# design 1

**Design 1: met2 routing**

Scale bar: 50 um.
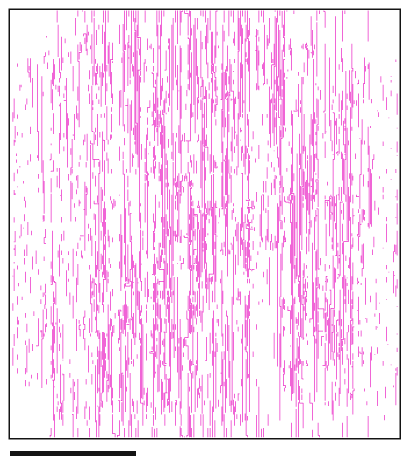

<file path="config.mk">
export PLATFORM = sky130hd
export DESIGN_NAME = alu_seq
export DESIGN_NICKNAME = d
export VERILOG_FILES = /design/src/rtl/alu_pkg.sv /design/src/rtl/alu_slice.sv /design/src/rtl/alu_seq.sv
export SDC_FILE = /design/constraint.sdc
export NUM_CORES = 1
export LEC_CHECK = 0
export ABC_AREA = 1
export CORE_ASPECT_RATIO = 1.1
export CORE_UTILIZATION = 40
export CTS_BUF_LIST = sky130_fd_sc_hd__clkbuf_8
export DETAILED_ROUTE_END_ITERATION = 6
export PLACE_DENSITY_LB_ADDON = 0.05
export SYNTH_ARGS = -nofsm -noshare
export SYNTH_HDL_FRONTEND = slang
export SYNTH_SLANG_ARGS = --single-unit
</file>
<file path="constraint.sdc">
create_clock -name clk -period 3.9 [get_ports clk]
set_input_delay 0.39 -clock clk [delete_from_list [all_inputs] [get_ports clk]]
set_output_delay 0.39 -clock clk [all_outputs]
set_load 0.01 [all_outputs]
</file>
<file path="src/rtl/alu_pkg.sv">
// rtl/alu_pkg.sv - shared op and state encodings for the sequential ALU
package alu_pkg;

  typedef enum logic [1:0] {
    ALU_ADD = 2'b00,
    ALU_SUB = 2'b01,
    ALU_AND = 2'b10,
    ALU_OR  = 2'b11
  } alu_op_e;

  typedef enum logic [1:0] {
    IDLE = 2'b00,
    BUSY = 2'b01,
    DONE = 2'b10
  } alu_seq_state_e;

endpackage

</file>
<file path="src/rtl/alu_slice.sv">
// rtl/alu_slice.sv - combinational SLICE-bit ALU step; msb_cin exists only with ALU_SEQ_FLAGS_EN
module alu_slice
  import alu_pkg::*;
#(
  parameter int SLICE = 8
) (
  input  logic [SLICE-1:0] a,
  input  logic [SLICE-1:0] b,
  input  logic             cin,
  input  alu_op_e          op,
  output logic [SLICE-1:0] s,
  output logic             cout
`ifdef ALU_SEQ_FLAGS_EN
  ,
  output logic             msb_cin
`endif
);

  logic [SLICE-1:0] b_eff;
  logic [SLICE:0]   sum;
  logic             arith;

  assign arith = (op == ALU_ADD) || (op == ALU_SUB);
  assign b_eff = (op == ALU_SUB) ? ~b : b;
  assign sum   = {1'b0, a} + {1'b0, b_eff} + {{SLICE{1'b0}}, cin};

  always_comb begin
    s    = '0;
    cout = 1'b0;
    case (op)
      ALU_ADD, ALU_SUB: begin
        s    = sum[SLICE-1:0];
        cout = sum[SLICE];
      end
      ALU_AND: s = a & b;
      ALU_OR:  s = a | b;
      default: s = '0;
    endcase
  end

`ifdef ALU_SEQ_FLAGS_EN
  // Carry into the top bit recovered from the sum bit and its two addend bits.
  assign msb_cin = arith & (sum[SLICE-1] ^ a[SLICE-1] ^ b_eff[SLICE-1]);
`endif

endmodule

</file>
<file path="src/rtl/alu_seq.sv">
// rtl/alu_seq.sv - multi-cycle WIDTH-bit ALU, SLICE bits per clock; zero/ovf flags with ALU_SEQ_FLAGS_EN
module alu_seq
  import alu_pkg::*;
#(
  parameter int WIDTH = 64,
  parameter int SLICE = 8
) (
  input  logic             clk,
  input  logic             rst_n,
  input  logic             in_valid,
  output logic             in_ready,
  input  logic [WIDTH-1:0] a,
  input  logic [WIDTH-1:0] b,
  input  logic             cin,
  input  logic [1:0]       op,
  output logic             out_valid,
  input  logic             out_ready,
  output logic [WIDTH-1:0] s,
  output logic             cout
`ifdef ALU_SEQ_FLAGS_EN
  ,
  output logic             zero,
  output logic             ovf
`endif
);

  localparam int NSLICE = WIDTH / SLICE;
  localparam int CNT_W  = (NSLICE > 1) ? $clog2(NSLICE) : 1;
  localparam logic [CNT_W-1:0] LAST_CNT = CNT_W'(NSLICE - 1);

  generate
    if ((WIDTH % SLICE) != 0) begin : g_bad_slice
      $fatal(1, "alu_seq: WIDTH must be a multiple of SLICE");
    end
  endgenerate

  alu_seq_state_e   state, state_next;
  logic [CNT_W-1:0] cnt;
  logic [WIDTH-1:0] a_q, b_q, s_next;
  alu_op_e          op_q;
  logic             carry_q;
  logic             ready_en;
  logic             accept, last;

  logic [SLICE-1:0] sl_s;
  logic             sl_cout;
`ifdef ALU_SEQ_FLAGS_EN
  logic             sl_msb_cin;
`endif

  alu_slice #(.SLICE(SLICE)) u_slice (
    .a       (a_q[cnt*SLICE +: SLICE]),
    .b       (b_q[cnt*SLICE +: SLICE]),
    .cin     (carry_q),
    .op      (op_q),
    .s       (sl_s),
    .cout    (sl_cout)
`ifdef ALU_SEQ_FLAGS_EN
    ,
    .msb_cin (sl_msb_cin)
`endif
  );

  // ready_en keeps in_ready low until the first edge after reset release.
  assign in_ready  = ready_en && (state == IDLE);
  assign out_valid = (state == DONE);
  assign accept    = in_valid && in_ready;
  assign last      = (cnt == LAST_CNT);

  always_comb begin
    s_next = s;
    s_next[cnt*SLICE +: SLICE] = sl_s;
  end

  always_comb begin
    state_next = state;
    case (state)
      IDLE:    if (accept) state_next = BUSY;
      BUSY:    if (last) state_next = DONE;
      DONE:    if (out_ready) state_next = IDLE;
      default: state_next = IDLE;
    endcase
  end

  always_ff @(posedge clk or negedge rst_n) begin
    if (!rst_n) begin
      state    <= IDLE;
      ready_en <= 1'b0;
      cnt      <= '0;
      a_q      <= '0;
      b_q      <= '0;
      op_q     <= ALU_ADD;
      carry_q  <= 1'b0;
      s        <= '0;
      cout     <= 1'b0;
`ifdef ALU_SEQ_FLAGS_EN
      zero     <= 1'b0;
      ovf      <= 1'b0;
`endif
    end else begin
      ready_en <= 1'b1;
      state    <= state_next;
      if (state == IDLE && accept) begin
        a_q     <= a;
        b_q     <= b;
        op_q    <= alu_op_e'(op);
        carry_q <= cin;
        cnt     <= '0;
      end
      if (state == BUSY) begin
        s       <= s_next;
        carry_q <= sl_cout;
        cnt     <= cnt + CNT_W'(1);
        if (last) begin
          // The slice already forces cout low for the logic ops.
          cout <= sl_cout;
`ifdef ALU_SEQ_FLAGS_EN
          zero <= (s_next == '0);
          ovf  <= sl_msb_cin ^ sl_cout;
`endif
        end
      end
    end
  end

endmodule

</file>
# design 2

[config.mk]
export PLATFORM = sky130hd
export DESIGN_NAME = muldiv_issue_ctrl
export DESIGN_NICKNAME = d
export VERILOG_FILES = /design/src/rtl/muldiv_issue_ctrl.sv
export SDC_FILE = /design/constraint.sdc
export NUM_CORES = 1
export LEC_CHECK = 0
export CORE_MARGIN = 2
export CORE_UTILIZATION = 45
export DETAILED_ROUTE_END_ITERATION = 6
export PLACE_DENSITY = 0.89
export REMOVE_ABC_BUFFERS = 1
export SYNTH_ARGS = -nofsm -noshare
export SYNTH_HDL_FRONTEND = slang
export SYNTH_SLANG_ARGS = --single-unit
[constraint.sdc]
create_clock -name clock -period 8.2 [get_ports clock]
set_input_delay 0.82 -clock clock [delete_from_list [all_inputs] [get_ports clock]]
set_output_delay 0.82 -clock clock [all_outputs]
set_load 0.02 [all_outputs]
[src/rtl/muldiv_issue_ctrl.sv]
// Issue/sequencing controller for the shared multi-cycle mul/div unit.
// Latches one request, pulses start, waits for result or timeout, hands off to writeback.
module muldiv_issue_ctrl #(
  parameter int TIMEOUT          = 40,
  parameter int EXC_RD           = 30,
  parameter int EXC_CODE_DIV     = 5,
  parameter int EXC_CODE_TIMEOUT = 6
) (
  input  logic        clock,
  input  logic        reset,
  input  logic        req_valid,
  output logic        req_ready,
  input  logic        req_is_div,
  input  logic [31:0] req_opA,
  input  logic [31:0] req_opB,
  input  logic [4:0]  req_rd,
  input  logic        flush,
  output logic [31:0] unit_opA,
  output logic [31:0] unit_opB,
  output logic        unit_ctrl_MULT,
  output logic        unit_ctrl_DIV,
  input  logic [31:0] unit_result,
  input  logic        unit_exception,
  input  logic        unit_resultRDY,
  output logic        wb_valid,
  input  logic        wb_ready,
  output logic [4:0]  wb_rd,
  output logic [31:0] wb_data,
  output logic        wb_exception,
  output logic        busy,
  input  logic [4:0]  chk_rs,
  input  logic [4:0]  chk_rt,
  output logic        hazard
);

  localparam int CW = $clog2(TIMEOUT + 1);
  localparam logic [CW-1:0] CNT_LAST = CW'(TIMEOUT - 1);

  localparam logic [2:0] S_IDLE  = 3'd0;
  localparam logic [2:0] S_START = 3'd1;
  localparam logic [2:0] S_WAIT  = 3'd2;
  localparam logic [2:0] S_DONE  = 3'd3;
  localparam logic [2:0] S_DRAIN = 3'd4;

  logic [2:0]    r_state;
  logic [31:0]   r_opA;
  logic [31:0]   r_opB;
  logic [4:0]    r_rd;
  logic          r_is_div;
  logic [CW-1:0] r_cnt;
  logic          r_timeout;
  logic [31:0]   r_result;
  logic          r_exc;

  logic w_rdy_ok;
  logic w_tmo;
  logic w_done;
  logic w_start;
  logic w_excp;

  // Ready in the first WAIT cycle may be left over from the previous op.
  assign w_rdy_ok = unit_resultRDY && (r_cnt != '0);
  assign w_tmo    = (r_cnt == CNT_LAST);

  always_ff @(posedge clock or posedge reset) begin
    if (reset) begin
      r_state   <= S_IDLE;
      r_opA     <= '0;
      r_opB     <= '0;
      r_rd      <= '0;
      r_is_div  <= 1'b0;
      r_cnt     <= '0;
      r_timeout <= 1'b0;
      r_result  <= '0;
      r_exc     <= 1'b0;
    end else begin
      case (r_state)
        S_IDLE: begin
          if (req_valid) begin
            r_opA     <= req_opA;
            r_opB     <= req_opB;
            r_rd      <= req_rd;
            r_is_div  <= req_is_div;
            r_timeout <= 1'b0;
            r_exc     <= 1'b0;
            r_state   <= S_START;
          end
        end
        S_START: begin
          r_cnt   <= '0;
          r_state <= flush ? S_DRAIN : S_WAIT;
        end
        S_WAIT: begin
          if (flush) begin
            r_state <= S_DRAIN;
          end else if (w_rdy_ok) begin
            r_result <= unit_result;
            r_exc    <= unit_exception;
            // A normal result to x0 has nothing to write back.
            if (!unit_exception && r_rd == 5'd0)
              r_state <= S_IDLE;
            else
              r_state <= S_DONE;
          end else if (w_tmo) begin
            r_timeout <= 1'b1;
            r_state   <= S_DONE;
          end else begin
            r_cnt <= r_cnt + 1'b1;
          end
        end
        S_DONE: begin
          if (flush || wb_ready)
            r_state <= S_IDLE;
        end
        S_DRAIN: begin
          if (w_rdy_ok || w_tmo)
            r_state <= S_IDLE;
          else
            r_cnt <= r_cnt + 1'b1;
        end
        default: r_state <= S_IDLE;
      endcase
    end
  end

  assign w_done  = (r_state == S_DONE);
  assign w_start = (r_state == S_START);
  assign w_excp  = r_timeout | r_exc;

  assign req_ready      = (r_state == S_IDLE);
  assign busy           = (r_state != S_IDLE);
  assign unit_opA       = r_opA;
  assign unit_opB       = r_opB;
  assign unit_ctrl_MULT = w_start & ~r_is_div;
  assign unit_ctrl_DIV  = w_start & r_is_div;

  always_comb begin
    wb_valid     = 1'b0;
    wb_rd        = '0;
    wb_data      = '0;
    wb_exception = 1'b0;
    if (w_done) begin
      wb_valid     = 1'b1;
      wb_exception = w_excp;
      if (r_timeout) begin
        wb_rd   = 5'(EXC_RD);
        wb_data = 32'(EXC_CODE_TIMEOUT);
      end else if (r_exc) begin
        wb_rd   = 5'(EXC_RD);
        wb_data = 32'(EXC_CODE_DIV);
      end else begin
        wb_rd   = r_rd;
        wb_data = r_result;
      end
    end
  end

  assign hazard = busy && (r_rd != 5'd0)
               && (chk_rs == r_rd || chk_rt == r_rd)
               && (r_state != S_DRAIN);

endmodule

# design 3

**src/rtl/fetch_pkg.sv**
```systemverilog
// fetch_pkg: shared FSM encoding and default parameters for the instruction fetch stage.
package fetch_pkg;
    typedef enum logic [1:0] {FS_IDLE = 2'd0, FS_RUN = 2'd1, FS_HALT = 2'd2} fetch_state_t;
    localparam int INSTR_WIDTH_DEF = 20;
    localparam int PC_BITS_DEF = 5;
    localparam logic [INSTR_WIDTH_DEF-1:0] HALT_WORD_DEF = 20'hFFFFF;
endpackage

```
**src/rtl/instr_fetch_if.sv**
```systemverilog
// instr_fetch_if: load/control requests and issued-instruction responses of the fetch stage.
interface instr_fetch_if import fetch_pkg::*; #(
    parameter int INSTR_WIDTH = INSTR_WIDTH_DEF,
    parameter int PC_BITS = PC_BITS_DEF
) ();
    logic                   load_en;
    logic [PC_BITS-1:0]     load_addr;
    logic [INSTR_WIDTH-1:0] load_data;
    logic                   start;
    logic                   stall;
    logic                   jump_en;
    logic [PC_BITS-1:0]     jump_addr;
    logic [INSTR_WIDTH-1:0] instruction;
    logic                   instr_valid;
    logic [PC_BITS-1:0]     pc;
    logic                   busy;
    logic                   halted;

    modport master (
        output load_en, load_addr, load_data, start, stall, jump_en, jump_addr,
        input  instruction, instr_valid, pc, busy, halted
    );
    modport slave (
        input  load_en, load_addr, load_data, start, stall, jump_en, jump_addr,
        output instruction, instr_valid, pc, busy, halted
    );
endinterface

```
**src/rtl/prog_mem.sv**
```systemverilog
// prog_mem: program store with synchronous write and asynchronous read; contents are never reset.
module prog_mem #(
    parameter int INSTR_WIDTH = 20,
    parameter int PC_BITS = 5
) (
    input  logic                   clk,
    input  logic                   we,
    input  logic [PC_BITS-1:0]     waddr,
    input  logic [INSTR_WIDTH-1:0] wdata,
    input  logic [PC_BITS-1:0]     raddr,
    output logic [INSTR_WIDTH-1:0] rdata
);
    logic [INSTR_WIDTH-1:0] mem [2**PC_BITS];

    always_ff @(posedge clk)
        if (we) mem[waddr] <= wdata;

    assign rdata = mem[raddr];
endmodule

```
**src/rtl/instr_fetch.sv**
```systemverilog
// instr_fetch: PC-driven fetch FSM issuing one registered instruction per cycle, with stall, jump and halt.
module instr_fetch import fetch_pkg::*; #(
    parameter int INSTR_WIDTH = INSTR_WIDTH_DEF,
    parameter int PC_BITS = PC_BITS_DEF,
    parameter logic [INSTR_WIDTH-1:0] HALT_WORD = HALT_WORD_DEF
) (
    input logic          clk,
    input logic          rst,
    instr_fetch_if.slave bus
);
    fetch_state_t state;
    logic [INSTR_WIDTH-1:0] word;

    prog_mem #(.INSTR_WIDTH(INSTR_WIDTH), .PC_BITS(PC_BITS)) u_mem (
        .clk   (clk),
        .we    (bus.load_en && state != FS_RUN),
        .waddr (bus.load_addr),
        .wdata (bus.load_data),
        .raddr (bus.pc),
        .rdata (word)
    );

    always_ff @(posedge clk) begin
        if (!rst) begin
            state           <= FS_IDLE;
            bus.pc          <= '0;
            bus.instruction <= '0;
            bus.instr_valid <= 1'b0;
            bus.busy        <= 1'b0;
            bus.halted      <= 1'b0;
        end else if (state != FS_RUN) begin
            bus.instruction <= '0;
            bus.instr_valid <= 1'b0;
            if (bus.start) begin
                state      <= FS_RUN;
                bus.pc     <= '0;
                bus.busy   <= 1'b1;
                bus.halted <= 1'b0;
            end
        end else if (!bus.stall) begin
            // a jump costs one bubble: the target word is fetched on the following edge
            if (bus.jump_en) begin
                bus.pc          <= bus.jump_addr;
                bus.instruction <= '0;
                bus.instr_valid <= 1'b0;
            end else if (word == HALT_WORD) begin
                state           <= FS_HALT;
                bus.instruction <= '0;
                bus.instr_valid <= 1'b0;
                bus.busy        <= 1'b0;
                bus.halted      <= 1'b1;
            end else begin
                bus.instruction <= word;
                bus.instr_valid <= 1'b1;
                bus.pc          <= bus.pc + PC_BITS'(1);
            end
        end
    end
endmodule
```
**src/flat_wrapper.sv**
```systemverilog
// flat-port wrapper written by rule: the top's interface ports become plain ports
module instr_fetch_flat import fetch_pkg::*;
#(
    parameter int INSTR_WIDTH = INSTR_WIDTH_DEF,
    parameter int PC_BITS = PC_BITS_DEF,
    parameter logic [INSTR_WIDTH-1:0] HALT_WORD = HALT_WORD_DEF
)
  (clk, rst, bus_load_en, bus_load_addr, bus_load_data, bus_start, bus_stall, bus_jump_en, bus_jump_addr, bus_instruction, bus_instr_valid, bus_pc, bus_busy, bus_halted);
  instr_fetch_if #(.INSTR_WIDTH(INSTR_WIDTH), .PC_BITS(PC_BITS)) bus_i ();
  input logic clk;
  input logic rst;
  input wire logic [$bits(bus_i.load_en)-1:0] bus_load_en;
  input wire logic [$bits(bus_i.load_addr)-1:0] bus_load_addr;
  input wire logic [$bits(bus_i.load_data)-1:0] bus_load_data;
  input wire logic [$bits(bus_i.start)-1:0] bus_start;
  input wire logic [$bits(bus_i.stall)-1:0] bus_stall;
  input wire logic [$bits(bus_i.jump_en)-1:0] bus_jump_en;
  input wire logic [$bits(bus_i.jump_addr)-1:0] bus_jump_addr;
  output wire logic [$bits(bus_i.instruction)-1:0] bus_instruction;
  output wire logic [$bits(bus_i.instr_valid)-1:0] bus_instr_valid;
  output wire logic [$bits(bus_i.pc)-1:0] bus_pc;
  output wire logic [$bits(bus_i.busy)-1:0] bus_busy;
  output wire logic [$bits(bus_i.halted)-1:0] bus_halted;
  assign bus_i.load_en = bus_load_en;
  assign bus_i.load_addr = bus_load_addr;
  assign bus_i.load_data = bus_load_data;
  assign bus_i.start = bus_start;
  assign bus_i.stall = bus_stall;
  assign bus_i.jump_en = bus_jump_en;
  assign bus_i.jump_addr = bus_jump_addr;
  assign bus_instruction = bus_i.instruction;
  assign bus_instr_valid = bus_i.instr_valid;
  assign bus_pc = bus_i.pc;
  assign bus_busy = bus_i.busy;
  assign bus_halted = bus_i.halted;
  instr_fetch #(.INSTR_WIDTH(INSTR_WIDTH), .PC_BITS(PC_BITS), .HALT_WORD(HALT_WORD)) u_core (.clk(clk), .rst(rst), .bus(bus_i));
endmodule
```
**config.mk**
```make
export PLATFORM = sky130hd
export DESIGN_NAME = instr_fetch_flat
export DESIGN_NICKNAME = d
export VERILOG_FILES = /design/src/rtl/fetch_pkg.sv /design/src/rtl/instr_fetch_if.sv /design/src/rtl/prog_mem.sv /design/src/rtl/instr_fetch.sv /design/src/flat_wrapper.sv
export SDC_FILE = /design/constraint.sdc
export NUM_CORES = 1
export LEC_CHECK = 0
export CORE_MARGIN = 2
export CORE_UTILIZATION = 45
export DETAILED_ROUTE_END_ITERATION = 10
export HOLD_SLACK_MARGIN = 0.02
export PLACE_DENSITY = 0.67
export SYNTH_ARGS = -nofsm -noshare
export SYNTH_HDL_FRONTEND = slang
export SYNTH_SLANG_ARGS = --single-unit
```
**constraint.sdc**
```tcl
create_clock -name clk -period 4.1 [get_ports clk]
set_input_delay 0.41 -clock clk [delete_from_list [all_inputs] [get_ports clk]]
set_output_delay 0.41 -clock clk [all_outputs]
set_load 0.02 [all_outputs]
```
# design 4

$ cat src/rtl/sync_down_counter_jk.sv
// Synchronous modulo-MOD down counter built from per-bit JK cells, with parallel load,
// count enable and a one-shot mode that halts at zero until the next load or reset.
module sync_down_counter_jk #(
  parameter int unsigned WIDTH = 4,
  parameter int unsigned MOD   = 16
) (
  input  logic             clk,
  input  logic             reset,
  input  logic             en,
  input  logic             load,
  input  logic [WIDTH-1:0] load_val,
  input  logic             mode,
  output logic [WIDTH-1:0] q,
  output logic             zero,
  output logic             borrow,
  output logic             done
);

  localparam logic [WIDTH-1:0] MaxVal = WIDTH'(MOD - 1);

  typedef enum logic {StRun, StHalt} state_e;

  state_e           state_q, state_d;
  logic [WIDTH-1:0] q_q, q_d;
  logic [WIDTH-1:0] toggle, target, j, k;
  logic             borrow_q, borrow_d;
  logic             force_val, count;

  assign zero = (q_q == '0);

  always_comb begin
    state_d   = state_q;
    borrow_d  = 1'b0;
    force_val = 1'b0;
    count     = 1'b0;
    target    = (load_val > MaxVal) ? MaxVal : load_val;

    if (load) begin
      force_val = 1'b1;
      state_d   = StRun;
    end else if (state_q == StRun && en) begin
      if (!zero) begin
        count = 1'b1;
      end else if (!mode) begin
        force_val = 1'b1;
        target    = MaxVal;
        borrow_d  = 1'b1;
      end else begin
        state_d = StHalt;
      end
    end

    // Bit i toggles on a decrement when every lower bit is already zero.
    toggle[0] = 1'b1;
    for (int i = 1; i < WIDTH; i++) begin
      toggle[i] = toggle[i-1] & ~q_q[i-1];
    end

    // Load and wrap drive J/K as set/reset to force the target value into the cells.
    for (int i = 0; i < WIDTH; i++) begin
      if (force_val) begin
        j[i] = target[i];
        k[i] = ~target[i];
      end else if (count) begin
        j[i] = toggle[i];
        k[i] = toggle[i];
      end else begin
        j[i] = 1'b0;
        k[i] = 1'b0;
      end
      q_d[i] = (j[i] & ~q_q[i]) | (~k[i] & q_q[i]);
    end
  end

  always_ff @(posedge clk) begin
    if (reset) begin
      q_q      <= MaxVal;
      state_q  <= StRun;
      borrow_q <= 1'b0;
    end else begin
      q_q      <= q_d;
      state_q  <= state_d;
      borrow_q <= borrow_d;
    end
  end

  assign q      = q_q;
  assign borrow = borrow_q;
  assign done   = (state_q == StHalt);

endmodule

$ cat config.mk
export PLATFORM = sky130hd
export DESIGN_NAME = sync_down_counter_jk
export DESIGN_NICKNAME = d
export VERILOG_FILES = /design/src/rtl/sync_down_counter_jk.sv
export SDC_FILE = /design/constraint.sdc
export NUM_CORES = 1
export LEC_CHECK = 0
export CORE_AREA = 2 2 39 41
export DETAILED_ROUTE_END_ITERATION = 12
export DIE_AREA = 0 0 41 43
export PLACE_DENSITY = 0.63
export SLEW_MARGIN = 20
export SYNTH_ARGS = -nofsm -noshare
export SYNTH_HDL_FRONTEND = slang
export SYNTH_SLANG_ARGS = --single-unit
$ cat constraint.sdc
create_clock -name clk -period 1.82 [get_ports clk]
set_clock_uncertainty 0.2 [all_clocks]
set_input_delay 0.364 -clock clk [delete_from_list [all_inputs] [get_ports clk]]
set_output_delay 0.364 -clock clk [all_outputs]
set_load 0.05 [all_outputs]
**Design 2: cell outlines without signal wires**

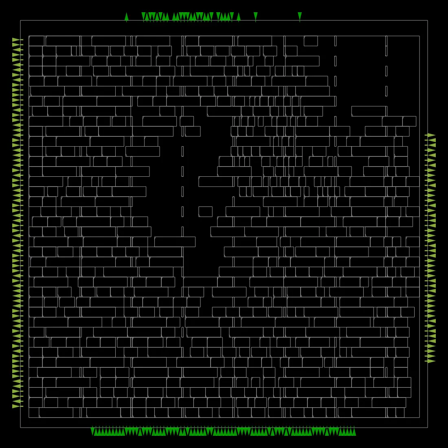
Post-Layout Cell Count: 751
Core ar.: 0.0109 mm^2

==> impl_metrics.env, design 2 <==
# yosys + openroad results
export IMPL_outcome="finished clean"
export IMPL_hold_class="flop to flop"
export IMPL_cts_tree="yes"
export IMPL_end_kind="output pin"
export IMPL_cts_resized=0
export IMPL_n_antenna_cell=0
export IMPL_arrival_ps=2930
export IMPL_topRoutingLayerUsed="met4"
export IMPL_drtPass1Iterations=4
export IMPL_pg_comb_uw=1240
export IMPL_dp_worst_setup_slack_ps=4660
export IMPL_whs_ps=500
export IMPL_cts_buffer_depth=2
export IMPL_netlist_logic_family_top="multiplexers"
export IMPL_fin_area_mm2=0.00797
[design 2: path summary, 6_finish.rpt]
check | start | endpoint | slack [ps] | depth (start not counted)
hold reg to reg | r_result[18] | r_result[18] | 500 | 1
setup / recovery | r_state[0] | wb_rd[0] | 4450 | 4
setup reg to reg | r_state[1] | r_exc | 5350 | 4
min in group asynchronous | reset | unit_opB[3] | 740 | 2
max in group asynchronous | reset | r_result[6] | 6030 | 3
hold / removal | r_result[18] | r_result[18] | 500 | 1
[design 2: worst reg2reg max path: stages, from the launching register on]
cell and delay [ps]:
dfrtp_1 560, inv_1 180, nor4_1 610, nand2b_2 760
o41ai_1 610
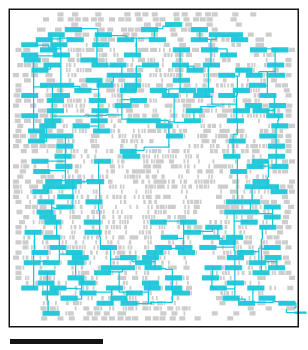
**Above:** design 1 (port wiring).
Scale bar: 50 um.
[rst_n] cyan | direction: input | edge: right | end cells: 202 | buffers: 5 | wire: 1670 um
Top-Level Pins: 202
Port Buf Inserts: 201

**Design 1: cell outlines without signal wires**

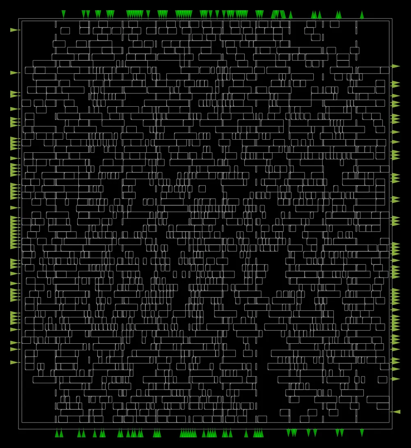
tap cell count: 315
std cell rows: 61
Core ar.: 0.0252 mm^2
Seq/total area: 38.5%

Notes on 'met2 routing' of design 1 above:
wire length on this layer: 13600 um
longest straight run: 75.5 um

==> impl_metrics.env, design 1 <==
# yosys + openroad results
export IMPL_arrival_ps=3910
export IMPL_whs_ps=-48.4
export IMPL_syn_area_mm2=0.0102
export IMPL_slew_headroom_pct=31.5
export IMPL_top_cells_by_area="dfrtp_1 (49%), nand2_1 (11%), mux2_2 (7.7%)"
export IMPL_pg_clk_uw=1830
export IMPL_hold_class="input pin to asynchronous set/reset pin"
export IMPL_reg_largest_list="a_q (64), b_q (64), s (64)"
export IMPL_outcome="finished, violations left"
export IMPL_p_int_uw=6790
export IMPL_violations="negative hold slack"
export IMPL_grt_antenna_before_repair=0
export IMPL_period_used_pct=88.6
export IMPL_layout_top_cells="nand2_1 (312), dfrtp_1 (201), clkdlybuf4s50_1 (200)"
export IMPL_warning_count=34
export IMPL_final_seq_area_mm2=0.00506
export IMPL_grt_max_degree=120
export IMPL_power_uw=12500
export IMPL_buffers=221
export IMPL_hold_viol_final=20
export IMPL_mostFrequentLayoutCell="nand2_1"
export IMPL_worstSetupPathType="flop to flop"
export IMPL_comb_cell_share_pct=33.5
export IMPL_ff2ff_path_depth=18
-- design 1: worst max-delay path by stage --
stage,from,to
final,cnt[0],s[60]
after global routing,cnt[0],s[60]
after CTS,cnt[0],s[60]
after detailed placement,cnt[0],s[60]
after global placement,cnt[0],s[28]
after floorplan,cnt[0],s[26]
-- design 1: layer usage --
| layer | up-vias | track usage [%] | wire length, um |
|---|---|---|---|
| met1 | 3964 | 27.8 | 12200 |
| met4 | 0 | 7.62 | 756 |
| li1 | 4158 | - | - |
| met3 | 59 | 3.60 | 1060 |
| met2 | 197 | 37.1 | 13600 |
| met5 | - | 0 | 0 |
**Design 4: signal metal coverage by tile**

8 x 9 tiles, from white (low) to dark blue (high), scaled to the fullest tile. Values are wire area over tile area, all layers added.
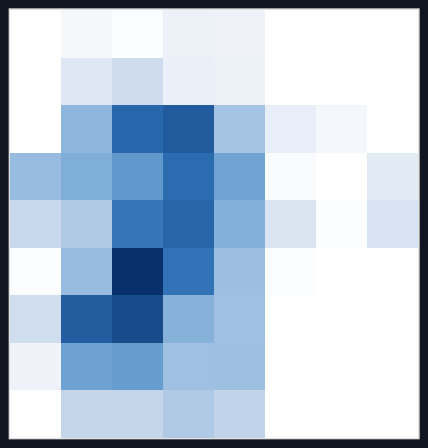
densest ninth of the die: center
tiles over half the peak: 18%
nearly empty tiles: 35%
emptiest ninth of the die: lower right
fullest tile: 0.36
mean over tiles: 0.087
Total Wirelength: 966 um
GRT Overall Usage: 14.9%
WL/cell: 13.6 um
Vias: 364

==> impl_metrics.env, design 4 <==
# yosys + openroad results
export IMPL_crit_start="q[0]"
export IMPL_outcome="finished clean"
export IMPL_top_usage_layer="met2"
export IMPL_multi_input_comb_cells=25
export IMPL_ys_warnings_count=0
export IMPL_critical_path_required_ps=1260
export IMPL_clockNetworkAreaShare_pct=4.01
export IMPL_nWellTaps=16
export IMPL_n_fill_cell=125
export IMPL_syn_inst=33
export IMPL_reg2reg_from="q[0]"
export IMPL_critPathLaunchType="flop"
export IMPL_grt_ovfl_total=0
export IMPL_seq_share_pct=20.2
export IMPL_clkTransAtPathRegs_ps=60
export IMPL_final_seq_area_um2=133
export IMPL_die_y_um=43
export IMPL_ant_nets=0
[design 4: flip-flops by register name, summed over array words and instances, names as in the netlist]
name	count
borrow	1
done	1
q	4
[design 4: cells by family (layout without fill, tap and decap cells)]
logic type             Yosys count  count (layout)  synth area share, %
DFF                              6               6                 35.8
buffers and inverters            2              24                 4.48
AOI/OAI and AO/OA                9               9                 22.4
and+or+nand+nor                 16              16                 37.3
[design 4: worst register-to-register path, cell delays in order (launching register included)]
cell     delay (ps)
dfxtp_4         380
nor4_4          280
buf_4           140
or3b_4          400
a41oi_2         190
**Design 3: cell outlines without signal wires**

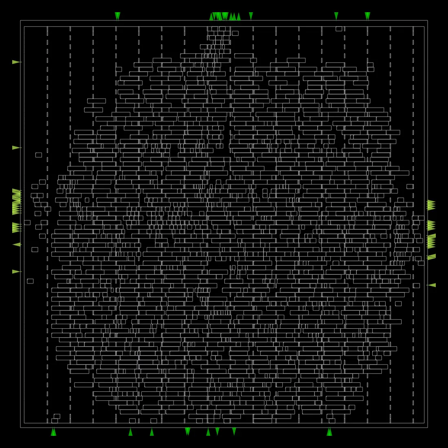
Post-Layout Cell Count: 2383
Final Core Density: 52.6%

==> impl_metrics.env, design 3 <==
# yosys + openroad results
export IMPL_outcome="finished clean"
export IMPL_ff_type="edfxtp_1"
export IMPL_sequentialPower_uw=7590
export IMPL_fp_dieW_um=246
export IMPL_whs_ps=445
export IMPL_ios=64
export IMPL_grt_pass1_wl_um=92000
export IMPL_dpl_cell_area_mm2=0.0283
export IMPL_fin_skew_ps=21.1
export IMPL_nets=1607
export IMPL_swShare_pct=20.1
export IMPL_whs_path_depth=2
export IMPL_power_group_top="sequential cells"
export IMPL_yosysSeqAreaShare_pct=75.5
export IMPL_wl_met2_um=29600
export IMPL_core_mm2=0.0578
export IMPL_htreeDepth=3
export IMPL_crit_path_end="u_core.bus.pc[0]"
export IMPL_drive_above_1_share_pct=17.2
export IMPL_min_from="u_core.bus.instruction[0]"
export IMPL_multi_input_comb_cells=683
export IMPL_syn_inst=1438
export IMPL_postSynthAreaPerCell_um2=18.3
export IMPL_synth_top_area_share_pct=73.0
export IMPL_use_met2_pct=32.7
export IMPL_slew_violations=0
==> design 3: registers in the layout (all words and copies together) (netlist names), named ones only <==
name	flops
u_core.bus.pc	5
u_core.u_mem.mem	640
u_core.bus.instr_valid	1
u_core.bus.instruction	20
u_core.state	2
==> design 3: cells by family after synthesis <==
logic type / count (synthesis)
and+or+nand+nor: 205
buffers and inverters: 82
AOI/OAI and AO/OA: 176
DFF: 673
adders and majority gates: 1
xor gates and xnor gates: 3
muxes: 298
==> design 3: stage by stage <==
stage,std cells,total power (uW)
CTS,2383,14200
finish,2383,14100
global route,2383,14500
floorplan,1438,8020
global placement,2265,8300
detailed placement,2265,8320

==> gallery <==
Met2 routing.
shot_01.png
Scale bar: 10 um.
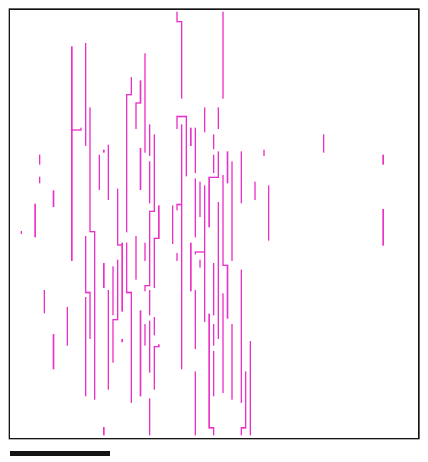
shot_02.png
Scale bar: 50 um.
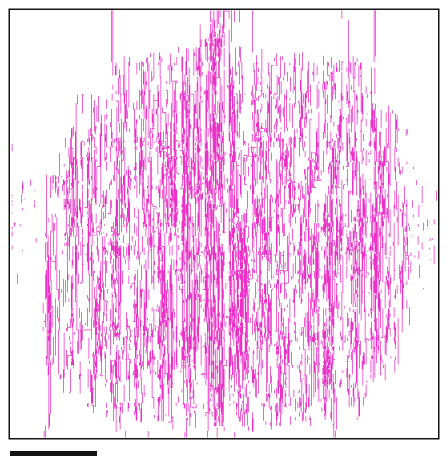
shot_03.png
Scale bar: 20 um.
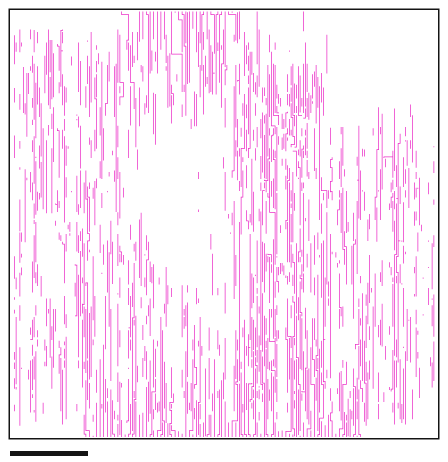
Design 4 is shot_01.png.
Design 3 is shot_02.png.
Design 2 is shot_03.png.
The one with the smallest die is shot_01.png.
The one with the largest die is shot_02.png.

Key to shot_02.png:
wire length on this layer: 29.6 mm
main direction: vertical
longest straight run: 93.7 um


# design 5

**Design 5: sequential cells colored by netlist name**

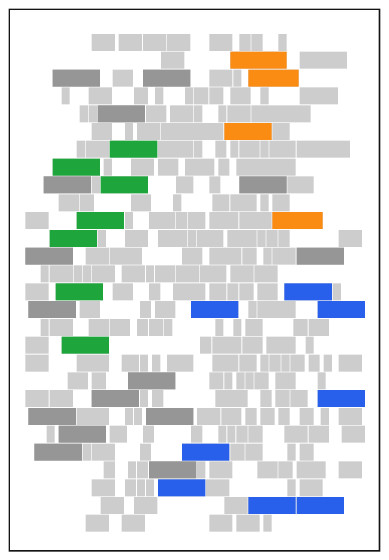

### src/rtl/seq_detect_param.sv
// Moore serial-pattern detector with a runtime-programmable pattern (1..PAT_W bits),
// overlapping or non-overlapping matching, and a saturating match counter.
module seq_detect_param #(
  parameter int PAT_W = 8,
  parameter int CNT_W = 8,
  parameter logic [PAT_W-1:0] RST_PAT = PAT_W'(8'b0000_0101),
  parameter int RST_LEN = 3,
  parameter logic RST_OVL = 1'b1,
  localparam int LEN_W = $clog2(PAT_W+1)
) (
  input  logic             clk,
  input  logic             rst,
  input  logic             x,
  input  logic             x_vld,
  input  logic             pat_ld,
  input  logic [PAT_W-1:0] pat_in,
  input  logic [LEN_W-1:0] len_in,
  input  logic             ovl_in,
  input  logic             cnt_clr,
  output logic             y,
  output logic [CNT_W-1:0] match_cnt,
  output logic             cnt_sat
);

  localparam logic [LEN_W-1:0] FULL = LEN_W'(PAT_W);

  logic [PAT_W-1:0] pat;
  logic [PAT_W-1:0] hist;
  logic [PAT_W-1:0] hist_next;
  logic [PAT_W-1:0] mask;
  logic [LEN_W-1:0] len;
  logic [LEN_W-1:0] len_ld;
  logic [LEN_W-1:0] fill;
  logic [LEN_W-1:0] fill_next;
  logic             ovl;
  logic             accept;
  logic             match;
  logic [CNT_W-1:0] cnt_next;

  // Qualifier: x is consumed on a posedge only while x_vld is high; there is no
  // back-pressure. A config load in the same cycle wins and the bit is dropped.
  assign accept    = x_vld & ~pat_ld;
  assign hist_next = {hist[PAT_W-2:0], x};
  assign fill_next = (fill == FULL) ? FULL : fill + LEN_W'(1);
  assign len_ld    = ((len_in == '0) || (len_in > FULL)) ? FULL : len_in;

  always_comb begin
    mask = '0;
    for (int i = 0; i < PAT_W; i++) begin
      mask[i] = (LEN_W'(i) < len);
    end
  end

  assign match = accept && (fill_next >= len) && (((hist_next ^ pat) & mask) == '0);

  always_comb begin
    cnt_next = match_cnt;
    if (cnt_clr) begin
      cnt_next = match ? CNT_W'(1) : '0;
    end else if (match && (match_cnt != '1)) begin
      cnt_next = match_cnt + CNT_W'(1);
    end
  end

  always_ff @(posedge clk) begin
    if (rst) begin
      pat       <= RST_PAT;
      len       <= LEN_W'(RST_LEN);
      ovl       <= RST_OVL;
      hist      <= '0;
      fill      <= '0;
      y         <= 1'b0;
      match_cnt <= '0;
      cnt_sat   <= 1'b0;
    end else begin
      if (pat_ld) begin
        pat  <= pat_in;
        len  <= len_ld;
        ovl  <= ovl_in;
        hist <= '0;
        fill <= '0;
        y    <= 1'b0;
      end else if (x_vld) begin
        hist <= hist_next;
        // Non-overlap restarts the fill count so the next match needs len fresh bits.
        fill <= (match && !ovl) ? '0 : fill_next;
        y    <= match;
      end
      match_cnt <= cnt_next;
      cnt_sat   <= &cnt_next;
    end
  end

endmodule

### config.mk
export PLATFORM = sky130hd
export DESIGN_NAME = seq_detect_param
export DESIGN_NICKNAME = d
export VERILOG_FILES = /design/src/rtl/seq_detect_param.sv
export SDC_FILE = /design/constraint.sdc
export NUM_CORES = 1
export LEC_CHECK = 0
export CAP_MARGIN = 10
export CORE_ASPECT_RATIO = 1.5
export CORE_MARGIN = 2
export CORE_UTILIZATION = 44
export CTS_CLUSTER_DIAMETER = 80
export CTS_CLUSTER_SIZE = 14
export DETAILED_ROUTE_END_ITERATION = 6
export GPL_TIMING_DRIVEN = 0
export MAX_ROUTING_LAYER = met4
export PLACE_DENSITY = 0.7
export SYNTH_ARGS = -nofsm -noshare
export SYNTH_HDL_FRONTEND = slang
export SYNTH_SLANG_ARGS = --single-unit
### constraint.sdc
create_clock -name clk -period 2.6 [get_ports clk]
set_input_delay 0.26 -clock clk [delete_from_list [all_inputs] [get_ports clk]]
set_output_delay 0.26 -clock clk [all_outputs]
set_load 0.02 [all_outputs]
# design 6

$ cat config.mk
export PLATFORM = sky130hd
export DESIGN_NAME = conv_mac
export DESIGN_NICKNAME = d
export VERILOG_FILES = /design/src/rtl/conv_mac.sv
export SDC_FILE = /design/constraint.sdc
export NUM_CORES = 1
export LEC_CHECK = 0
export CORE_MARGIN = 2
export CORE_UTILIZATION = 55
export CTS_BUF_LIST = sky130_fd_sc_hd__clkbuf_8
export CTS_CLUSTER_DIAMETER = 100
export DETAILED_ROUTE_END_ITERATION = 16
export DONT_BUFFER_PORTS = 1
export PLACE_DENSITY_LB_ADDON = 0.05
export SYNTH_ARGS = -nofsm -noshare
export SYNTH_HDL_FRONTEND = slang
export SYNTH_SLANG_ARGS = --single-unit
export TNS_END_PERCENT = 5
$ cat constraint.sdc
create_clock -name clk -period 4.8 [get_ports clk]
set_input_delay 0.72 -clock clk [delete_from_list [all_inputs] [get_ports clk]]
set_output_delay 0.72 -clock clk [all_outputs]
set_load 0.005 [all_outputs]
$ cat src/rtl/conv_mac.sv
`default_nettype none
// ============================================================================
// Module   : conv_mac
// Purpose  : Signed multiply-accumulate over KERNEL_SIZE^2 (pixel, weight)
//            pairs per window with saturated, frame-tagged result stream.
//            Optional macro CONV_MAC_RELU_EN clamps negative results to 0.
// Revision : 1.0 - initial release
// ============================================================================
module conv_mac #(
  parameter int WIDTH       = 16,
  parameter int KERNEL_SIZE = 3,
  parameter int CONV_SIZE   = 8,
  parameter int FRAC_BITS   = 0
) (
  input  logic                    clk,
  input  logic                    rst,
  input  logic                    win_valid,
  output logic                    win_ready,
  input  logic signed [WIDTH-1:0] win_pixel,
  input  logic signed [WIDTH-1:0] win_weight,
  output logic                    mult_valid,
  input  logic                    mult_ready,
  output logic signed [WIDTH-1:0] mult_data,
  output logic                    mult_last
);

  localparam int c_kk     = KERNEL_SIZE * KERNEL_SIZE;
  localparam int c_frame  = CONV_SIZE * CONV_SIZE;
  localparam int c_acc_w  = 2 * WIDTH + $clog2(c_kk);
  localparam int c_elem_w = (c_kk > 1) ? $clog2(c_kk) : 1;
  localparam int c_win_w  = (c_frame > 1) ? $clog2(c_frame) : 1;

  localparam logic [c_elem_w-1:0] c_elem_last = c_elem_w'(c_kk - 1);
  localparam logic [c_win_w-1:0]  c_win_last  = c_win_w'(c_frame - 1);

  localparam logic signed [c_acc_w-1:0] c_sat_max =
    {{(c_acc_w - WIDTH + 1){1'b0}}, {(WIDTH - 1){1'b1}}};
  localparam logic signed [c_acc_w-1:0] c_sat_min = ~c_sat_max;
  localparam logic signed [WIDTH-1:0]   c_max_w   = {1'b0, {(WIDTH - 1){1'b1}}};
  localparam logic signed [WIDTH-1:0]   c_min_w   = ~c_max_w;

  typedef enum logic [0:0] {
    S_ACC = 1'b0,
    S_OUT = 1'b1
  } state_t;

  state_t                      r_state;
  state_t                      w_state_nxt;
  logic [c_elem_w-1:0]         r_elem_cnt;
  logic [c_win_w-1:0]          r_win_cnt;
  logic signed [c_acc_w-1:0]   r_acc;
  logic signed [WIDTH-1:0]     r_data;
  logic                        r_last;

  logic                        w_win_ready;
  logic                        w_mult_valid;
  logic                        w_accept;
  logic                        w_win_done;
  logic                        w_out_hs;
  logic [c_win_w-1:0]          w_win_cnt_inc;
  logic [c_win_w-1:0]          w_win_cnt_cur;
  logic signed [2*WIDTH-1:0]   w_prod;
  logic signed [c_acc_w-1:0]   w_prod_ext;
  logic signed [c_acc_w-1:0]   w_acc_nxt;
  logic signed [c_acc_w-1:0]   w_shift;
  logic signed [WIDTH-1:0]     w_sat;
  logic signed [WIDTH-1:0]     w_result;

  // ---------------------------------------------------------------------------
  // Arithmetic: product, accumulate, scale, saturate
  // ---------------------------------------------------------------------------
  always_comb begin
    w_prod     = win_pixel * win_weight;
    w_prod_ext = c_acc_w'(w_prod);
    w_acc_nxt  = (r_elem_cnt == '0) ? w_prod_ext : (r_acc + w_prod_ext);
    w_shift    = w_acc_nxt >>> FRAC_BITS;
    if (w_shift > c_sat_max) begin
      w_sat = c_max_w;
    end else if (w_shift < c_sat_min) begin
      w_sat = c_min_w;
    end else begin
      w_sat = w_shift[WIDTH-1:0];
    end
  end

`ifdef CONV_MAC_RELU_EN
  assign w_result = w_sat[WIDTH-1] ? '0 : w_sat;
`else
  assign w_result = w_sat;
`endif

  // ---------------------------------------------------------------------------
  // FSM: next state and handshake outputs
  // ---------------------------------------------------------------------------
  always_comb begin
    w_state_nxt  = r_state;
    w_win_ready  = 1'b1;
    w_mult_valid = 1'b0;
    w_out_hs     = 1'b0;
    case (r_state)
      S_ACC: begin
        w_win_ready = 1'b1;
      end
      S_OUT: begin
        w_mult_valid = 1'b1;
        // Input side only advances when the held result is taken.
        w_win_ready  = mult_ready;
        w_out_hs     = mult_ready;
      end
      default: begin
        w_win_ready = 1'b1;
      end
    endcase

    w_accept   = win_valid && w_win_ready;
    w_win_done = w_accept && (r_elem_cnt == c_elem_last);

    if (w_win_done) begin
      w_state_nxt = S_OUT;
    end else if (w_out_hs) begin
      w_state_nxt = S_ACC;
    end else if (r_state != S_OUT) begin
      w_state_nxt = S_ACC;
    end
  end

  always_ff @(posedge clk or posedge rst) begin
    if (rst) begin
      r_state <= S_ACC;
    end else begin
      r_state <= w_state_nxt;
    end
  end

  // ---------------------------------------------------------------------------
  // Counters, accumulator and result registers
  // ---------------------------------------------------------------------------
  assign w_win_cnt_inc = (r_win_cnt == c_win_last) ? '0 : (r_win_cnt + 1'b1);
  // A window finishing during an output handshake belongs to the next slot.
  assign w_win_cnt_cur = w_out_hs ? w_win_cnt_inc : r_win_cnt;

  always_ff @(posedge clk or posedge rst) begin
    if (rst) begin
      r_elem_cnt <= '0;
      r_win_cnt  <= '0;
      r_acc      <= '0;
      r_data     <= '0;
      r_last     <= 1'b0;
    end else begin
      if (w_accept) begin
        r_acc      <= w_acc_nxt;
        r_elem_cnt <= (r_elem_cnt == c_elem_last) ? '0 : (r_elem_cnt + 1'b1);
      end
      if (w_out_hs) begin
        r_win_cnt <= w_win_cnt_inc;
      end
      if (w_win_done) begin
        r_data <= w_result;
        r_last <= (w_win_cnt_cur == c_win_last);
      end
    end
  end

  assign win_ready  = w_win_ready;
  assign mult_valid = w_mult_valid;
  assign mult_data  = r_data;
  assign mult_last  = r_last;

endmodule
`default_nettype wire
# design 7

## config.mk

```make
export PLATFORM = sky130hd
export DESIGN_NAME = sbg_scoreboard
export DESIGN_NICKNAME = d
export VERILOG_FILES = /design/src/rtl/sbg_pkg.sv /design/src/rtl/sbg_base_adv.sv /design/src/rtl/sbg_scoreboard.sv
export SDC_FILE = /design/constraint.sdc
export NUM_CORES = 1
export LEC_CHECK = 0
export ABC_AREA = 1
export CAP_MARGIN = 20
export CORE_MARGIN = 5
export CORE_UTILIZATION = 47
export CTS_BUF_LIST = sky130_fd_sc_hd__clkbuf_4 sky130_fd_sc_hd__clkbuf_8 sky130_fd_sc_hd__clkbuf_16
export DETAILED_ROUTE_END_ITERATION = 8
export PLACE_DENSITY_LB_ADDON = 0.15
export SYNTH_ARGS = -nofsm -noshare
export SYNTH_HDL_FRONTEND = slang
export SYNTH_SLANG_ARGS = --single-unit
```

## constraint.sdc

```tcl
create_clock -name clk -period 1.91 [get_ports clk]
set_input_delay 0.382 -clock clk [delete_from_list [all_inputs] [get_ports clk]]
set_output_delay 0.382 -clock clk [all_outputs]
set_load 0.02 [all_outputs]
```

## src/rtl/sbg_pkg.sv

```systemverilog
// Shared types and codes for the Simple Baseball Game pipeline.
// Holds PA result codes, winner codes, scoreboard FSM states and count-stage XY codes.
package sbg_pkg;

  localparam logic [1:0] PA_HIT  = 2'b00;
  localparam logic [1:0] PA_OUT  = 2'b01;
  localparam logic [1:0] PA_WALK = 2'b10;

  localparam logic [1:0] WIN_NONE = 2'b00;
  localparam logic [1:0] WIN_AWAY = 2'b01;
  localparam logic [1:0] WIN_HOME = 2'b10;
  localparam logic [1:0] WIN_TIE  = 2'b11;

  localparam logic [1:0] XY_IDLE = 2'b00;
  localparam logic [1:0] XY_X    = 2'b01;
  localparam logic [1:0] XY_Y    = 2'b10;
  localparam logic [1:0] XY_Z    = 2'b11;

  typedef enum logic {
    PLAY = 1'b0,
    OVER = 1'b1
  } sb_state_t;

  function automatic logic [6:0] sat_inc(
    input logic [6:0] v,
    input logic [6:0] max
  );
    return (v < max) ? v + 7'd1 : v;
  endfunction

endpackage

```

## src/rtl/sbg_base_adv.sv

```systemverilog
// Combinational base advance for one plate appearance.
// Ports: bases/result in; next_bases and run (one run scored) out.
module sbg_base_adv
  import sbg_pkg::*;
(
  input  logic [2:0] bases,
  input  logic [1:0] result,
  output logic [2:0] next_bases,
  output logic       run
);

  always_comb begin
    next_bases = bases;
    run        = 1'b0;
    case (result)
      PA_HIT: begin
        run        = bases[2];
        next_bases = {bases[1:0], 1'b1};
      end
      PA_WALK: begin
        // Forced advance: fill the lowest empty base.
        if (!bases[0])      next_bases[0] = 1'b1;
        else if (!bases[1]) next_bases[1] = 1'b1;
        else if (!bases[2]) next_bases[2] = 1'b1;
        else                run = 1'b1;
      end
      default: ;
    endcase
  end

endmodule

```

## src/rtl/sbg_scoreboard.sv

```systemverilog
// Game-level scoreboard: bases, runs, inning/half and end of game.
// Ports: clk, rst, pa_valid/pa_result, side_retire in; registered score/inning/half/bases/run_pulse/game_over/winner out.
module sbg_scoreboard
  import sbg_pkg::*;
#(
  parameter int NUM_INNINGS = 3,
  parameter int MAX_INNINGS = 9,
  parameter int SCORE_MAX   = 99
) (
  input  logic       clk,
  input  logic       rst,
  input  logic       pa_valid,
  input  logic [1:0] pa_result,
  input  logic       side_retire,
  output logic [6:0] score_away,
  output logic [6:0] score_home,
  output logic [3:0] inning,
  output logic       half,
  output logic [2:0] bases,
  output logic       run_pulse,
  output logic       game_over,
  output logic [1:0] winner
);

  localparam logic [3:0] NUM_I = 4'(NUM_INNINGS);
  localparam logic [3:0] MAX_I = 4'(MAX_INNINGS);
  localparam logic [6:0] S_MAX = 7'(SCORE_MAX);

  sb_state_t  state_q, state_d;
  logic [6:0] away_d, home_d;
  logic [3:0] inning_d;
  logic       half_d, run_d;
  logic [2:0] bases_d, adv_bases;
  logic [1:0] winner_d;
  logic       adv_run;

  sbg_base_adv u_adv (
    .bases      (bases),
    .result     (pa_result),
    .next_bases (adv_bases),
    .run        (adv_run)
  );

  always_comb begin
    state_d  = state_q;
    away_d   = score_away;
    home_d   = score_home;
    inning_d = inning;
    half_d   = half;
    bases_d  = bases;
    run_d    = 1'b0;
    winner_d = winner;
    if (state_q == PLAY) begin
      if (side_retire) begin
        bases_d = '0;
        if (!half) begin
          if (inning >= NUM_I && score_home > score_away) begin
            state_d  = OVER;
            winner_d = WIN_HOME;
          end else begin
            half_d = 1'b1;
          end
        end else if (inning >= NUM_I && score_home != score_away) begin
          state_d  = OVER;
          winner_d = (score_home > score_away) ? WIN_HOME : WIN_AWAY;
        end else if (inning >= MAX_I) begin
          // Reaching here past regulation means the scores are level.
          state_d  = OVER;
          winner_d = WIN_TIE;
        end else begin
          half_d   = 1'b0;
          inning_d = inning + 4'd1;
        end
      end else if (pa_valid) begin
        bases_d = adv_bases;
        if (adv_run) begin
          run_d = 1'b1;
          if (half) home_d = sat_inc(score_home, S_MAX);
          else      away_d = sat_inc(score_away, S_MAX);
          // Walk-off: the go-ahead run in a deciding bottom half ends it.
          if (half && inning >= NUM_I && home_d > score_away) begin
            state_d  = OVER;
            winner_d = WIN_HOME;
          end
        end
      end
    end
  end

  always_ff @(posedge clk) begin
    if (rst) begin
      state_q    <= PLAY;
      score_away <= '0;
      score_home <= '0;
      inning     <= 4'd1;
      half       <= 1'b0;
      bases      <= '0;
      run_pulse  <= 1'b0;
      winner     <= WIN_NONE;
    end else begin
      state_q    <= state_d;
      score_away <= away_d;
      score_home <= home_d;
      inning     <= inning_d;
      half       <= half_d;
      bases      <= bases_d;
      run_pulse  <= run_d;
      winner     <= winner_d;
    end
  end

  assign game_over = (state_q == OVER);

endmodule

```


## Gallery

Met2 routing.
(a)
Scale bar: 50 um.
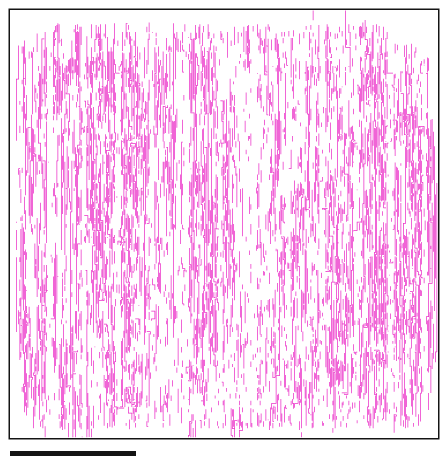
(b)
Scale bar: 20 um.
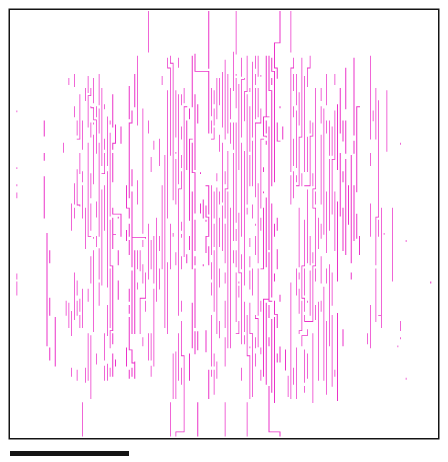
(c)
Scale bar: 20 um.
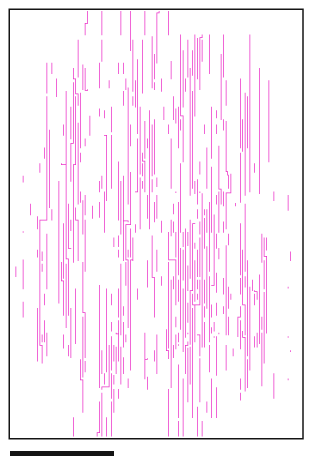
(b) is design 7.
(a) is design 6.
(c) is design 5.

**Design 6: wiring by layer**

Two of the layers only.
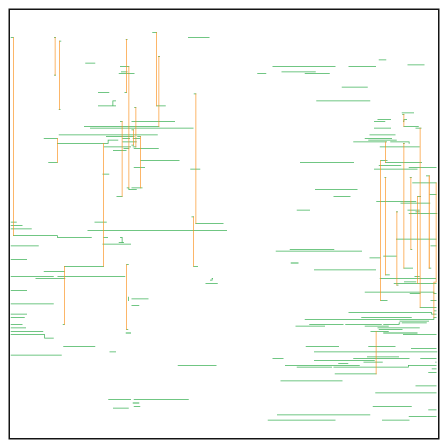
[met4] orange | wire length: 928 um
[met3] green | wire length: 1950 um

==> impl_metrics.env, design 6 <==
# yosys + openroad results
export IMPL_outcome="finished, violations left"
export IMPL_violations="negative setup slack"
export IMPL_postSynthAreaPerCell_um2=8.64
export IMPL_ios=55
export IMPL_worst_path_max_delay_cell="fa_2"
export IMPL_cts_tree="yes"
export IMPL_holdBufCountCts=0
export IMPL_final_setup_worst_slack_ps=-3320
export IMPL_grt_ovfl_total=0
export IMPL_ant_nets=0
export IMPL_finalSetupViolCount=45
export IMPL_multi_input_comb_cells=1304
export IMPL_hold_class="input pin to asynchronous set/reset pin"
export IMPL_clkTransAtPathRegs_ps=90
export IMPL_die_area_mm2=0.0291
export IMPL_warning_count=30
export IMPL_ys_warnings_count=0
export IMPL_mux_share_pct=0.755
export IMPL_cts_buffers=9
export IMPL_cts_setup_buffers=13
export IMPL_drtPass1Iterations=5
export IMPL_rows=60
export IMPL_largest_area_cell="fa_1"
[design 6: cell families (layout without fill, tap and decap cells)]
kind of cell    count (synthesis)  in the layout
compound gates                290            290
fa+ha+maj                     383            383
xor+xnor                       64             64
buf+inv                       396            641
flops                          64             64
mux                            11             11
simple gates                  556            556
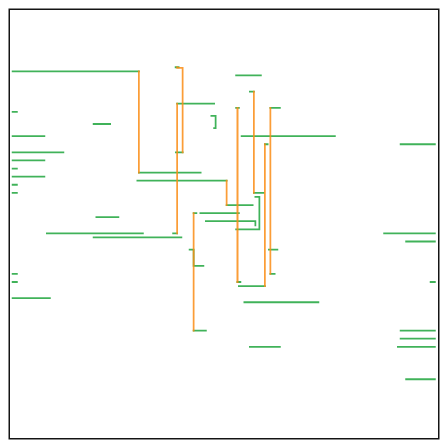
**Above:** design 7 (wiring by layer).
Two of the layers only.
[met4] orange | wire length: 176 um
[met3] green | wire length: 257 um
Vias: 2026
WL/cell: 14.0 um

==> impl_metrics.env, design 7 <==
# yosys + openroad results
export IMPL_outcome="finished, violations left"
export IMPL_violations="negative setup slack"
export IMPL_ys_top_cells_by_count="nand2_1 (69), inv_1 (43), dfxtp_1 (26), a21oi_1 (25), nor2_1 (21)"
export IMPL_final_setup_worst_slack_ps=-213
export IMPL_critPathLaunchType="flop"
export IMPL_worst_path_max_delay_cell="dfxtp_4"
export IMPL_holdBufCountCts=0
export IMPL_initCoreUtil_pct=48.7
export IMPL_routabilityCongestion=0.902
export IMPL_end_kind="flop"
export IMPL_root_buffer="clkbuf_8"
export IMPL_dpl_cell_area_mm2=0.00234
export IMPL_grt_max_degree=16
export IMPL_slew_headroom_pct=73.4
export IMPL_yosysUniqueCellTypes=28
export IMPL_cp_max_fo=7
export IMPL_met3WireLength_um=257
export IMPL_seq_share_pct=19.6
export IMPL_first_global_vias=1855
export IMPL_finalSetupViolCount=5
export IMPL_hold_viol_final=0
export IMPL_clockNetworkAreaShare_pct=2.38
export IMPL_crit_buf_inv=2
export IMPL_use_met2_pct=35.2
export IMPL_slew_violations=0
export IMPL_multi_input_comb_cells=190
export IMPL_hold_class="flop to flop"
export IMPL_clock_latency_ps=280
[design 7: registers in the layout, indices dropped and copies added (netlist names)]
register,flops
inning,4
run_pulse,1
winner,2
game_over,1
score_home,7
bases,3
score_away,7
half,1
[design 7: what timing repair did]
action / CTS / global route
endpoints found under the setup margin: 3 / 8
gates resized: 14 / 31
gates cloned: 0 / 0
pin swaps: 16 / 15
buffers inserted: 20 / 5
**Design 5: port wiring**

Scale bar: 20 um.
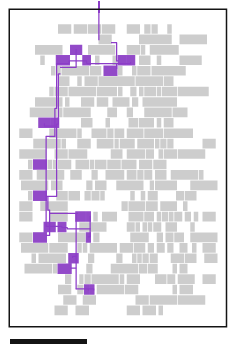
[pat_ld] purple | direction: input | edge: top | end cells: 20 | buffers: 3 | wire: 195 um
Top-Level Pins: 29
Port Buf Inserts: 28

**Design 5: wiring by layer**

Two of the layers only.
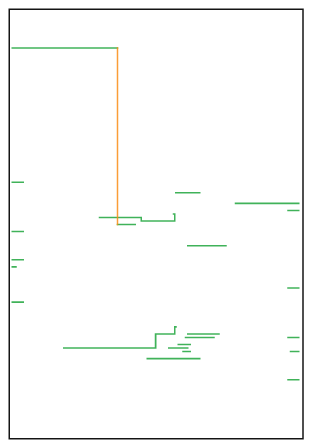
[met4] orange | wire length: 34.0 um
[met3] green | wire length: 138 um

Notes on 'sequential cells colored by netlist name' of design 5 above:
[fill] orange | flops: 4
[match_cnt] blue | flops: 8
[hist] green | flops: 7
not colored: 15

==> impl_metrics.env, design 5 <==
# yosys + openroad results
export IMPL_reg2reg_to="cnt_sat"
export IMPL_clockNetworkAreaShare_pct=3.76
export IMPL_logic_area_mm2=0.00115
export IMPL_final_setup_worst_slack_ps=-6.98
export IMPL_finalSetupViolCount=1
export IMPL_aoi_share_pct=13.2
export IMPL_met3WireLength_um=138
export IMPL_critPathLaunchType="flop"
export IMPL_layout_top_cells="dfxtp_1 (31), clkdlybuf4s50_1 (28), nor2_1 (23)"
export IMPL_via_per_inst=5.40
export IMPL_hold_viol_final=0
export IMPL_n_fill_cell=353
export IMPL_postSynthAreaPerCell_um2=8.69
export IMPL_largest_area_cell="dfxtp_1"
export IMPL_grt_antenna_before_repair=0
export IMPL_outcome="finished, violations left"
export IMPL_wl_met2_um=2280
export IMPL_cts_buffer_depth=2
export IMPL_drt_initial_drc_count=52
export IMPL_violations="negative setup slack"
export IMPL_drtPass1Iterations=4
export IMPL_cts_sinks=34
export IMPL_slew_violations=0
export IMPL_first_global_vias=1550
export IMPL_final_seq_area_um2=687
export IMPL_fmax_ghz=0.384
[design 5: per-stage QoR]
| stage | util (%) | TNS, ps | worst slack (ps) | hold slack [ps] |
|---|---|---|---|---|
| floorplan | - | 0 | 13.2 | 359 |
| global placement | 54.1 | -285 | -170 | 480 |
| detailed placement | 54.1 | -395 | -234 | 485 |
| CTS | 60.2 | -3.42 | -3.42 | 507 |
| global route | 61.3 | -215 | -110 | 554 |
| finish | 61.3 | -6.98 | -6.98 | 517 |

# design 8

**Design 8: met2 routing**

Scale bar: 100 um.
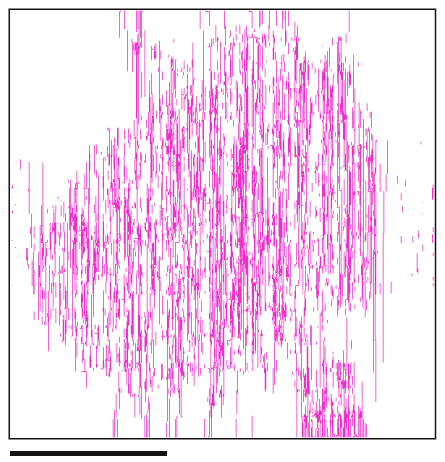

--- src/rtl/imem_load_arbiter.sv ---
// Writable instruction store shared by the CPU fetch port and an image loader.
// Clears to NOP after reset, accepts a program image, then arbitrates fetch against hot-patch writes.
module imem_load_arbiter #(
  parameter int unsigned DEPTH    = 16,
  parameter int unsigned AW       = 4,
  parameter logic [31:0] NOP_WORD = 32'h00000000
) (
  input  logic          clk,
  input  logic          rst_n,
  input  logic          ld_valid,
  output logic          ld_ready,
  input  logic [AW-1:0] ld_addr,
  input  logic [31:0]   ld_data,
  input  logic          ld_last,
  input  logic          fetch_req,
  input  logic [31:0]   fetch_addr,
  output logic          fetch_ack,
  output logic [31:0]   fetch_inst,
  output logic          cpu_stall,
  output logic [1:0]    state_o,
  output logic [AW:0]   ld_count
);

  localparam int unsigned CW = AW + 1;

  typedef enum logic [1:0] {
    ST_CLEAR = 2'b00,
    ST_LOAD  = 2'b01,
    ST_RUN   = 2'b10
  } state_t;

  state_t        r_state;
  state_t        w_state_nxt;
  logic [AW-1:0] r_clr_idx;
  logic [AW:0]   r_ld_count;
  logic          r_fair;
  logic [31:0]   r_mem [DEPTH];
  logic          r_fetch_ack;
  logic [31:0]   r_fetch_inst;

  logic          w_ld_grant;
  logic          w_fetch_grant;
  logic          w_we;
  logic [AW-1:0] w_waddr;
  logic [31:0]   w_wdata;
  logic          w_fair_nxt;
  logic          w_fetch_oor;

  // State register
  always_ff @(posedge clk or negedge rst_n) begin
    if (!rst_n) r_state <= ST_CLEAR;
    else        r_state <= w_state_nxt;
  end

  // Next state, grants and write port selection
  always_comb begin
    w_state_nxt   = r_state;
    w_ld_grant    = 1'b0;
    w_fetch_grant = 1'b0;
    w_we          = 1'b0;
    w_waddr       = ld_addr;
    w_wdata       = ld_data;
    w_fair_nxt    = 1'b0;
    case (r_state)
      ST_CLEAR: begin
        w_we    = 1'b1;
        w_waddr = r_clr_idx;
        w_wdata = NOP_WORD;
        if (r_clr_idx == AW'(DEPTH - 1)) w_state_nxt = ST_LOAD;
      end
      ST_LOAD: begin
        w_ld_grant = 1'b1;
        w_we       = ld_valid;
        if (ld_valid && ld_last) w_state_nxt = ST_RUN;
      end
      ST_RUN: begin
        // Loader wins a conflict unless it won the previous one
        w_ld_grant    = ld_valid & (~fetch_req | ~r_fair);
        w_fetch_grant = fetch_req & (~ld_valid | r_fair);
        w_we          = w_ld_grant;
        w_fair_nxt    = fetch_req & ld_valid & ~r_fair;
      end
      default: w_state_nxt = ST_CLEAR;
    endcase
  end

  // Clear index, load counter and fairness flag
  always_ff @(posedge clk or negedge rst_n) begin
    if (!rst_n) begin
      r_clr_idx  <= '0;
      r_ld_count <= '0;
      r_fair     <= 1'b0;
    end else begin
      r_fair <= w_fair_nxt;
      if (r_state == ST_CLEAR) begin
        r_clr_idx  <= r_clr_idx + AW'(1);
        r_ld_count <= '0;
      end else if (r_state == ST_LOAD && w_we && r_ld_count != CW'(DEPTH)) begin
        r_ld_count <= r_ld_count + CW'(1);
      end
    end
  end

  // Storage array; contents undefined until the clear pass completes
  always_ff @(posedge clk) begin
    if (w_we) r_mem[w_waddr] <= w_wdata;
  end

  assign w_fetch_oor = |fetch_addr[31:AW];

  // Registered fetch read; never coincides with a write
  always_ff @(posedge clk or negedge rst_n) begin
    if (!rst_n) begin
      r_fetch_ack  <= 1'b0;
      r_fetch_inst <= NOP_WORD;
    end else begin
      r_fetch_ack <= w_fetch_grant;
      if (w_fetch_grant) begin
        r_fetch_inst <= w_fetch_oor ? NOP_WORD : r_mem[fetch_addr[AW-1:0]];
      end
    end
  end

  assign ld_ready   = w_ld_grant;
  assign fetch_ack  = r_fetch_ack;
  assign fetch_inst = r_fetch_inst;
  assign cpu_stall  = (r_state != ST_RUN) | (fetch_req & ~w_fetch_grant);
  assign state_o    = r_state;
  assign ld_count   = r_ld_count;

endmodule

--- config.mk ---
export PLATFORM = sky130hd
export DESIGN_NAME = imem_load_arbiter
export DESIGN_NICKNAME = d
export VERILOG_FILES = /design/src/rtl/imem_load_arbiter.sv
export SDC_FILE = /design/constraint.sdc
export NUM_CORES = 1
export LEC_CHECK = 0
export CAP_MARGIN = 5
export CORE_AREA = 3 3 267 269
export CTS_BUF_LIST = sky130_fd_sc_hd__clkbuf_8 sky130_fd_sc_hd__clkbuf_16
export DETAILED_ROUTE_END_ITERATION = 12
export DIE_AREA = 0 0 270 272
export PLACE_DENSITY = 0.56
export SYNTH_ARGS = -nofsm -noshare
export SYNTH_HDL_FRONTEND = slang
export SYNTH_SLANG_ARGS = --single-unit
--- constraint.sdc ---
create_clock -name clk -period 7.31 [get_ports clk]
set_input_delay 1.462 -clock clk [delete_from_list [all_inputs] [get_ports clk]]
set_output_delay 1.462 -clock clk [all_outputs]
set_load 0.05 [all_outputs]
# design 9

File: config.mk
export PLATFORM = sky130hd
export DESIGN_NAME = kmeans_ctrl
export DESIGN_NICKNAME = d
export VERILOG_FILES = /design/src/rtl/kmeans_ctrl.sv
export SDC_FILE = /design/constraint.sdc
export NUM_CORES = 1
export LEC_CHECK = 0
export ABC_AREA = 1
export CORE_AREA = 2 2 70 72
export DETAILED_ROUTE_END_ITERATION = 7
export DIE_AREA = 0 0 72 74
export MAX_ROUTING_LAYER = met4
export PLACE_DENSITY = 0.76
export SETUP_SLACK_MARGIN = 0.02
export SYNTH_ARGS = -nofsm -noshare
export SYNTH_HDL_FRONTEND = slang
export SYNTH_SLANG_ARGS = --single-unit
File: constraint.sdc
create_clock -name clk -period 2 [get_ports clk]
set_clock_uncertainty 0.1 [all_clocks]
set_input_delay 0.5 -clock clk [delete_from_list [all_inputs] [get_ports clk]]
set_output_delay 0.5 -clock clk [all_outputs]
set_load 0.01 [all_outputs]
File: src/rtl/kmeans_ctrl.sv
// kmeans_ctrl: iteration sequencer for the 3-D k-means clustering datapath.
// Walks INIT -> (CLR, per-point ASSIGN, per-cluster UPDATE, CHECK)* -> DONE.
// It drives the point-memory address, label writes and accumulator strobes,
// and handshakes with the nearest-centroid and centroid-update units.
// Optional feature: define KMEANS_EARLY_STOP_EN to stop as soon as a pass
// (from the second one on) changes no labels; otherwise every run lasts
// exactly MAX_ITER iterations.
module kmeans_ctrl #(
    parameter int N_POINTS = 41,
    parameter int K        = 7,
    parameter int MAX_ITER = 16,
    parameter int ADDR_W   = 6,
    parameter int LBL_W    = 3
) (
    input  logic              clk,
    input  logic              rst,
    input  logic              start,
    output logic              busy,
    output logic              done,
    output logic [ADDR_W-1:0] pt_addr,
    input  logic [LBL_W-1:0]  pt_label_rd,
    output logic              lbl_we,
    output logic [LBL_W-1:0]  lbl_wdata,
    output logic              cen_init_we,
    output logic [LBL_W-1:0]  cen_idx,
    output logic              acc_clr,
    output logic              acc_en,
    output logic              asg_start,
    input  logic              asg_done,
    input  logic [LBL_W-1:0]  asg_label,
    output logic              upd_start,
    input  logic              upd_done,
    output logic [7:0]        iter_cnt,
    output logic [ADDR_W-1:0] changes
);

    typedef enum logic [3:0] {
        IDLE, INIT, CLR, A_REQ, A_WAIT, A_WR, U_REQ, U_WAIT, CHECK, DONE
    } state_t;

    localparam logic [ADDR_W-1:0] LAST_PT    = ADDR_W'(N_POINTS - 1);
    localparam logic [LBL_W-1:0]  LAST_K     = LBL_W'(K - 1);
    localparam logic [7:0]        ITER_LIMIT = 8'(MAX_ITER);

    state_t     state;
    logic [7:0] iter_next;
    logic       stop;

    // pt_addr doubles as the point counter p and cen_idx as the cluster
    // counter k, so the addresses seen outside are the counters themselves.
    assign iter_next = iter_cnt + 8'd1;

`ifdef KMEANS_EARLY_STOP_EN
    // Converged once a pass after the first changes nothing, or limit hit.
    assign stop = (iter_next == ITER_LIMIT) ||
                  ((iter_next >= 8'd2) && (changes == '0));
`else
    // Fixed-length run: only the iteration limit ends it.
    assign stop = (iter_next == ITER_LIMIT);
`endif

    // Sequencer FSM with every output registered; strobes default low each cycle.
    always_ff @(posedge clk or posedge rst) begin
        if (rst) begin
            // NOTE: sequential state uses non-blocking (<=) so every register
            // samples pre-edge values; blocking here would create order races.
            state       <= IDLE;
            busy        <= 1'b0;
            done        <= 1'b0;
            pt_addr     <= '0;
            lbl_we      <= 1'b0;
            lbl_wdata   <= '0;
            cen_init_we <= 1'b0;
            cen_idx     <= '0;
            acc_clr     <= 1'b0;
            acc_en      <= 1'b0;
            asg_start   <= 1'b0;
            upd_start   <= 1'b0;
            iter_cnt    <= '0;
            changes     <= '0;
        end else begin
            cen_init_we <= 1'b0;
            acc_clr     <= 1'b0;
            acc_en      <= 1'b0;
            lbl_we      <= 1'b0;
            asg_start   <= 1'b0;
            upd_start   <= 1'b0;

            case (state)
                IDLE, DONE: begin
                    if (start) begin
                        state       <= INIT;
                        busy        <= 1'b1;
                        done        <= 1'b0;
                        iter_cnt    <= '0;
                        changes     <= '0;
                        pt_addr     <= '0;
                        cen_idx     <= '0;
                        cen_init_we <= 1'b1;
                    end
                end
                INIT: begin
                    // Seed centroid k with point k, one per cycle.
                    if (cen_idx == LAST_K) begin
                        state   <= CLR;
                        acc_clr <= 1'b1;
                    end else begin
                        pt_addr     <= pt_addr + 1'b1;
                        cen_idx     <= cen_idx + 1'b1;
                        cen_init_we <= 1'b1;
                    end
                end
                CLR: begin
                    // changes is cleared on leaving CLR so the finished pass
                    // stays visible for one cycle next to the bumped iter_cnt.
                    changes   <= '0;
                    pt_addr   <= '0;
                    asg_start <= 1'b1;
                    state     <= A_REQ;
                end
                A_REQ: state <= A_WAIT;
                A_WAIT: begin
                    if (asg_done) begin
                        lbl_wdata <= asg_label;
                        lbl_we    <= 1'b1;
                        acc_en    <= 1'b1;
                        state     <= A_WR;
                    end
                end
                A_WR: begin
                    // pt_label_rd still shows the old label during the write cycle.
                    if ((iter_cnt == 8'd0) || (lbl_wdata != pt_label_rd))
                        changes <= changes + 1'b1;
                    if (pt_addr == LAST_PT) begin
                        cen_idx   <= '0;
                        upd_start <= 1'b1;
                        state     <= U_REQ;
                    end else begin
                        pt_addr   <= pt_addr + 1'b1;
                        asg_start <= 1'b1;
                        state     <= A_REQ;
                    end
                end
                U_REQ: state <= U_WAIT;
                U_WAIT: begin
                    if (upd_done) begin
                        if (cen_idx == LAST_K) begin
                            state <= CHECK;
                        end else begin
                            cen_idx   <= cen_idx + 1'b1;
                            upd_start <= 1'b1;
                            state     <= U_REQ;
                        end
                    end
                end
                CHECK: begin
                    iter_cnt <= iter_next;
                    if (stop) begin
                        state     <= DONE;
                        busy      <= 1'b0;
                        done      <= 1'b1;
                        pt_addr   <= '0;
                        cen_idx   <= '0;
                        lbl_wdata <= '0;
                    end else begin
                        state   <= CLR;
                        acc_clr <= 1'b1;
                    end
                end
                default: state <= IDLE;
            endcase
        end
    end

endmodule


==> screenshots <==
Cell outlines without signal wires.
Plate I
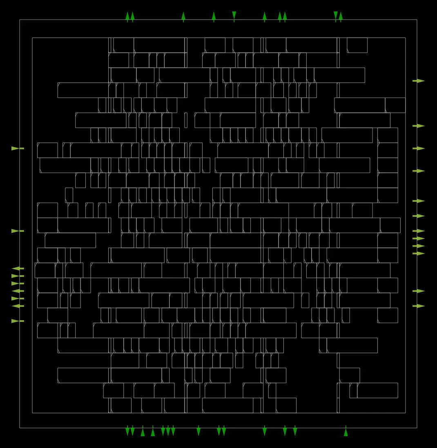
Plate II
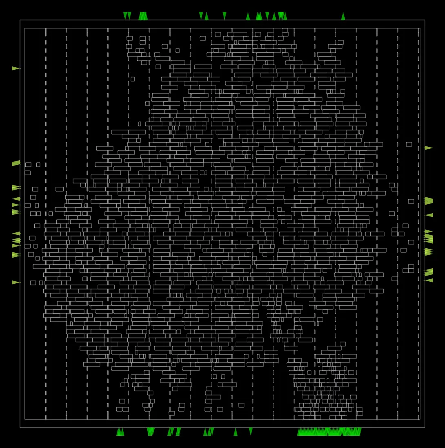
| picture | from |
|---|---|
| Plate I | design 9 |
| Plate II | design 8 |

**Design 8: sequential cells colored by netlist name**

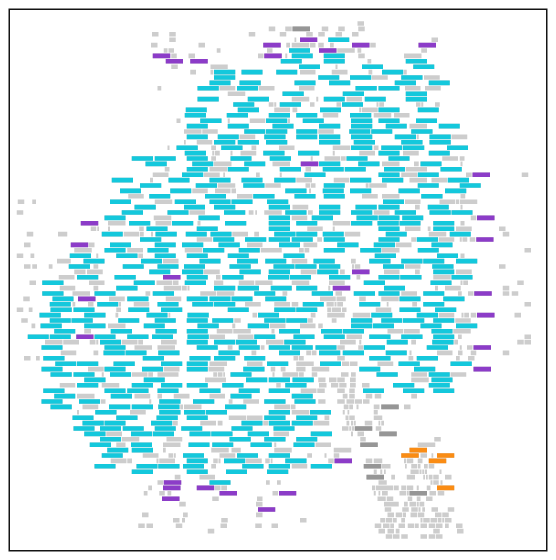
[r_mem] cyan | flops: 512
[ld_count] orange | flops: 5 | where: lower right
[fetch_inst] purple | flops: 32 | where: widely spread
not colored: 8
Seq/total area: 64.2%
Final Core Density: 37.3%

## Picture notes: 'met2 routing' of design 8
nets with wire on the layer: 1083
wire length on this layer: 26.4 mm
longest straight run: 92.1 um

==> impl_metrics.env, design 8 <==
# yosys + openroad results
export IMPL_holdBufCountCts=0
export IMPL_fin_area_mm2=0.0257
export IMPL_critPathLaunchType="input pin"
export IMPL_slowest_delay_ps=820
export IMPL_dp_cells=2023
export IMPL_final_seq_area_mm2=0.0165
export IMPL_top_cells_by_area="edfxtp_1 (72%), mux4_2 (13%), dfrtp_1 (5.3%)"
export IMPL_adder_share_pct=0.467
export IMPL_met3WireLength_um=2720
export IMPL_core_mm2=0.0688
export IMPL_cellLeakagePower_uw=0.00837
export IMPL_warning_count=31
export IMPL_initCoreUtil_pct=31.1
export IMPL_p_int_uw=6250
export IMPL_topRoutingLayerUsed="met5"
export IMPL_wl_met1_um=21800
export IMPL_clkTransAtPathRegs_ps=60
export IMPL_yosysChipArea_mm2=0.0214
export IMPL_outcome="finished clean"
export IMPL_whs_ps=504
export IMPL_hold_viol_final=0
export IMPL_pg_comb_uw=1380
export IMPL_syn_inst=1010
export IMPL_critical_path_required_ps=5850
export IMPL_edf_count=512
export IMPL_pg_clk_uw=2840
export IMPL_netlist_logic_family_top="multiplexers"
## design 8: worst max path at each step
stage                          from        end  slack [ps]  cells after the start
after CTS                 fetch_req   ld_ready        2560                      5
after global routing      fetch_req   ld_ready        2450                      5
after floorplan            ld_valid  cpu_stall        3220                      2
after detailed placement  fetch_req   ld_ready        2560                      5
final                     fetch_req   ld_ready        2560                      5
after global placement    fetch_req   ld_ready        2440                      5
## design 8: state kept, by name (all words and copies together), names as in the netlist
register,cells
r_mem,512
ld_count,5
fetch_inst,32
r_clr_idx,4
state_o,2
r_fair,1
fetch_ack,1
**Design 9: met2 routing**

Scale bar: 20 um.
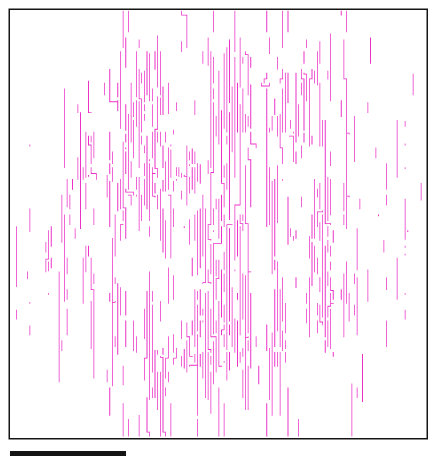
nets with wire on the layer: 297
main direction: vertical
longest straight run: 25.9 um
wire length on this layer: 2410 um
share of all routed wire: 48%

==> impl_metrics.env, design 9 <==
# yosys + openroad results
export IMPL_p_seq_share_pct=36.1
export IMPL_topRoutingLayerUsed="met4"
export IMPL_cts_sinks=37
export IMPL_outcome="finished clean"
export IMPL_ant_nets=0
export IMPL_ff2ff_path_depth=10
export IMPL_async_flop_share_pct=100
export IMPL_ff_type="dfrtp_1"
export IMPL_min_from="busy"
export IMPL_peakVddDrop_uv=561
export IMPL_tightestPinTransition_ps=383
export IMPL_edf_count=0
export IMPL_gr_usage_met1_pct=25.1
export IMPL_syn_area_mm2=0.00220
export IMPL_stdcell_count=402
export IMPL_buffers=53
export IMPL_whs_path_depth=2
export IMPL_use_met2_pct=34.5
export IMPL_met3WireLength_um=224
export IMPL_cts_setup_buffers=0
export IMPL_fin_area_mm2=0.00287
export IMPL_finalSetupViolCount=0
export IMPL_wl_per_cell_um=12.4
export IMPL_grt_ovfl_total=0
export IMPL_reg2reg_from="iter_cnt[0]"
export IMPL_drtPass1Iterations=4
export IMPL_grt_use_met3_pct=4.47
design 9: logic make-up (layout without fill, tap and decap cells):
logic type      after synthesis  after routing
compound gates               21             21
xor+xnor                     12             12
fa+ha+maj                     7              7
buf+inv                      37             96
flops                        37             37
simple gates                175            175
design 9: state kept, by name, summed over array words and instances, names as in the netlist:
signal       cells
acc_en           1
changes          6
done             1
cen_init_we      1
busy             1
acc_clr          1
state            4
pt_addr          6
upd_start        1
cen_idx          3
iter_cnt         8
asg_start        1
lbl_wdata        3

# design 10

## config.mk

```make
export PLATFORM = sky130hd
export DESIGN_NAME = prog_loader_ctrl_flat
export DESIGN_NICKNAME = d
export VERILOG_FILES = /design/src/rtl/prog_loader_pkg.sv /design/src/rtl/prog_loader_ctrl_if.sv /design/src/rtl/prog_loader_ctrl_quintet_packer.sv /design/src/rtl/prog_loader_ctrl.sv /design/src/flat_wrapper.sv
export SDC_FILE = /design/constraint.sdc
export NUM_CORES = 1
export LEC_CHECK = 0
export ABC_CLOCK_PERIOD_IN_PS = 2300
export CORE_MARGIN = 2
export CORE_UTILIZATION = 35
export DETAILED_ROUTE_END_ITERATION = 7
export HOLD_SLACK_MARGIN = 0.12
export PLACE_DENSITY = 0.72
export SLEW_MARGIN = 5
export SYNTH_ARGS = -nofsm -noshare
export SYNTH_HDL_FRONTEND = slang
export SYNTH_SLANG_ARGS = --single-unit
```

## constraint.sdc

```tcl
create_clock -name i_clk -period 2.3 [get_ports i_clk]
set_input_delay 0.46 -clock i_clk [delete_from_list [all_inputs] [get_ports i_clk]]
set_output_delay 0.46 -clock i_clk [all_outputs]
set_load 0.1 [all_outputs]
```

## src/rtl/prog_loader_pkg.sv

```systemverilog
// Shared types and default sizes for the programme loader sequencer.
package prog_loader_pkg;

    localparam int QUINTET_W     = 5;
    localparam int WORD_QUINTETS = 3;
    localparam int ADDR_WIDTH    = 3;
    localparam int WORD_W        = 15;

    // Encoding is visible on state_o, so values are pinned.
    typedef enum logic [1:0] {
        S_LOAD   = 2'd0,
        S_HALTED = 2'd1,
        S_RUN    = 2'd2,
        S_STEP   = 2'd3
    } state_e;

endpackage

```

## src/rtl/prog_loader_ctrl_if.sv

```systemverilog
// Load-beat, instruction-memory write and CPU control bundle of prog_loader_ctrl.
interface prog_loader_if
    import prog_loader_pkg::*;
#(
    parameter int QW = QUINTET_W,
    parameter int AW = ADDR_WIDTH
) ();

    logic              load_valid;
    logic [QW-1:0]     load_data;
    logic              load_ready;
    logic              reload;
    logic              run;
    logic              step;
    logic              imem_wr;
    logic [AW-1:0]     imem_waddr;
    logic [WORD_W-1:0] imem_wdata;
    logic              cpu_en;
    logic              cpu_rst;
    logic [1:0]        state_o;
    logic [WORD_W-1:0] load_csum;

    // Controller side.
    modport slave (
        input  load_valid, load_data, reload, run, step,
        output load_ready, imem_wr, imem_waddr, imem_wdata,
               cpu_en, cpu_rst, state_o, load_csum
    );

    // Loader source / SoC side.
    modport master (
        output load_valid, load_data, reload, run, step,
        input  load_ready, imem_wr, imem_waddr, imem_wdata,
               cpu_en, cpu_rst, state_o, load_csum
    );

endinterface

```

## src/rtl/prog_loader_ctrl_quintet_packer.sv

```systemverilog
// Packs quintet beats into one instruction word and raises a one-cycle write strobe.
module quintet_packer
    import prog_loader_pkg::*;
#(
    parameter int QW = QUINTET_W,
    parameter int WQ = WORD_QUINTETS
) (
    input  logic             i_clk,
    input  logic             i_rst_n,
    input  logic             i_clr,
    input  logic             i_en,
    input  logic             i_valid,
    input  logic [QW-1:0]    i_data,
    output logic             o_ready,
    output logic             o_wr,
    output logic [QW*WQ-1:0] o_wdata
);

    localparam int CNT_W = (WQ > 1) ? $clog2(WQ) : 1;

    logic [CNT_W-1:0] r_cnt;
    logic [QW*WQ-1:0] r_data;
    logic             r_wr;
    logic             w_accept;

    // Beats stall during the write cycle so the word is stable while written.
    assign o_ready  = i_en & ~r_wr;
    assign w_accept = i_valid & o_ready;

    always_ff @(posedge i_clk or negedge i_rst_n) begin
        if (!i_rst_n) begin
            r_cnt  <= '0;
            r_data <= '0;
            r_wr   <= 1'b0;
        end else if (i_clr) begin
            r_cnt  <= '0;
            r_data <= '0;
            r_wr   <= 1'b0;
        end else begin
            r_wr <= 1'b0;
            if (w_accept) begin
                for (int k = 0; k < WQ; k++) begin
                    if (r_cnt == CNT_W'(k)) r_data[k*QW +: QW] <= i_data;
                end
                if (r_cnt == CNT_W'(WQ-1)) begin
                    r_cnt <= '0;
                    r_wr  <= 1'b1;
                end else begin
                    r_cnt <= r_cnt + 1'b1;
                end
            end
        end
    end

    assign o_wr    = r_wr;
    assign o_wdata = r_data;

endmodule

```

## src/rtl/prog_loader_ctrl.sv

```systemverilog
// Programme loader and CPU run/halt/step sequencer.
// Optional load checksum register enabled by defining PROG_LOADER_CSUM_EN.
module prog_loader_ctrl
    import prog_loader_pkg::*;
#(
    parameter int QUINTET_W     = prog_loader_pkg::QUINTET_W,
    parameter int WORD_QUINTETS = prog_loader_pkg::WORD_QUINTETS,
    parameter int ADDR_WIDTH    = prog_loader_pkg::ADDR_WIDTH
) (
    input  logic         i_clk,
    input  logic         i_rst_n,
    prog_loader_if.slave bus
);

    state_e                r_state;
    state_e                w_next;
    logic [ADDR_WIDTH-1:0] r_addr;
    logic                  w_is_load;
    logic                  w_wr;
    logic [WORD_W-1:0]     w_wdata;

    assign w_is_load = (r_state == S_LOAD);

    quintet_packer #(
        .QW (QUINTET_W),
        .WQ (WORD_QUINTETS)
    ) u_packer (
        .i_clk   (i_clk),
        .i_rst_n (i_rst_n),
        .i_clr   (bus.reload),
        .i_en    (w_is_load),
        .i_valid (bus.load_valid),
        .i_data  (bus.load_data),
        .o_ready (bus.load_ready),
        .o_wr    (w_wr),
        .o_wdata (w_wdata)
    );

    // Address advances after each write and wraps naturally at the memory depth.
    always_ff @(posedge i_clk or negedge i_rst_n) begin
        if (!i_rst_n)        r_addr <= '0;
        else if (bus.reload) r_addr <= '0;
        else if (w_wr)       r_addr <= r_addr + 1'b1;
    end

    always_ff @(posedge i_clk or negedge i_rst_n) begin
        if (!i_rst_n) r_state <= S_LOAD;
        else          r_state <= w_next;
    end

    always_comb begin
        w_next = r_state;
        if (bus.reload) begin
            w_next = S_LOAD;
        end else begin
            unique case (r_state)
                S_LOAD:   if (w_wr && (r_addr == '1)) w_next = S_HALTED;
                S_HALTED: begin
                    if (bus.run)       w_next = S_RUN;
                    else if (bus.step) w_next = S_STEP;
                end
                S_RUN:    if (!bus.run) w_next = S_HALTED;
                S_STEP:   w_next = S_HALTED;
                default:  w_next = S_LOAD;
            endcase
        end
    end

    assign bus.imem_wr    = w_wr;
    assign bus.imem_waddr = r_addr;
    assign bus.imem_wdata = w_wdata;
    assign bus.cpu_rst    = w_is_load;
    assign bus.cpu_en     = (r_state == S_RUN) | (r_state == S_STEP);
    assign bus.state_o    = r_state;

`ifdef PROG_LOADER_CSUM_EN
    logic [WORD_W-1:0] r_csum;

    always_ff @(posedge i_clk or negedge i_rst_n) begin
        if (!i_rst_n)        r_csum <= '0;
        else if (bus.reload) r_csum <= '0;
        else if (w_wr)       r_csum <= r_csum ^ w_wdata;
    end

    assign bus.load_csum = r_csum;
`else
    assign bus.load_csum = '0;
`endif

endmodule

```

## src/flat_wrapper.sv

```systemverilog
// flat-port wrapper written by rule: the top's interface ports become plain ports
module prog_loader_ctrl_flat import prog_loader_pkg::*;
#(
    parameter int QUINTET_W     = prog_loader_pkg::QUINTET_W,
    parameter int WORD_QUINTETS = prog_loader_pkg::WORD_QUINTETS,
    parameter int ADDR_WIDTH    = prog_loader_pkg::ADDR_WIDTH
)
  (i_clk, i_rst_n, bus_load_valid, bus_load_data, bus_reload, bus_run, bus_step, bus_load_ready, bus_imem_wr, bus_imem_waddr, bus_imem_wdata, bus_cpu_en, bus_cpu_rst, bus_state_o, bus_load_csum);
  prog_loader_if #(.QW(5), .AW(3)) bus_i ();
  input  logic i_clk;
  input  logic i_rst_n;
  input wire logic [$bits(bus_i.load_valid)-1:0] bus_load_valid;
  input wire logic [$bits(bus_i.load_data)-1:0] bus_load_data;
  input wire logic [$bits(bus_i.reload)-1:0] bus_reload;
  input wire logic [$bits(bus_i.run)-1:0] bus_run;
  input wire logic [$bits(bus_i.step)-1:0] bus_step;
  output wire logic [$bits(bus_i.load_ready)-1:0] bus_load_ready;
  output wire logic [$bits(bus_i.imem_wr)-1:0] bus_imem_wr;
  output wire logic [$bits(bus_i.imem_waddr)-1:0] bus_imem_waddr;
  output wire logic [$bits(bus_i.imem_wdata)-1:0] bus_imem_wdata;
  output wire logic [$bits(bus_i.cpu_en)-1:0] bus_cpu_en;
  output wire logic [$bits(bus_i.cpu_rst)-1:0] bus_cpu_rst;
  output wire logic [$bits(bus_i.state_o)-1:0] bus_state_o;
  output wire logic [$bits(bus_i.load_csum)-1:0] bus_load_csum;
  assign bus_i.load_valid = bus_load_valid;
  assign bus_i.load_data = bus_load_data;
  assign bus_i.reload = bus_reload;
  assign bus_i.run = bus_run;
  assign bus_i.step = bus_step;
  assign bus_load_ready = bus_i.load_ready;
  assign bus_imem_wr = bus_i.imem_wr;
  assign bus_imem_waddr = bus_i.imem_waddr;
  assign bus_imem_wdata = bus_i.imem_wdata;
  assign bus_cpu_en = bus_i.cpu_en;
  assign bus_cpu_rst = bus_i.cpu_rst;
  assign bus_state_o = bus_i.state_o;
  assign bus_load_csum = bus_i.load_csum;
  prog_loader_ctrl #(.QUINTET_W(QUINTET_W), .WORD_QUINTETS(WORD_QUINTETS), .ADDR_WIDTH(ADDR_WIDTH)) u_core (.i_clk(i_clk), .i_rst_n(i_rst_n), .bus(bus_i));
endmodule
```

# design 11

## config.mk

```make
export PLATFORM = sky130hd
export DESIGN_NAME = clock_core
export DESIGN_NICKNAME = d
export VERILOG_FILES = /design/src/rtl/clock_core_pkg.sv /design/src/rtl/clock_core_sec_prescaler.sv /design/src/rtl/clock_core.sv
export SDC_FILE = /design/constraint.sdc
export NUM_CORES = 1
export LEC_CHECK = 0
export CORE_ASPECT_RATIO = 0.7
export CORE_UTILIZATION = 45
export DETAILED_ROUTE_END_ITERATION = 10
export PLACE_DENSITY = 0.8
export SLEW_MARGIN = 20
export SYNTH_ARGS = -nofsm -noshare
export SYNTH_HDL_FRONTEND = slang
export SYNTH_SLANG_ARGS = --single-unit
```

## constraint.sdc

```tcl
create_clock -name clk -period 2.5 [get_ports clk]
set_input_delay 0.5 -clock clk [delete_from_list [all_inputs] [get_ports clk]]
set_output_delay 0.5 -clock clk [all_outputs]
set_load 0.1 [all_outputs]
```

## src/rtl/clock_core_pkg.sv

```systemverilog
// Shared types for the alarm-clock time-keeping core: modes, cursor, op strobes and
// small modular-increment helpers.
package clock_core_pkg;

  localparam int CLOCK_FREQ_DEFAULT   = 2;
  localparam int RING_SECONDS_DEFAULT = 60;

  typedef enum logic [1:0] {
    MODE_DISPLAY   = 2'd0,
    MODE_SET_TIME  = 2'd1,
    MODE_SET_ALARM = 2'd2
  } clock_mode_t;

  typedef enum logic {
    CUR_HOURS   = 1'b0,
    CUR_MINUTES = 1'b1
  } cursor_t;

  // One strobe per bit; a higher bit index means a higher priority.
  typedef logic [5:0] clock_op_t;
  localparam int OP_UP           = 0;
  localparam int OP_LEFT         = 1;
  localparam int OP_TOGGLE_ALARM = 2;
  localparam int OP_SET_ALARM    = 3;
  localparam int OP_SET_TIME     = 4;
  localparam int OP_DISPLAY_TIME = 5;

  typedef enum logic [2:0] {
    ACT_NONE, ACT_DISPLAY, ACT_SET_TIME, ACT_SET_ALARM, ACT_TOGGLE, ACT_LEFT, ACT_UP
  } op_act_t;

  function automatic op_act_t decode_op(input clock_op_t op);
    if      (op[OP_DISPLAY_TIME]) return ACT_DISPLAY;
    else if (op[OP_SET_TIME])     return ACT_SET_TIME;
    else if (op[OP_SET_ALARM])    return ACT_SET_ALARM;
    else if (op[OP_TOGGLE_ALARM]) return ACT_TOGGLE;
    else if (op[OP_LEFT])         return ACT_LEFT;
    else if (op[OP_UP])           return ACT_UP;
    else                          return ACT_NONE;
  endfunction

  function automatic logic [4:0] inc_hours(input logic [4:0] h);
    return (h == 5'd23) ? 5'd0 : h + 5'd1;
  endfunction

  function automatic logic [5:0] inc_sixty(input logic [5:0] v);
    return (v == 6'd59) ? 6'd0 : v + 6'd1;
  endfunction

endpackage

```

## src/rtl/clock_core_sec_prescaler.sv

```systemverilog
// Divides clk down to a one-cycle sec_tick strobe; hold_i parks the count at zero.
module sec_prescaler #(
  parameter int CLOCK_FREQ = 2
) (
  input  logic clk,
  input  logic rst_n,
  input  logic hold_i,
  output logic tick_o
);

  localparam int CW = (CLOCK_FREQ > 1) ? $clog2(CLOCK_FREQ) : 1;
  localparam logic [CW-1:0] LAST = CW'(CLOCK_FREQ - 1);

  logic [CW-1:0] cnt_q;

  assign tick_o = (cnt_q == LAST) && !hold_i;

  // NOTE: sequential state is always written with <= so every flop samples pre-edge values.
  always_ff @(posedge clk or negedge rst_n) begin
    if (!rst_n) begin
      cnt_q <= '0;
    end else if (hold_i || cnt_q == LAST) begin
      cnt_q <= '0;
    end else begin
      cnt_q <= cnt_q + 1'b1;
    end
  end

endmodule

```

## src/rtl/clock_core.sv

```systemverilog
// Alarm-clock time-keeping core: HH:MM:SS time, HH:MM alarm, mode/cursor editing and
// the ringing state, with a display mux selecting alarm or time for the LCD stage.
module clock_core
  import clock_core_pkg::*;
#(
  parameter int CLOCK_FREQ   = CLOCK_FREQ_DEFAULT,
  parameter int RING_SECONDS = RING_SECONDS_DEFAULT
) (
  input  logic       clk,
  input  logic       rst_n,
  input  clock_op_t  op_i,
  output logic [4:0] disp_hours_o,
  output logic [5:0] disp_minutes_o,
  output logic [5:0] disp_seconds_o,
  output logic [1:0] mode_o,
  output logic       cursor_o,
  output logic       alarm_en_o,
  output logic       alarm_ring_o
);

  localparam int RW = $clog2(RING_SECONDS + 1);

  logic [4:0]  hh_q, hh_d, alarm_hh_q, alarm_hh_d;
  logic [5:0]  mm_q, mm_d, ss_q, ss_d, alarm_mm_q, alarm_mm_d;
  clock_mode_t mode_q, mode_d;
  cursor_t     cursor_q, cursor_d;
  logic        alarm_en_q, alarm_en_d, ring_q, ring_d, match_q, match_d;
  logic [RW-1:0] ring_cnt_q, ring_cnt_d;

  op_act_t act;
  logic    sec_tick;

  assign act = decode_op(op_i);

  // Entering SET_TIME clears the prescaler on the same edge that clears seconds.
  sec_prescaler #(.CLOCK_FREQ(CLOCK_FREQ)) u_prescaler (
    .clk    (clk),
    .rst_n  (rst_n),
    .hold_i ((mode_q == MODE_SET_TIME) || (act == ACT_SET_TIME)),
    .tick_o (sec_tick)
  );

  // NOTE: every signal assigned here gets a default first, so no latch is inferred.
  always_comb begin
    hh_d       = hh_q;
    mm_d       = mm_q;
    ss_d       = ss_q;
    alarm_hh_d = alarm_hh_q;
    alarm_mm_d = alarm_mm_q;
    mode_d     = mode_q;
    cursor_d   = cursor_q;
    alarm_en_d = alarm_en_q;
    ring_d     = ring_q;
    ring_cnt_d = ring_cnt_q;

    if (sec_tick) begin
      ss_d = inc_sixty(ss_q);
      if (ss_q == 6'd59) begin
        mm_d = inc_sixty(mm_q);
        if (mm_q == 6'd59) hh_d = inc_hours(hh_q);
      end
    end

    // Only the tick path can produce a match, so time edits never ring.
    match_d = sec_tick && alarm_en_q && (hh_d == alarm_hh_q) &&
              (mm_d == alarm_mm_q) && (ss_d == 6'd0);

    if (ring_q && sec_tick) begin
      ring_cnt_d = ring_cnt_q + 1'b1;
      if (ring_cnt_d == RW'(RING_SECONDS)) ring_d = 1'b0;
    end
    if (match_q && alarm_en_q) begin
      ring_d     = 1'b1;
      ring_cnt_d = '0;
    end
    if (ring_q && |op_i) ring_d = 1'b0;

    case (act)
      ACT_DISPLAY: begin
        mode_d   = MODE_DISPLAY;
        cursor_d = CUR_HOURS;
      end
      ACT_SET_TIME: begin
        mode_d   = MODE_SET_TIME;
        cursor_d = CUR_HOURS;
        ss_d     = 6'd0;
      end
      ACT_SET_ALARM: begin
        mode_d   = MODE_SET_ALARM;
        cursor_d = CUR_HOURS;
      end
      ACT_TOGGLE: begin
        alarm_en_d = !alarm_en_q;
        if (alarm_en_q) ring_d = 1'b0;
      end
      ACT_LEFT: begin
        if (mode_q != MODE_DISPLAY) cursor_d = cursor_t'(~cursor_q);
      end
      ACT_UP: begin
        if (mode_q == MODE_SET_TIME) begin
          if (cursor_q == CUR_HOURS) hh_d = inc_hours(hh_q);
          else                       mm_d = inc_sixty(mm_q);
        end else if (mode_q == MODE_SET_ALARM) begin
          if (cursor_q == CUR_HOURS) alarm_hh_d = inc_hours(alarm_hh_q);
          else                       alarm_mm_d = inc_sixty(alarm_mm_q);
        end
      end
      default: ;
    endcase
  end

  always_ff @(posedge clk or negedge rst_n) begin
    if (!rst_n) begin
      hh_q       <= '0;
      mm_q       <= '0;
      ss_q       <= '0;
      alarm_hh_q <= '0;
      alarm_mm_q <= '0;
      mode_q     <= MODE_DISPLAY;
      cursor_q   <= CUR_HOURS;
      alarm_en_q <= 1'b0;
      ring_q     <= 1'b0;
      match_q    <= 1'b0;
      ring_cnt_q <= '0;
    end else begin
      hh_q       <= hh_d;
      mm_q       <= mm_d;
      ss_q       <= ss_d;
      alarm_hh_q <= alarm_hh_d;
      alarm_mm_q <= alarm_mm_d;
      mode_q     <= mode_d;
      cursor_q   <= cursor_d;
      alarm_en_q <= alarm_en_d;
      ring_q     <= ring_d;
      match_q    <= match_d;
      ring_cnt_q <= ring_cnt_d;
    end
  end

  always_comb begin
    disp_hours_o   = (mode_q == MODE_SET_ALARM) ? alarm_hh_q : hh_q;
    disp_minutes_o = (mode_q == MODE_SET_ALARM) ? alarm_mm_q : mm_q;
  end

  assign disp_seconds_o = ss_q;
  assign mode_o         = mode_q;
  assign cursor_o       = cursor_q;
  assign alarm_en_o     = alarm_en_q;
  assign alarm_ring_o   = ring_q;

endmodule

```

**Design 11: cell outlines without signal wires**

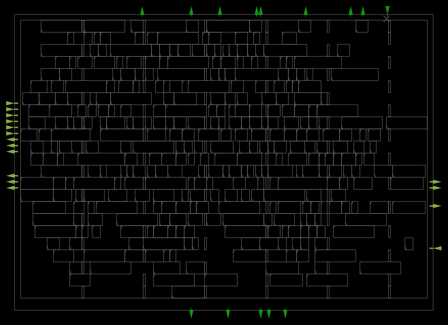
tap cell count: 75
Seq/total area: 29.9%
Core ar.: 0.00573 mm^2
Layout fillers: 489
Seq cells: 41

==> impl_metrics.env, design 11 <==
# yosys + openroad results
export IMPL_adder_share_pct=2.80
export IMPL_buffers=58
export IMPL_syn_to_final_growth_pct=30.5
export IMPL_multi_input_comb_cells=246
export IMPL_aoi_share_pct=16.7
export IMPL_crit_start="disp_seconds_o[3]"
export IMPL_die_area_mm2=0.00627
export IMPL_fin_util_pct=61.1
export IMPL_violations="design-rule violations"
export IMPL_power_share_clock_pct=31.9
export IMPL_p_comb_share_pct=24.3
export IMPL_port_buffers=29
export IMPL_clkTransAtPathRegs_ps=90
export IMPL_swShare_pct=33.8
export IMPL_ff2ff_path_depth=7
export IMPL_clock_latency_ps=310
export IMPL_n_antenna_cell=0
export IMPL_outcome="finished, violations left"
export IMPL_synth_flop_count=41
export IMPL_drc_errors=1
export IMPL_rows=23
export IMPL_dr_total_vias=2534
export IMPL_crit_path_end="match_q"
[design 11: registers in the layout, indices dropped and copies added, names as in the netlist]
name               cells
alarm_mm_q             6
disp_seconds_o         6
mm_q                   6
ring_cnt_q             6
alarm_hh_q             5
hh_q                   5
mode_o                 2
alarm_en_o             1
alarm_ring_o           1
cursor_o               1
match_q                1
u_prescaler.cnt_q      1
[design 11: layer usage]
metal	part of all wire, %	vias to the layer above
met5	0	-
met4	0.43	0
met3	6.2	4
met2	46	94
met1	48	1223
li1	-	1213
**Design 10: port wiring**

Scale bar: 20 um.
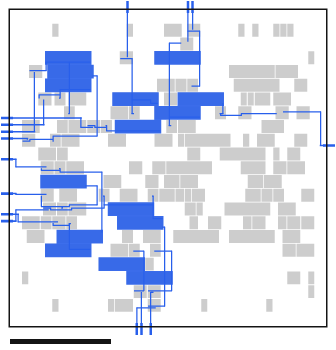
[bus_imem_wdata] blue | direction: output | edge: 8 left, 3 top, 3 bottom, 1 right | end cells: 15 | buffers: 15 | wire: 426 um

==> impl_metrics.env, design 10 <==
# yosys + openroad results
export IMPL_outcome="finished clean"
export IMPL_layout_top_cells="buf_4 (30), dfrtp_1 (23), nand2b_1 (20)"
export IMPL_finalSetupViolCount=0
export IMPL_grt_pass1_wl_um=3680
export IMPL_grt_ovfl_total=0
export IMPL_wl_um=2180
export IMPL_power_group_top="sequential cells"
export IMPL_synth_top_area_share_pct=48.1
export IMPL_ys_top_cells_by_count="dfrtp_1 (23), nand2b_1 (20), mux2i_1 (17), buf_4 (15), nor2_1 (5)"
export IMPL_first_global_vias=837
export IMPL_reg2reg_from="u_core.bus.state_o[0]"
export IMPL_largestClassByArea="registers"
export IMPL_grt_max_degree=26
export IMPL_dr_total_vias=806
export IMPL_die_y_um=62.5
export IMPL_hold_class="input pin to asynchronous set/reset pin"
export IMPL_power_uw=937
export IMPL_seq_cell_count=23
export IMPL_p_comb_share_pct=34.0
## design 10: metrics by stage
stage / cells / worst slack (ps) / instance area (um^2) / setup TNS, ps
after CTS: 190 / 350 / 1510 / 0
after detailed placement: 186 / 33.9 / 1490 / 0
after floorplan: 122 / -342 / 1260 / -342
after global routing: 190 / 321 / 1510 / 0
final: 190 / 356 / 1510 / 0
after global placement: 186 / 43.0 / 1490 / 0
## design 10: layer usage
| metal | vias up | track usage (%) |
|---|---|---|
| met2 | 31 | 19.4 |
| met4 | 0 | 1.67 |
| met5 | - | 0 |
| li1 | 397 | - |
| met3 | 0 | 3.42 |
| met1 | 378 | 15.4 |

==> notes/layouts.md <==
Pictures saved along the way, in no particular order.

Wiring by layer.
Two of the layers only.
image #1
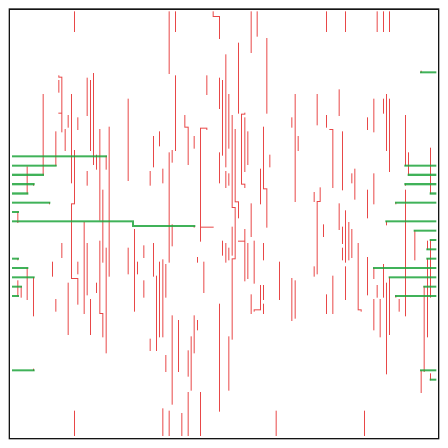
image #2
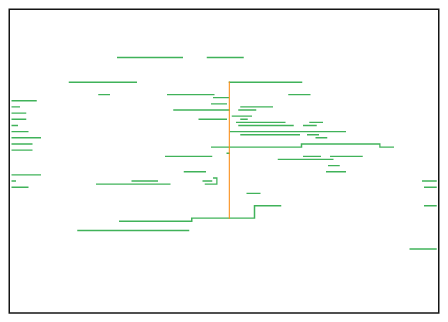
The one with the most wire is image #2.
| from | picture |
|---|---|
| design 10 | image #1 |
| design 11 | image #2 |

Key to image #2:
[met3] green | wire length: 417 um
[met4] orange | wire length: 29.9 um


# design 12

**Design 12: port wiring**

Scale bar: 10 um.
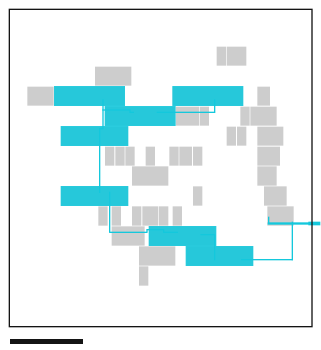

--- src/rtl/rx_edge_filter_detect.sv ---
// Per-channel RX front end: synchroniser, glitch filter and direction-qualified edge pulse.
// Optional sticky edge flags are built only when RX_EDGE_STICKY_EN is defined.
module rx_edge_filter_detect #(
  parameter int   CH_NUM      = 1,
  parameter int   SYNC_STAGES = 2,
  parameter int   FILTER_LEN  = 4,
  parameter logic IDLE_LEVEL  = 1'b1
) (
  input  logic                  clk,
  input  logic                  rst_n,
  input  logic [CH_NUM-1:0]     rx_pin_in,
  input  logic [2*CH_NUM-1:0]   mode_i,
  output logic [CH_NUM-1:0]     level_o,
  output logic [CH_NUM-1:0]     edge_o,
  output logic                  any_edge_o,
  input  logic [CH_NUM-1:0]     sticky_clr_i,
  output logic [CH_NUM-1:0]     sticky_o
);

  localparam int CNT_W = $clog2(FILTER_LEN + 1);

  logic [CH_NUM-1:0] level_vec;
  logic [CH_NUM-1:0] edge_vec;

  genvar gi;
  generate
    for (gi = 0; gi < CH_NUM; gi++) begin : g_ch
      logic [SYNC_STAGES-1:0] sync_q;
      logic                   sample;
      logic [CNT_W-1:0]       cnt_q, cnt_d;
      logic                   level_q, level_d;
      logic                   edge_q, edge_d;

      always_ff @(posedge clk or negedge rst_n) begin
        if (!rst_n) begin
          sync_q <= {SYNC_STAGES{IDLE_LEVEL}};
        end else begin
          sync_q <= {sync_q[SYNC_STAGES-2:0], rx_pin_in[gi]};
        end
      end

      assign sample = sync_q[SYNC_STAGES-1];

      // A new level is accepted only after FILTER_LEN consecutive differing samples;
      // any matching sample in between restarts the run.
      always_comb begin
        cnt_d   = cnt_q;
        level_d = level_q;
        edge_d  = 1'b0;
        if (sample == level_q) begin
          cnt_d = '0;
        end else if (cnt_q == CNT_W'(FILTER_LEN - 1)) begin
          level_d = sample;
          cnt_d   = '0;
          // Old level high means a falling edge (mode bit0), else rising (mode bit1).
          edge_d  = level_q ? mode_i[2*gi] : mode_i[2*gi+1];
        end else begin
          cnt_d = cnt_q + 1'b1;
        end
      end

      always_ff @(posedge clk or negedge rst_n) begin
        if (!rst_n) begin
          cnt_q   <= '0;
          level_q <= IDLE_LEVEL;
          edge_q  <= 1'b0;
        end else begin
          cnt_q   <= cnt_d;
          level_q <= level_d;
          edge_q  <= edge_d;
        end
      end

      assign level_vec[gi] = level_q;
      assign edge_vec[gi]  = edge_q;
    end
  endgenerate

  assign level_o    = level_vec;
  assign edge_o     = edge_vec;
  assign any_edge_o = |edge_vec;

`ifdef RX_EDGE_STICKY_EN
  logic [CH_NUM-1:0] sticky_q, sticky_d;

  // Setting from a pulse takes priority over a simultaneous clear.
  always_comb begin
    sticky_d = edge_vec | (sticky_q & ~sticky_clr_i);
  end

  always_ff @(posedge clk or negedge rst_n) begin
    if (!rst_n) begin
      sticky_q <= '0;
    end else begin
      sticky_q <= sticky_d;
    end
  end

  assign sticky_o = sticky_q;
`else
  logic unused_sticky_clr;
  assign unused_sticky_clr = ^sticky_clr_i;
  assign sticky_o          = '0;
`endif

endmodule

--- config.mk ---
export PLATFORM = sky130hd
export DESIGN_NAME = rx_edge_filter_detect
export DESIGN_NICKNAME = d
export VERILOG_FILES = /design/src/rtl/rx_edge_filter_detect.sv
export SDC_FILE = /design/constraint.sdc
export NUM_CORES = 1
export LEC_CHECK = 0
export ABC_AREA = 1
export CAP_MARGIN = 10
export CORE_AREA = 2 2 39 41
export CTS_BUF_LIST = sky130_fd_sc_hd__clkbuf_8
export DETAILED_ROUTE_END_ITERATION = 10
export DIE_AREA = 0 0 41 43
export GPL_ROUTABILITY_DRIVEN = 0
export GPL_TIMING_DRIVEN = 0
export PLACE_DENSITY = 0.56
export SLEW_MARGIN = 5
export SYNTH_ARGS = -nofsm -noshare
export SYNTH_HDL_FRONTEND = slang
export SYNTH_SLANG_ARGS = --single-unit
--- constraint.sdc ---
create_clock -name clk -period 1.3 [get_ports clk]
set_input_delay 0.26 -clock clk [delete_from_list [all_inputs] [get_ports clk]]
set_output_delay 0.26 -clock clk [all_outputs]
set_load 0.01 [all_outputs]
# design 13

<file path="src/rtl/rule_port_filter_pkg.sv">
// rule_port_filter_pkg: shared types and latencies for the rule port-group filter
package rule_port_filter_pkg;
  localparam int PG_RANGE_W = 66;
  localparam int R2P_LAT = 2;
  localparam int PGR_LAT = 2;
  typedef struct packed {
    logic tcp_en;
    logic udp_en;
    logic [15:0] src_lo;
    logic [15:0] src_hi;
    logic [15:0] dst_lo;
    logic [15:0] dst_hi;
  } pg_range_t;
endpackage

</file>
<file path="src/rtl/rule_port_filter_if.sv">
// rule_port_filter_if: rule stream, table lookup and output bundle of the filter
interface rule_port_filter_if #(
  parameter int RULE_AWIDTH = 16,
  parameter int PG_AWIDTH = 9,
  parameter int NUM_PG = 4
);
  import rule_port_filter_pkg::*;
  logic in_valid;
  logic in_ready;
  logic [RULE_AWIDTH-1:0] in_rule;
  logic [15:0] in_src_port;
  logic [15:0] in_dst_port;
  logic in_tcp;
  logic [RULE_AWIDTH-1:0] r2p_addr;
  logic [NUM_PG*PG_AWIDTH-1:0] r2p_data;
  logic [NUM_PG*PG_AWIDTH-1:0] pgr_addr;
  logic [NUM_PG*PG_RANGE_W-1:0] pgr_data;
  logic out_valid;
  logic out_ready;
  logic [RULE_AWIDTH-1:0] out_rule;
  logic [31:0] stat_match;
  logic [31:0] stat_drop;
  modport master (
    output in_valid, in_rule, in_src_port, in_dst_port, in_tcp, r2p_data, pgr_data, out_ready,
    input in_ready, r2p_addr, pgr_addr, out_valid, out_rule, stat_match, stat_drop
  );
  modport slave (
    input in_valid, in_rule, in_src_port, in_dst_port, in_tcp, r2p_data, pgr_data, out_ready,
    output in_ready, r2p_addr, pgr_addr, out_valid, out_rule, stat_match, stat_drop
  );
endinterface

</file>
<file path="src/rtl/rule_port_filter_pg_range_check.sv">
// rule_port_filter_pg_range_check: registered protocol and port-range hit for one port group
module rule_port_filter_pg_range_check
  import rule_port_filter_pkg::*;
(
  input  logic clk,
  input  logic rst,
  input  logic slot_valid,
  input  logic [15:0] src_port,
  input  logic [15:0] dst_port,
  input  logic tcp,
  input  pg_range_t rng,
  output logic hit
);
  // inclusive unsigned ranges; an inverted range can never satisfy both bounds
  always_ff @(posedge clk)
    hit <= rst ? 1'b0 : slot_valid & (tcp ? rng.tcp_en : rng.udp_en) &
           (src_port >= rng.src_lo) & (src_port <= rng.src_hi) &
           (dst_port >= rng.dst_lo) & (dst_port <= rng.dst_hi);
endmodule

</file>
<file path="src/rtl/rule_port_filter.sv">
// rule_port_filter: forwards rules whose port groups match the packet, drops and counts the rest
module rule_port_filter
  import rule_port_filter_pkg::*;
#(
  parameter int RULE_AWIDTH = 16,
  parameter int PG_AWIDTH = 9,
  parameter int NUM_PG = 4,
  parameter int OUT_DEPTH = 16
) (
  input logic clk,
  input logic rst,
  rule_port_filter_if.slave bus
);
  localparam int AW = $clog2(OUT_DEPTH);
  localparam int CW = AW + 1;
  localparam logic [CW-1:0] DEPTH_C = CW'(OUT_DEPTH);
  logic [CW-1:0] credits;
  logic accept, push, drop, pop, mem_pop, match;
  logic [6:0] sv;
  logic [RULE_AWIDTH-1:0] sr [7];
  logic [15:0] ssp [6];
  logic [15:0] sdp [6];
  logic [5:0] stcp;
  logic [NUM_PG-1:0] slot_v [3];
  logic [NUM_PG-1:0] hit;
  logic [RULE_AWIDTH-1:0] mem [OUT_DEPTH];
  logic [AW-1:0] wp, rp;
  logic [CW-1:0] cnt;
  assign bus.in_ready = !rst && credits < DEPTH_C;
  assign accept = bus.in_valid & bus.in_ready;
  assign bus.r2p_addr = bus.in_rule - RULE_AWIDTH'(1);
  assign match = |hit;
  assign push = sv[6] & match;
  assign drop = sv[6] & !match;
  assign pop = bus.out_valid & bus.out_ready;
  assign mem_pop = (cnt != '0) & (!bus.out_valid | bus.out_ready);
  // non-stalling shift of accepted rules; only the valids need clearing
  always_ff @(posedge clk) begin
    sv <= rst ? '0 : {sv[5:0], accept};
    stcp <= {stcp[4:0], bus.in_tcp};
    sr[0] <= bus.in_rule;
    ssp[0] <= bus.in_src_port;
    sdp[0] <= bus.in_dst_port;
    for (int i = 1; i < 7; i++) sr[i] <= sr[i-1];
    for (int i = 1; i < 6; i++) begin
      ssp[i] <= ssp[i-1];
      sdp[i] <= sdp[i-1];
    end
  end
  // turn returned pg IDs into range-table addresses and slot valids, then age the valids to meet range data
  always_ff @(posedge clk) begin
    for (int i = 0; i < NUM_PG; i++) begin
      bus.pgr_addr[i*PG_AWIDTH +: PG_AWIDTH] <= rst ? '0 : bus.r2p_data[i*PG_AWIDTH +: PG_AWIDTH] - PG_AWIDTH'(1);
      slot_v[0][i] <= !rst & sv[2] & (sr[2] != '0) & (bus.r2p_data[i*PG_AWIDTH +: PG_AWIDTH] != '0);
    end
    slot_v[1] <= rst ? '0 : slot_v[0];
    slot_v[2] <= rst ? '0 : slot_v[1];
  end
  for (genvar g = 0; g < NUM_PG; g++) begin : g_chk
    rule_port_filter_pg_range_check u_chk (
      .clk(clk),
      .rst(rst),
      .slot_valid(slot_v[2][g]),
      .src_port(ssp[5]),
      .dst_port(sdp[5]),
      .tcp(stcp[5]),
      .rng(pg_range_t'(bus.pgr_data[g*PG_RANGE_W +: PG_RANGE_W])),
      .hit(hit[g])
    );
  end
  // credits cover every rule from accept until it is popped or dropped, so the FIFO cannot overflow
  always_ff @(posedge clk) begin
    credits <= rst ? '0 : credits + CW'(accept) - CW'(pop) - CW'(drop);
    bus.stat_match <= rst ? '0 : bus.stat_match + 32'(push);
    bus.stat_drop <= rst ? '0 : bus.stat_drop + 32'(drop);
  end
  // FIFO storage written at retire
  always_ff @(posedge clk)
    if (push) mem[wp] <= sr[6];
  // FIFO pointers and occupancy
  always_ff @(posedge clk) begin
    wp <= rst ? '0 : wp + AW'(push);
    rp <= rst ? '0 : rp + AW'(mem_pop);
    cnt <= rst ? '0 : cnt + CW'(push) - CW'(mem_pop);
    assert (rst || !push || cnt != DEPTH_C || mem_pop);
  end
  // registered output stage, held while the consumer stalls
  always_ff @(posedge clk) begin
    bus.out_valid <= rst ? 1'b0 : mem_pop ? 1'b1 : bus.out_ready ? 1'b0 : bus.out_valid;
    bus.out_rule <= rst ? '0 : mem_pop ? mem[rp] : bus.out_rule;
  end
endmodule

</file>
<file path="src/flat_wrapper.sv">
// flat-port wrapper written by rule: the top's interface ports become plain ports
module rule_port_filter_flat import rule_port_filter_pkg::*;
#(
  parameter int RULE_AWIDTH = 16,
  parameter int PG_AWIDTH = 9,
  parameter int NUM_PG = 4,
  parameter int OUT_DEPTH = 16
)
  (clk, rst, bus_in_valid, bus_in_rule, bus_in_src_port, bus_in_dst_port, bus_in_tcp, bus_r2p_data, bus_pgr_data, bus_out_ready, bus_in_ready, bus_r2p_addr, bus_pgr_addr, bus_out_valid, bus_out_rule, bus_stat_match, bus_stat_drop);
  rule_port_filter_if #(.RULE_AWIDTH(RULE_AWIDTH), .PG_AWIDTH(PG_AWIDTH), .NUM_PG(NUM_PG)) bus_i ();
  input logic clk;
  input logic rst;
  input wire logic [$bits(bus_i.in_valid)-1:0] bus_in_valid;
  input wire logic [$bits(bus_i.in_rule)-1:0] bus_in_rule;
  input wire logic [$bits(bus_i.in_src_port)-1:0] bus_in_src_port;
  input wire logic [$bits(bus_i.in_dst_port)-1:0] bus_in_dst_port;
  input wire logic [$bits(bus_i.in_tcp)-1:0] bus_in_tcp;
  input wire logic [$bits(bus_i.r2p_data)-1:0] bus_r2p_data;
  input wire logic [$bits(bus_i.pgr_data)-1:0] bus_pgr_data;
  input wire logic [$bits(bus_i.out_ready)-1:0] bus_out_ready;
  output wire logic [$bits(bus_i.in_ready)-1:0] bus_in_ready;
  output wire logic [$bits(bus_i.r2p_addr)-1:0] bus_r2p_addr;
  output wire logic [$bits(bus_i.pgr_addr)-1:0] bus_pgr_addr;
  output wire logic [$bits(bus_i.out_valid)-1:0] bus_out_valid;
  output wire logic [$bits(bus_i.out_rule)-1:0] bus_out_rule;
  output wire logic [$bits(bus_i.stat_match)-1:0] bus_stat_match;
  output wire logic [$bits(bus_i.stat_drop)-1:0] bus_stat_drop;
  assign bus_i.in_valid = bus_in_valid;
  assign bus_i.in_rule = bus_in_rule;
  assign bus_i.in_src_port = bus_in_src_port;
  assign bus_i.in_dst_port = bus_in_dst_port;
  assign bus_i.in_tcp = bus_in_tcp;
  assign bus_i.r2p_data = bus_r2p_data;
  assign bus_i.pgr_data = bus_pgr_data;
  assign bus_i.out_ready = bus_out_ready;
  assign bus_in_ready = bus_i.in_ready;
  assign bus_r2p_addr = bus_i.r2p_addr;
  assign bus_pgr_addr = bus_i.pgr_addr;
  assign bus_out_valid = bus_i.out_valid;
  assign bus_out_rule = bus_i.out_rule;
  assign bus_stat_match = bus_i.stat_match;
  assign bus_stat_drop = bus_i.stat_drop;
  rule_port_filter #(.RULE_AWIDTH(RULE_AWIDTH), .PG_AWIDTH(PG_AWIDTH), .NUM_PG(NUM_PG), .OUT_DEPTH(OUT_DEPTH)) u_core (.clk(clk), .rst(rst), .bus(bus_i));
endmodule
</file>
<file path="config.mk">
export PLATFORM = sky130hd
export DESIGN_NAME = rule_port_filter_flat
export DESIGN_NICKNAME = d
export VERILOG_FILES = /design/src/rtl/rule_port_filter_pkg.sv /design/src/rtl/rule_port_filter_if.sv /design/src/rtl/rule_port_filter_pg_range_check.sv /design/src/rtl/rule_port_filter.sv /design/src/flat_wrapper.sv
export SDC_FILE = /design/constraint.sdc
export NUM_CORES = 1
export LEC_CHECK = 0
export CORE_MARGIN = 4
export CORE_UTILIZATION = 42
export CTS_CLUSTER_DIAMETER = 120
export DETAILED_ROUTE_END_ITERATION = 6
export PLACE_DENSITY = 0.66
export SLEW_MARGIN = 20
export SYNTH_ARGS = -nofsm -noshare
export SYNTH_HDL_FRONTEND = slang
export SYNTH_SLANG_ARGS = --single-unit
export TNS_END_PERCENT = 30
</file>
<file path="constraint.sdc">
create_clock -name clk -period 2.3 [get_ports clk]
set_input_delay 0.46 -clock clk [delete_from_list [all_inputs] [get_ports clk]]
set_output_delay 0.46 -clock clk [all_outputs]
set_load 0.02 [all_outputs]
</file>

==> screenshots <==
Sequential cells colored by netlist name.
panel A
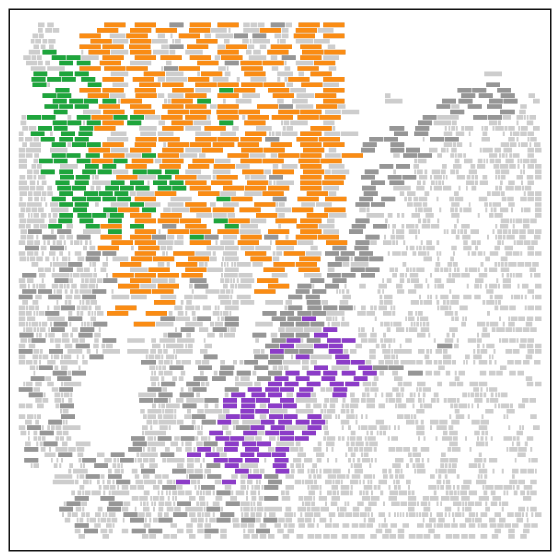
panel B
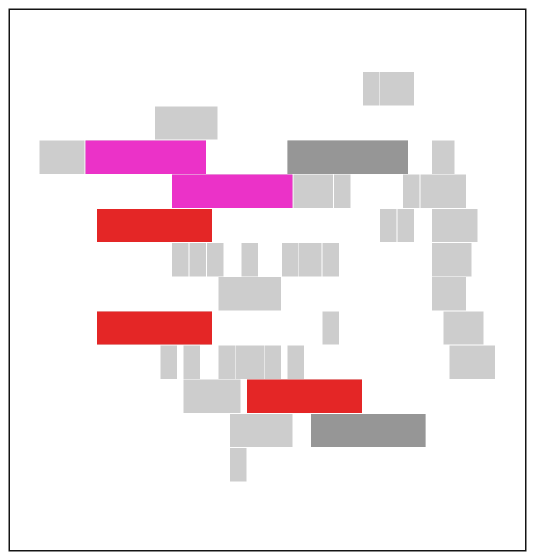
design 13 -> panel A
design 12 -> panel B

Key to panel B:
[g_ch.sync_q] magenta | flops: 2
[g_ch.cnt_q] red | flops: 3
not colored: 2

**Design 13: cell outlines without signal wires**

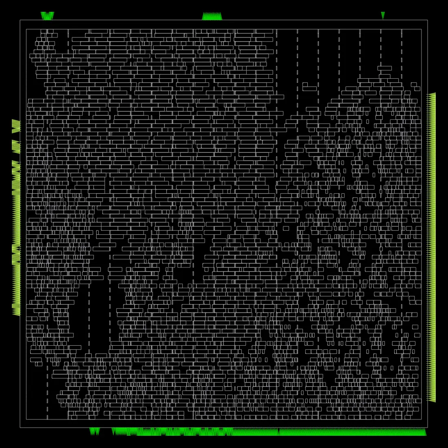
Post-Layout Cell Count: 3958
std cell rows: 95
Final Core Density: 58.1%
Layout fillers: 5421
tap cell count: 873

**Design 13: met2 routing**

Scale bar: 100 um.
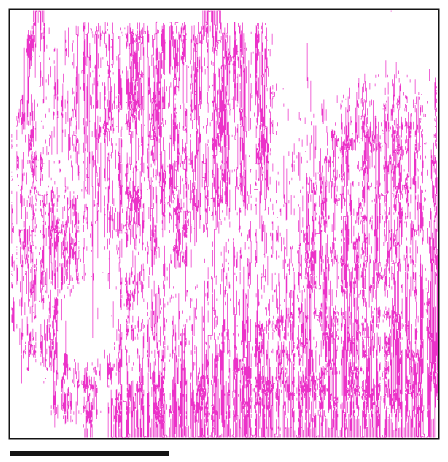
longest straight run: 107 um
share of all routed wire: 50%
main direction: vertical
nets with wire on the layer: 3206

==> impl_metrics.env, design 13 <==
# yosys + openroad results
export IMPL_outcome="finished, violations left"
export IMPL_violations="negative setup slack"
export IMPL_grt_pass1_wl_um=126000
export IMPL_reg2reg_from="u_core.g_chk[2].u_chk.hit"
export IMPL_root_buffer="clkbuf_16"
export IMPL_finalSetupViolCount=22
export IMPL_yosysUniqueCellTypes=50
export IMPL_die_y_um=270
export IMPL_final_setup_worst_slack_ps=-279
export IMPL_ys_warnings_count=0
export IMPL_crit_family="simple AND/OR/NAND/NOR gates"
export IMPL_top_register="u_core.mem"
export IMPL_buffers=655
export IMPL_hpwl_um=62400
export IMPL_dpl_cell_area_mm2=0.0360
export IMPL_comb_cell_share_pct=27.9
export IMPL_worstPathCellList="buf_8 -> nor4_4 -> buf_4 -> nand2_4 -> or4_4 -> buf_4 -> nor3_4 -> xor2_1 -> buf_4"
export IMPL_fp_dieW_um=270
export IMPL_critical_path_required_ps=1840
export IMPL_drive_above_1_share_pct=15.6
export IMPL_crit_path_end="bus_r2p_addr[11]"
export IMPL_wl_per_cell_um=21.3
export IMPL_arrival_ps=2120
export IMPL_dp_worst_setup_slack_ps=-1190
export IMPL_ant_nets=0
export IMPL_min_from="bus_in_rule[3]"
==> design 13: cell families (layout without fill, tap and decap cells) <==
kind of cell             Yosys count  in the layout  synth area share, %
AND-OR/OR-AND                    239            239                 5.06
multiplexers                     100            100                 6.32
flip-flops                       724            724                 59.2
other                              0              7                    0
AND/OR/NAND/NOR                  542            543                 9.36
XOR/XNOR                         105            105                 3.19
buffers and inverters            338           1084                 4.52
adder cells (fa/ha/maj)          283            283                 12.4
==> design 13: routing by layer <==
layer  track usage [%]  up-vias
met5                 0        -
met4              7.15       30
met3              5.98      142
met2              40.0      564
met1              26.8     9735
li1                  -     9602
**Design 12: met2 routing**

Scale bar: 10 um.
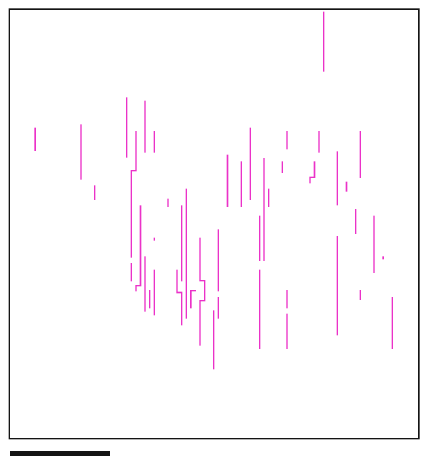
main direction: vertical
wire length on this layer: 206 um
nets with wire on the layer: 34
longest straight run: 12.9 um
share of all routed wire: 43%

**Design 12: wiring by layer**

Two of the layers only.
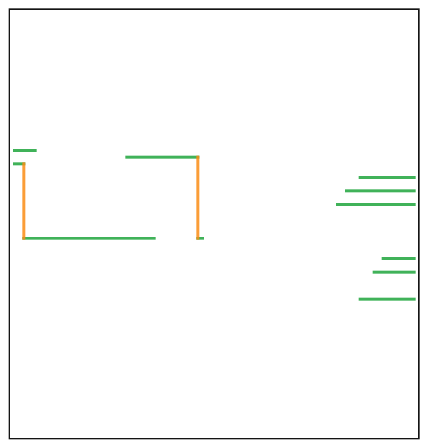
[met4] orange | wire length: 15.6 um
[met3] green | wire length: 55.9 um
Vias: 208
GRT Overall Usage: 7.19%
Total Wirelength: 474 um

## Picture notes: 'port wiring' of design 12
[rst_n] cyan | direction: input | edge: right | end cells: 7 | buffers: 1 | wire: 65.9 um
Top-Level Pins: 10
Port Buf Inserts: 7

==> impl_metrics.env, design 12 <==
# yosys + openroad results
export IMPL_stdcell_count=57
export IMPL_end_kind="output pin"
export IMPL_drtPass1Iterations=3
export IMPL_clkTransAtPathRegs_ps=40
export IMPL_nets=49
export IMPL_crit_path_end="edge_o"
export IMPL_outcome="finished clean"
export IMPL_cellLeakagePower_uw=0.000220
export IMPL_cts_buffer_depth=2
export IMPL_slowest_delay_ps=360
export IMPL_power_share_clock_pct=38.2
export IMPL_grt_ovfl_total=0
export IMPL_gr_usage_met1_pct=6.93
export IMPL_rows=14
export IMPL_tns_ps=0
## design 12: Yosys cell counts
library cell	number	area, um^2
nand2_1	8	30.0
dfrtp_1	4	100
inv_1	4	15.0
nor2_1	4	15.0
dfstp_2	3	78.8
buf_4	2	15.0
conb_1	1	3.75
ha_1	1	12.5
o21ai_0	1	5.00
or2_1	1	6.26
xnor2_1	1	8.76
## design 12: area by class of cell
type	instances	area share, %
tap	16	4.79
inverter	4	3.59
clock buffer	3	9.88
multi-input combinational	17	19.5
sequential	7	42.8
timing repair buffer	7	15.0
buffer	2	3.59
clock inverter	1	0.898


==> gallery <==
Sequential cells colored by netlist name.
picture 1
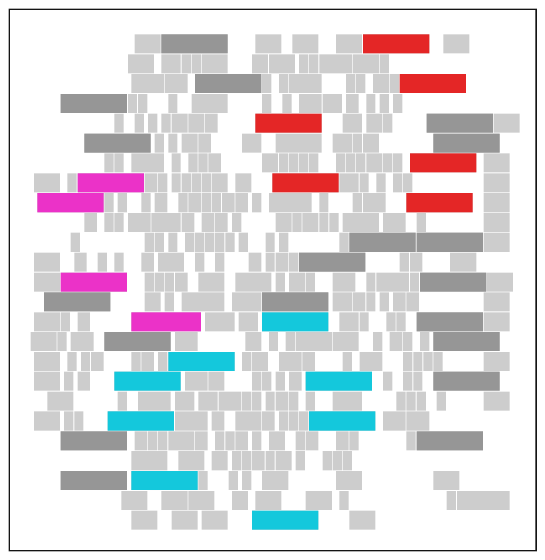
picture 2
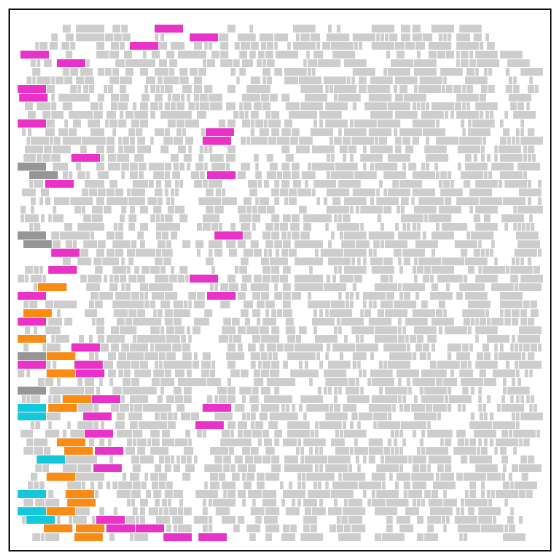
picture 3
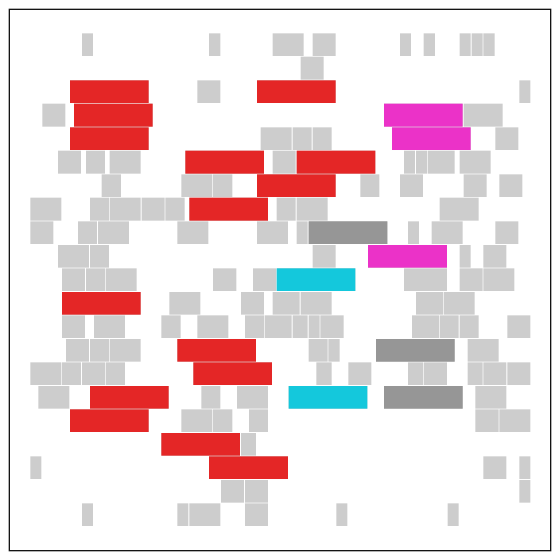
picture 4
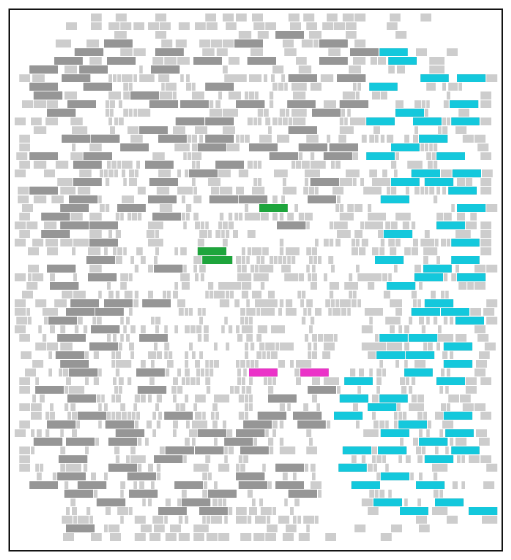
picture 5
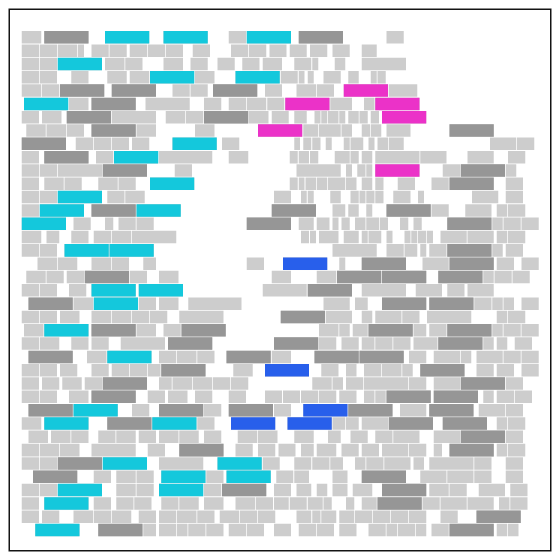
picture 6
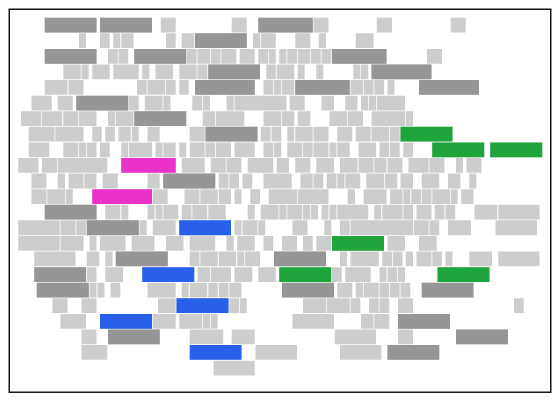
| from | picture |
|---|---|
| design 11 | picture 6 |
| design 9 | picture 1 |
| design 1 | picture 4 |
| design 10 | picture 3 |
| design 6 | picture 2 |
| design 2 | picture 5 |

Key to picture 4:
[cnt] green | flops: 3
[op_q] magenta | flops: 2
[s] cyan | flops: 64 | where: a column on the right
not colored: 133


==> notes/layouts.md <==
Pictures saved along the way, in no particular order.

Port wiring.
Plate I
Scale bar: 20 um.
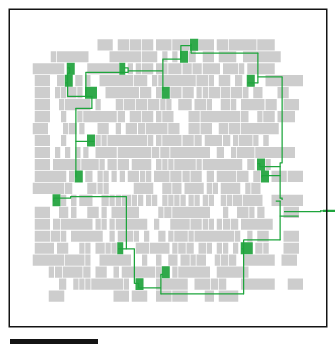
Plate II
Scale bar: 10 um.
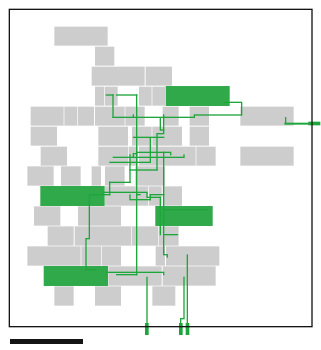
Plate III
Scale bar: 20 um.
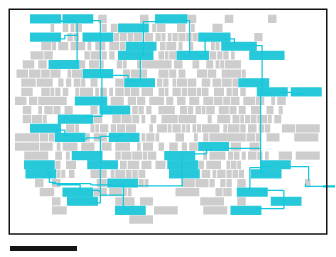
Plate IV
Scale bar: 50 um.
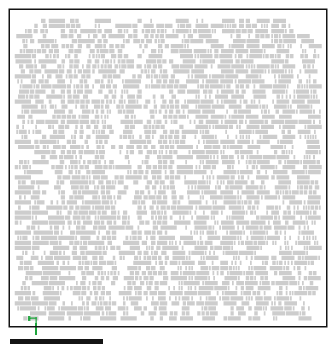
Plate V
Scale bar: 50 um.
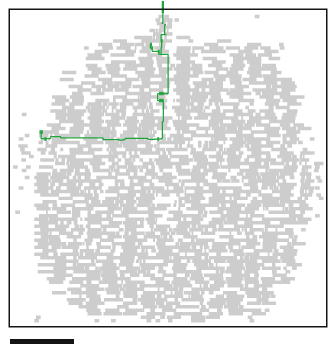
Plate VI
Scale bar: 100 um.
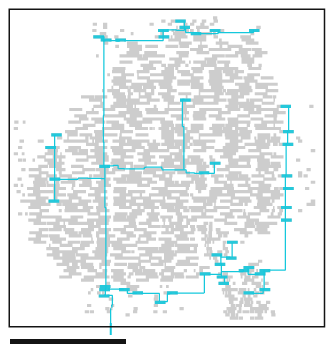
For design 11, see Plate III.
For design 3, see Plate V.
For design 6, see Plate IV.
For design 4, see Plate II.
For design 7, see Plate I.
For design 8, see Plate VI.
- largest die: Plate VI
- fewest cells: Plate II

No activity file was given, so power comes from the tool's default toggle rates.
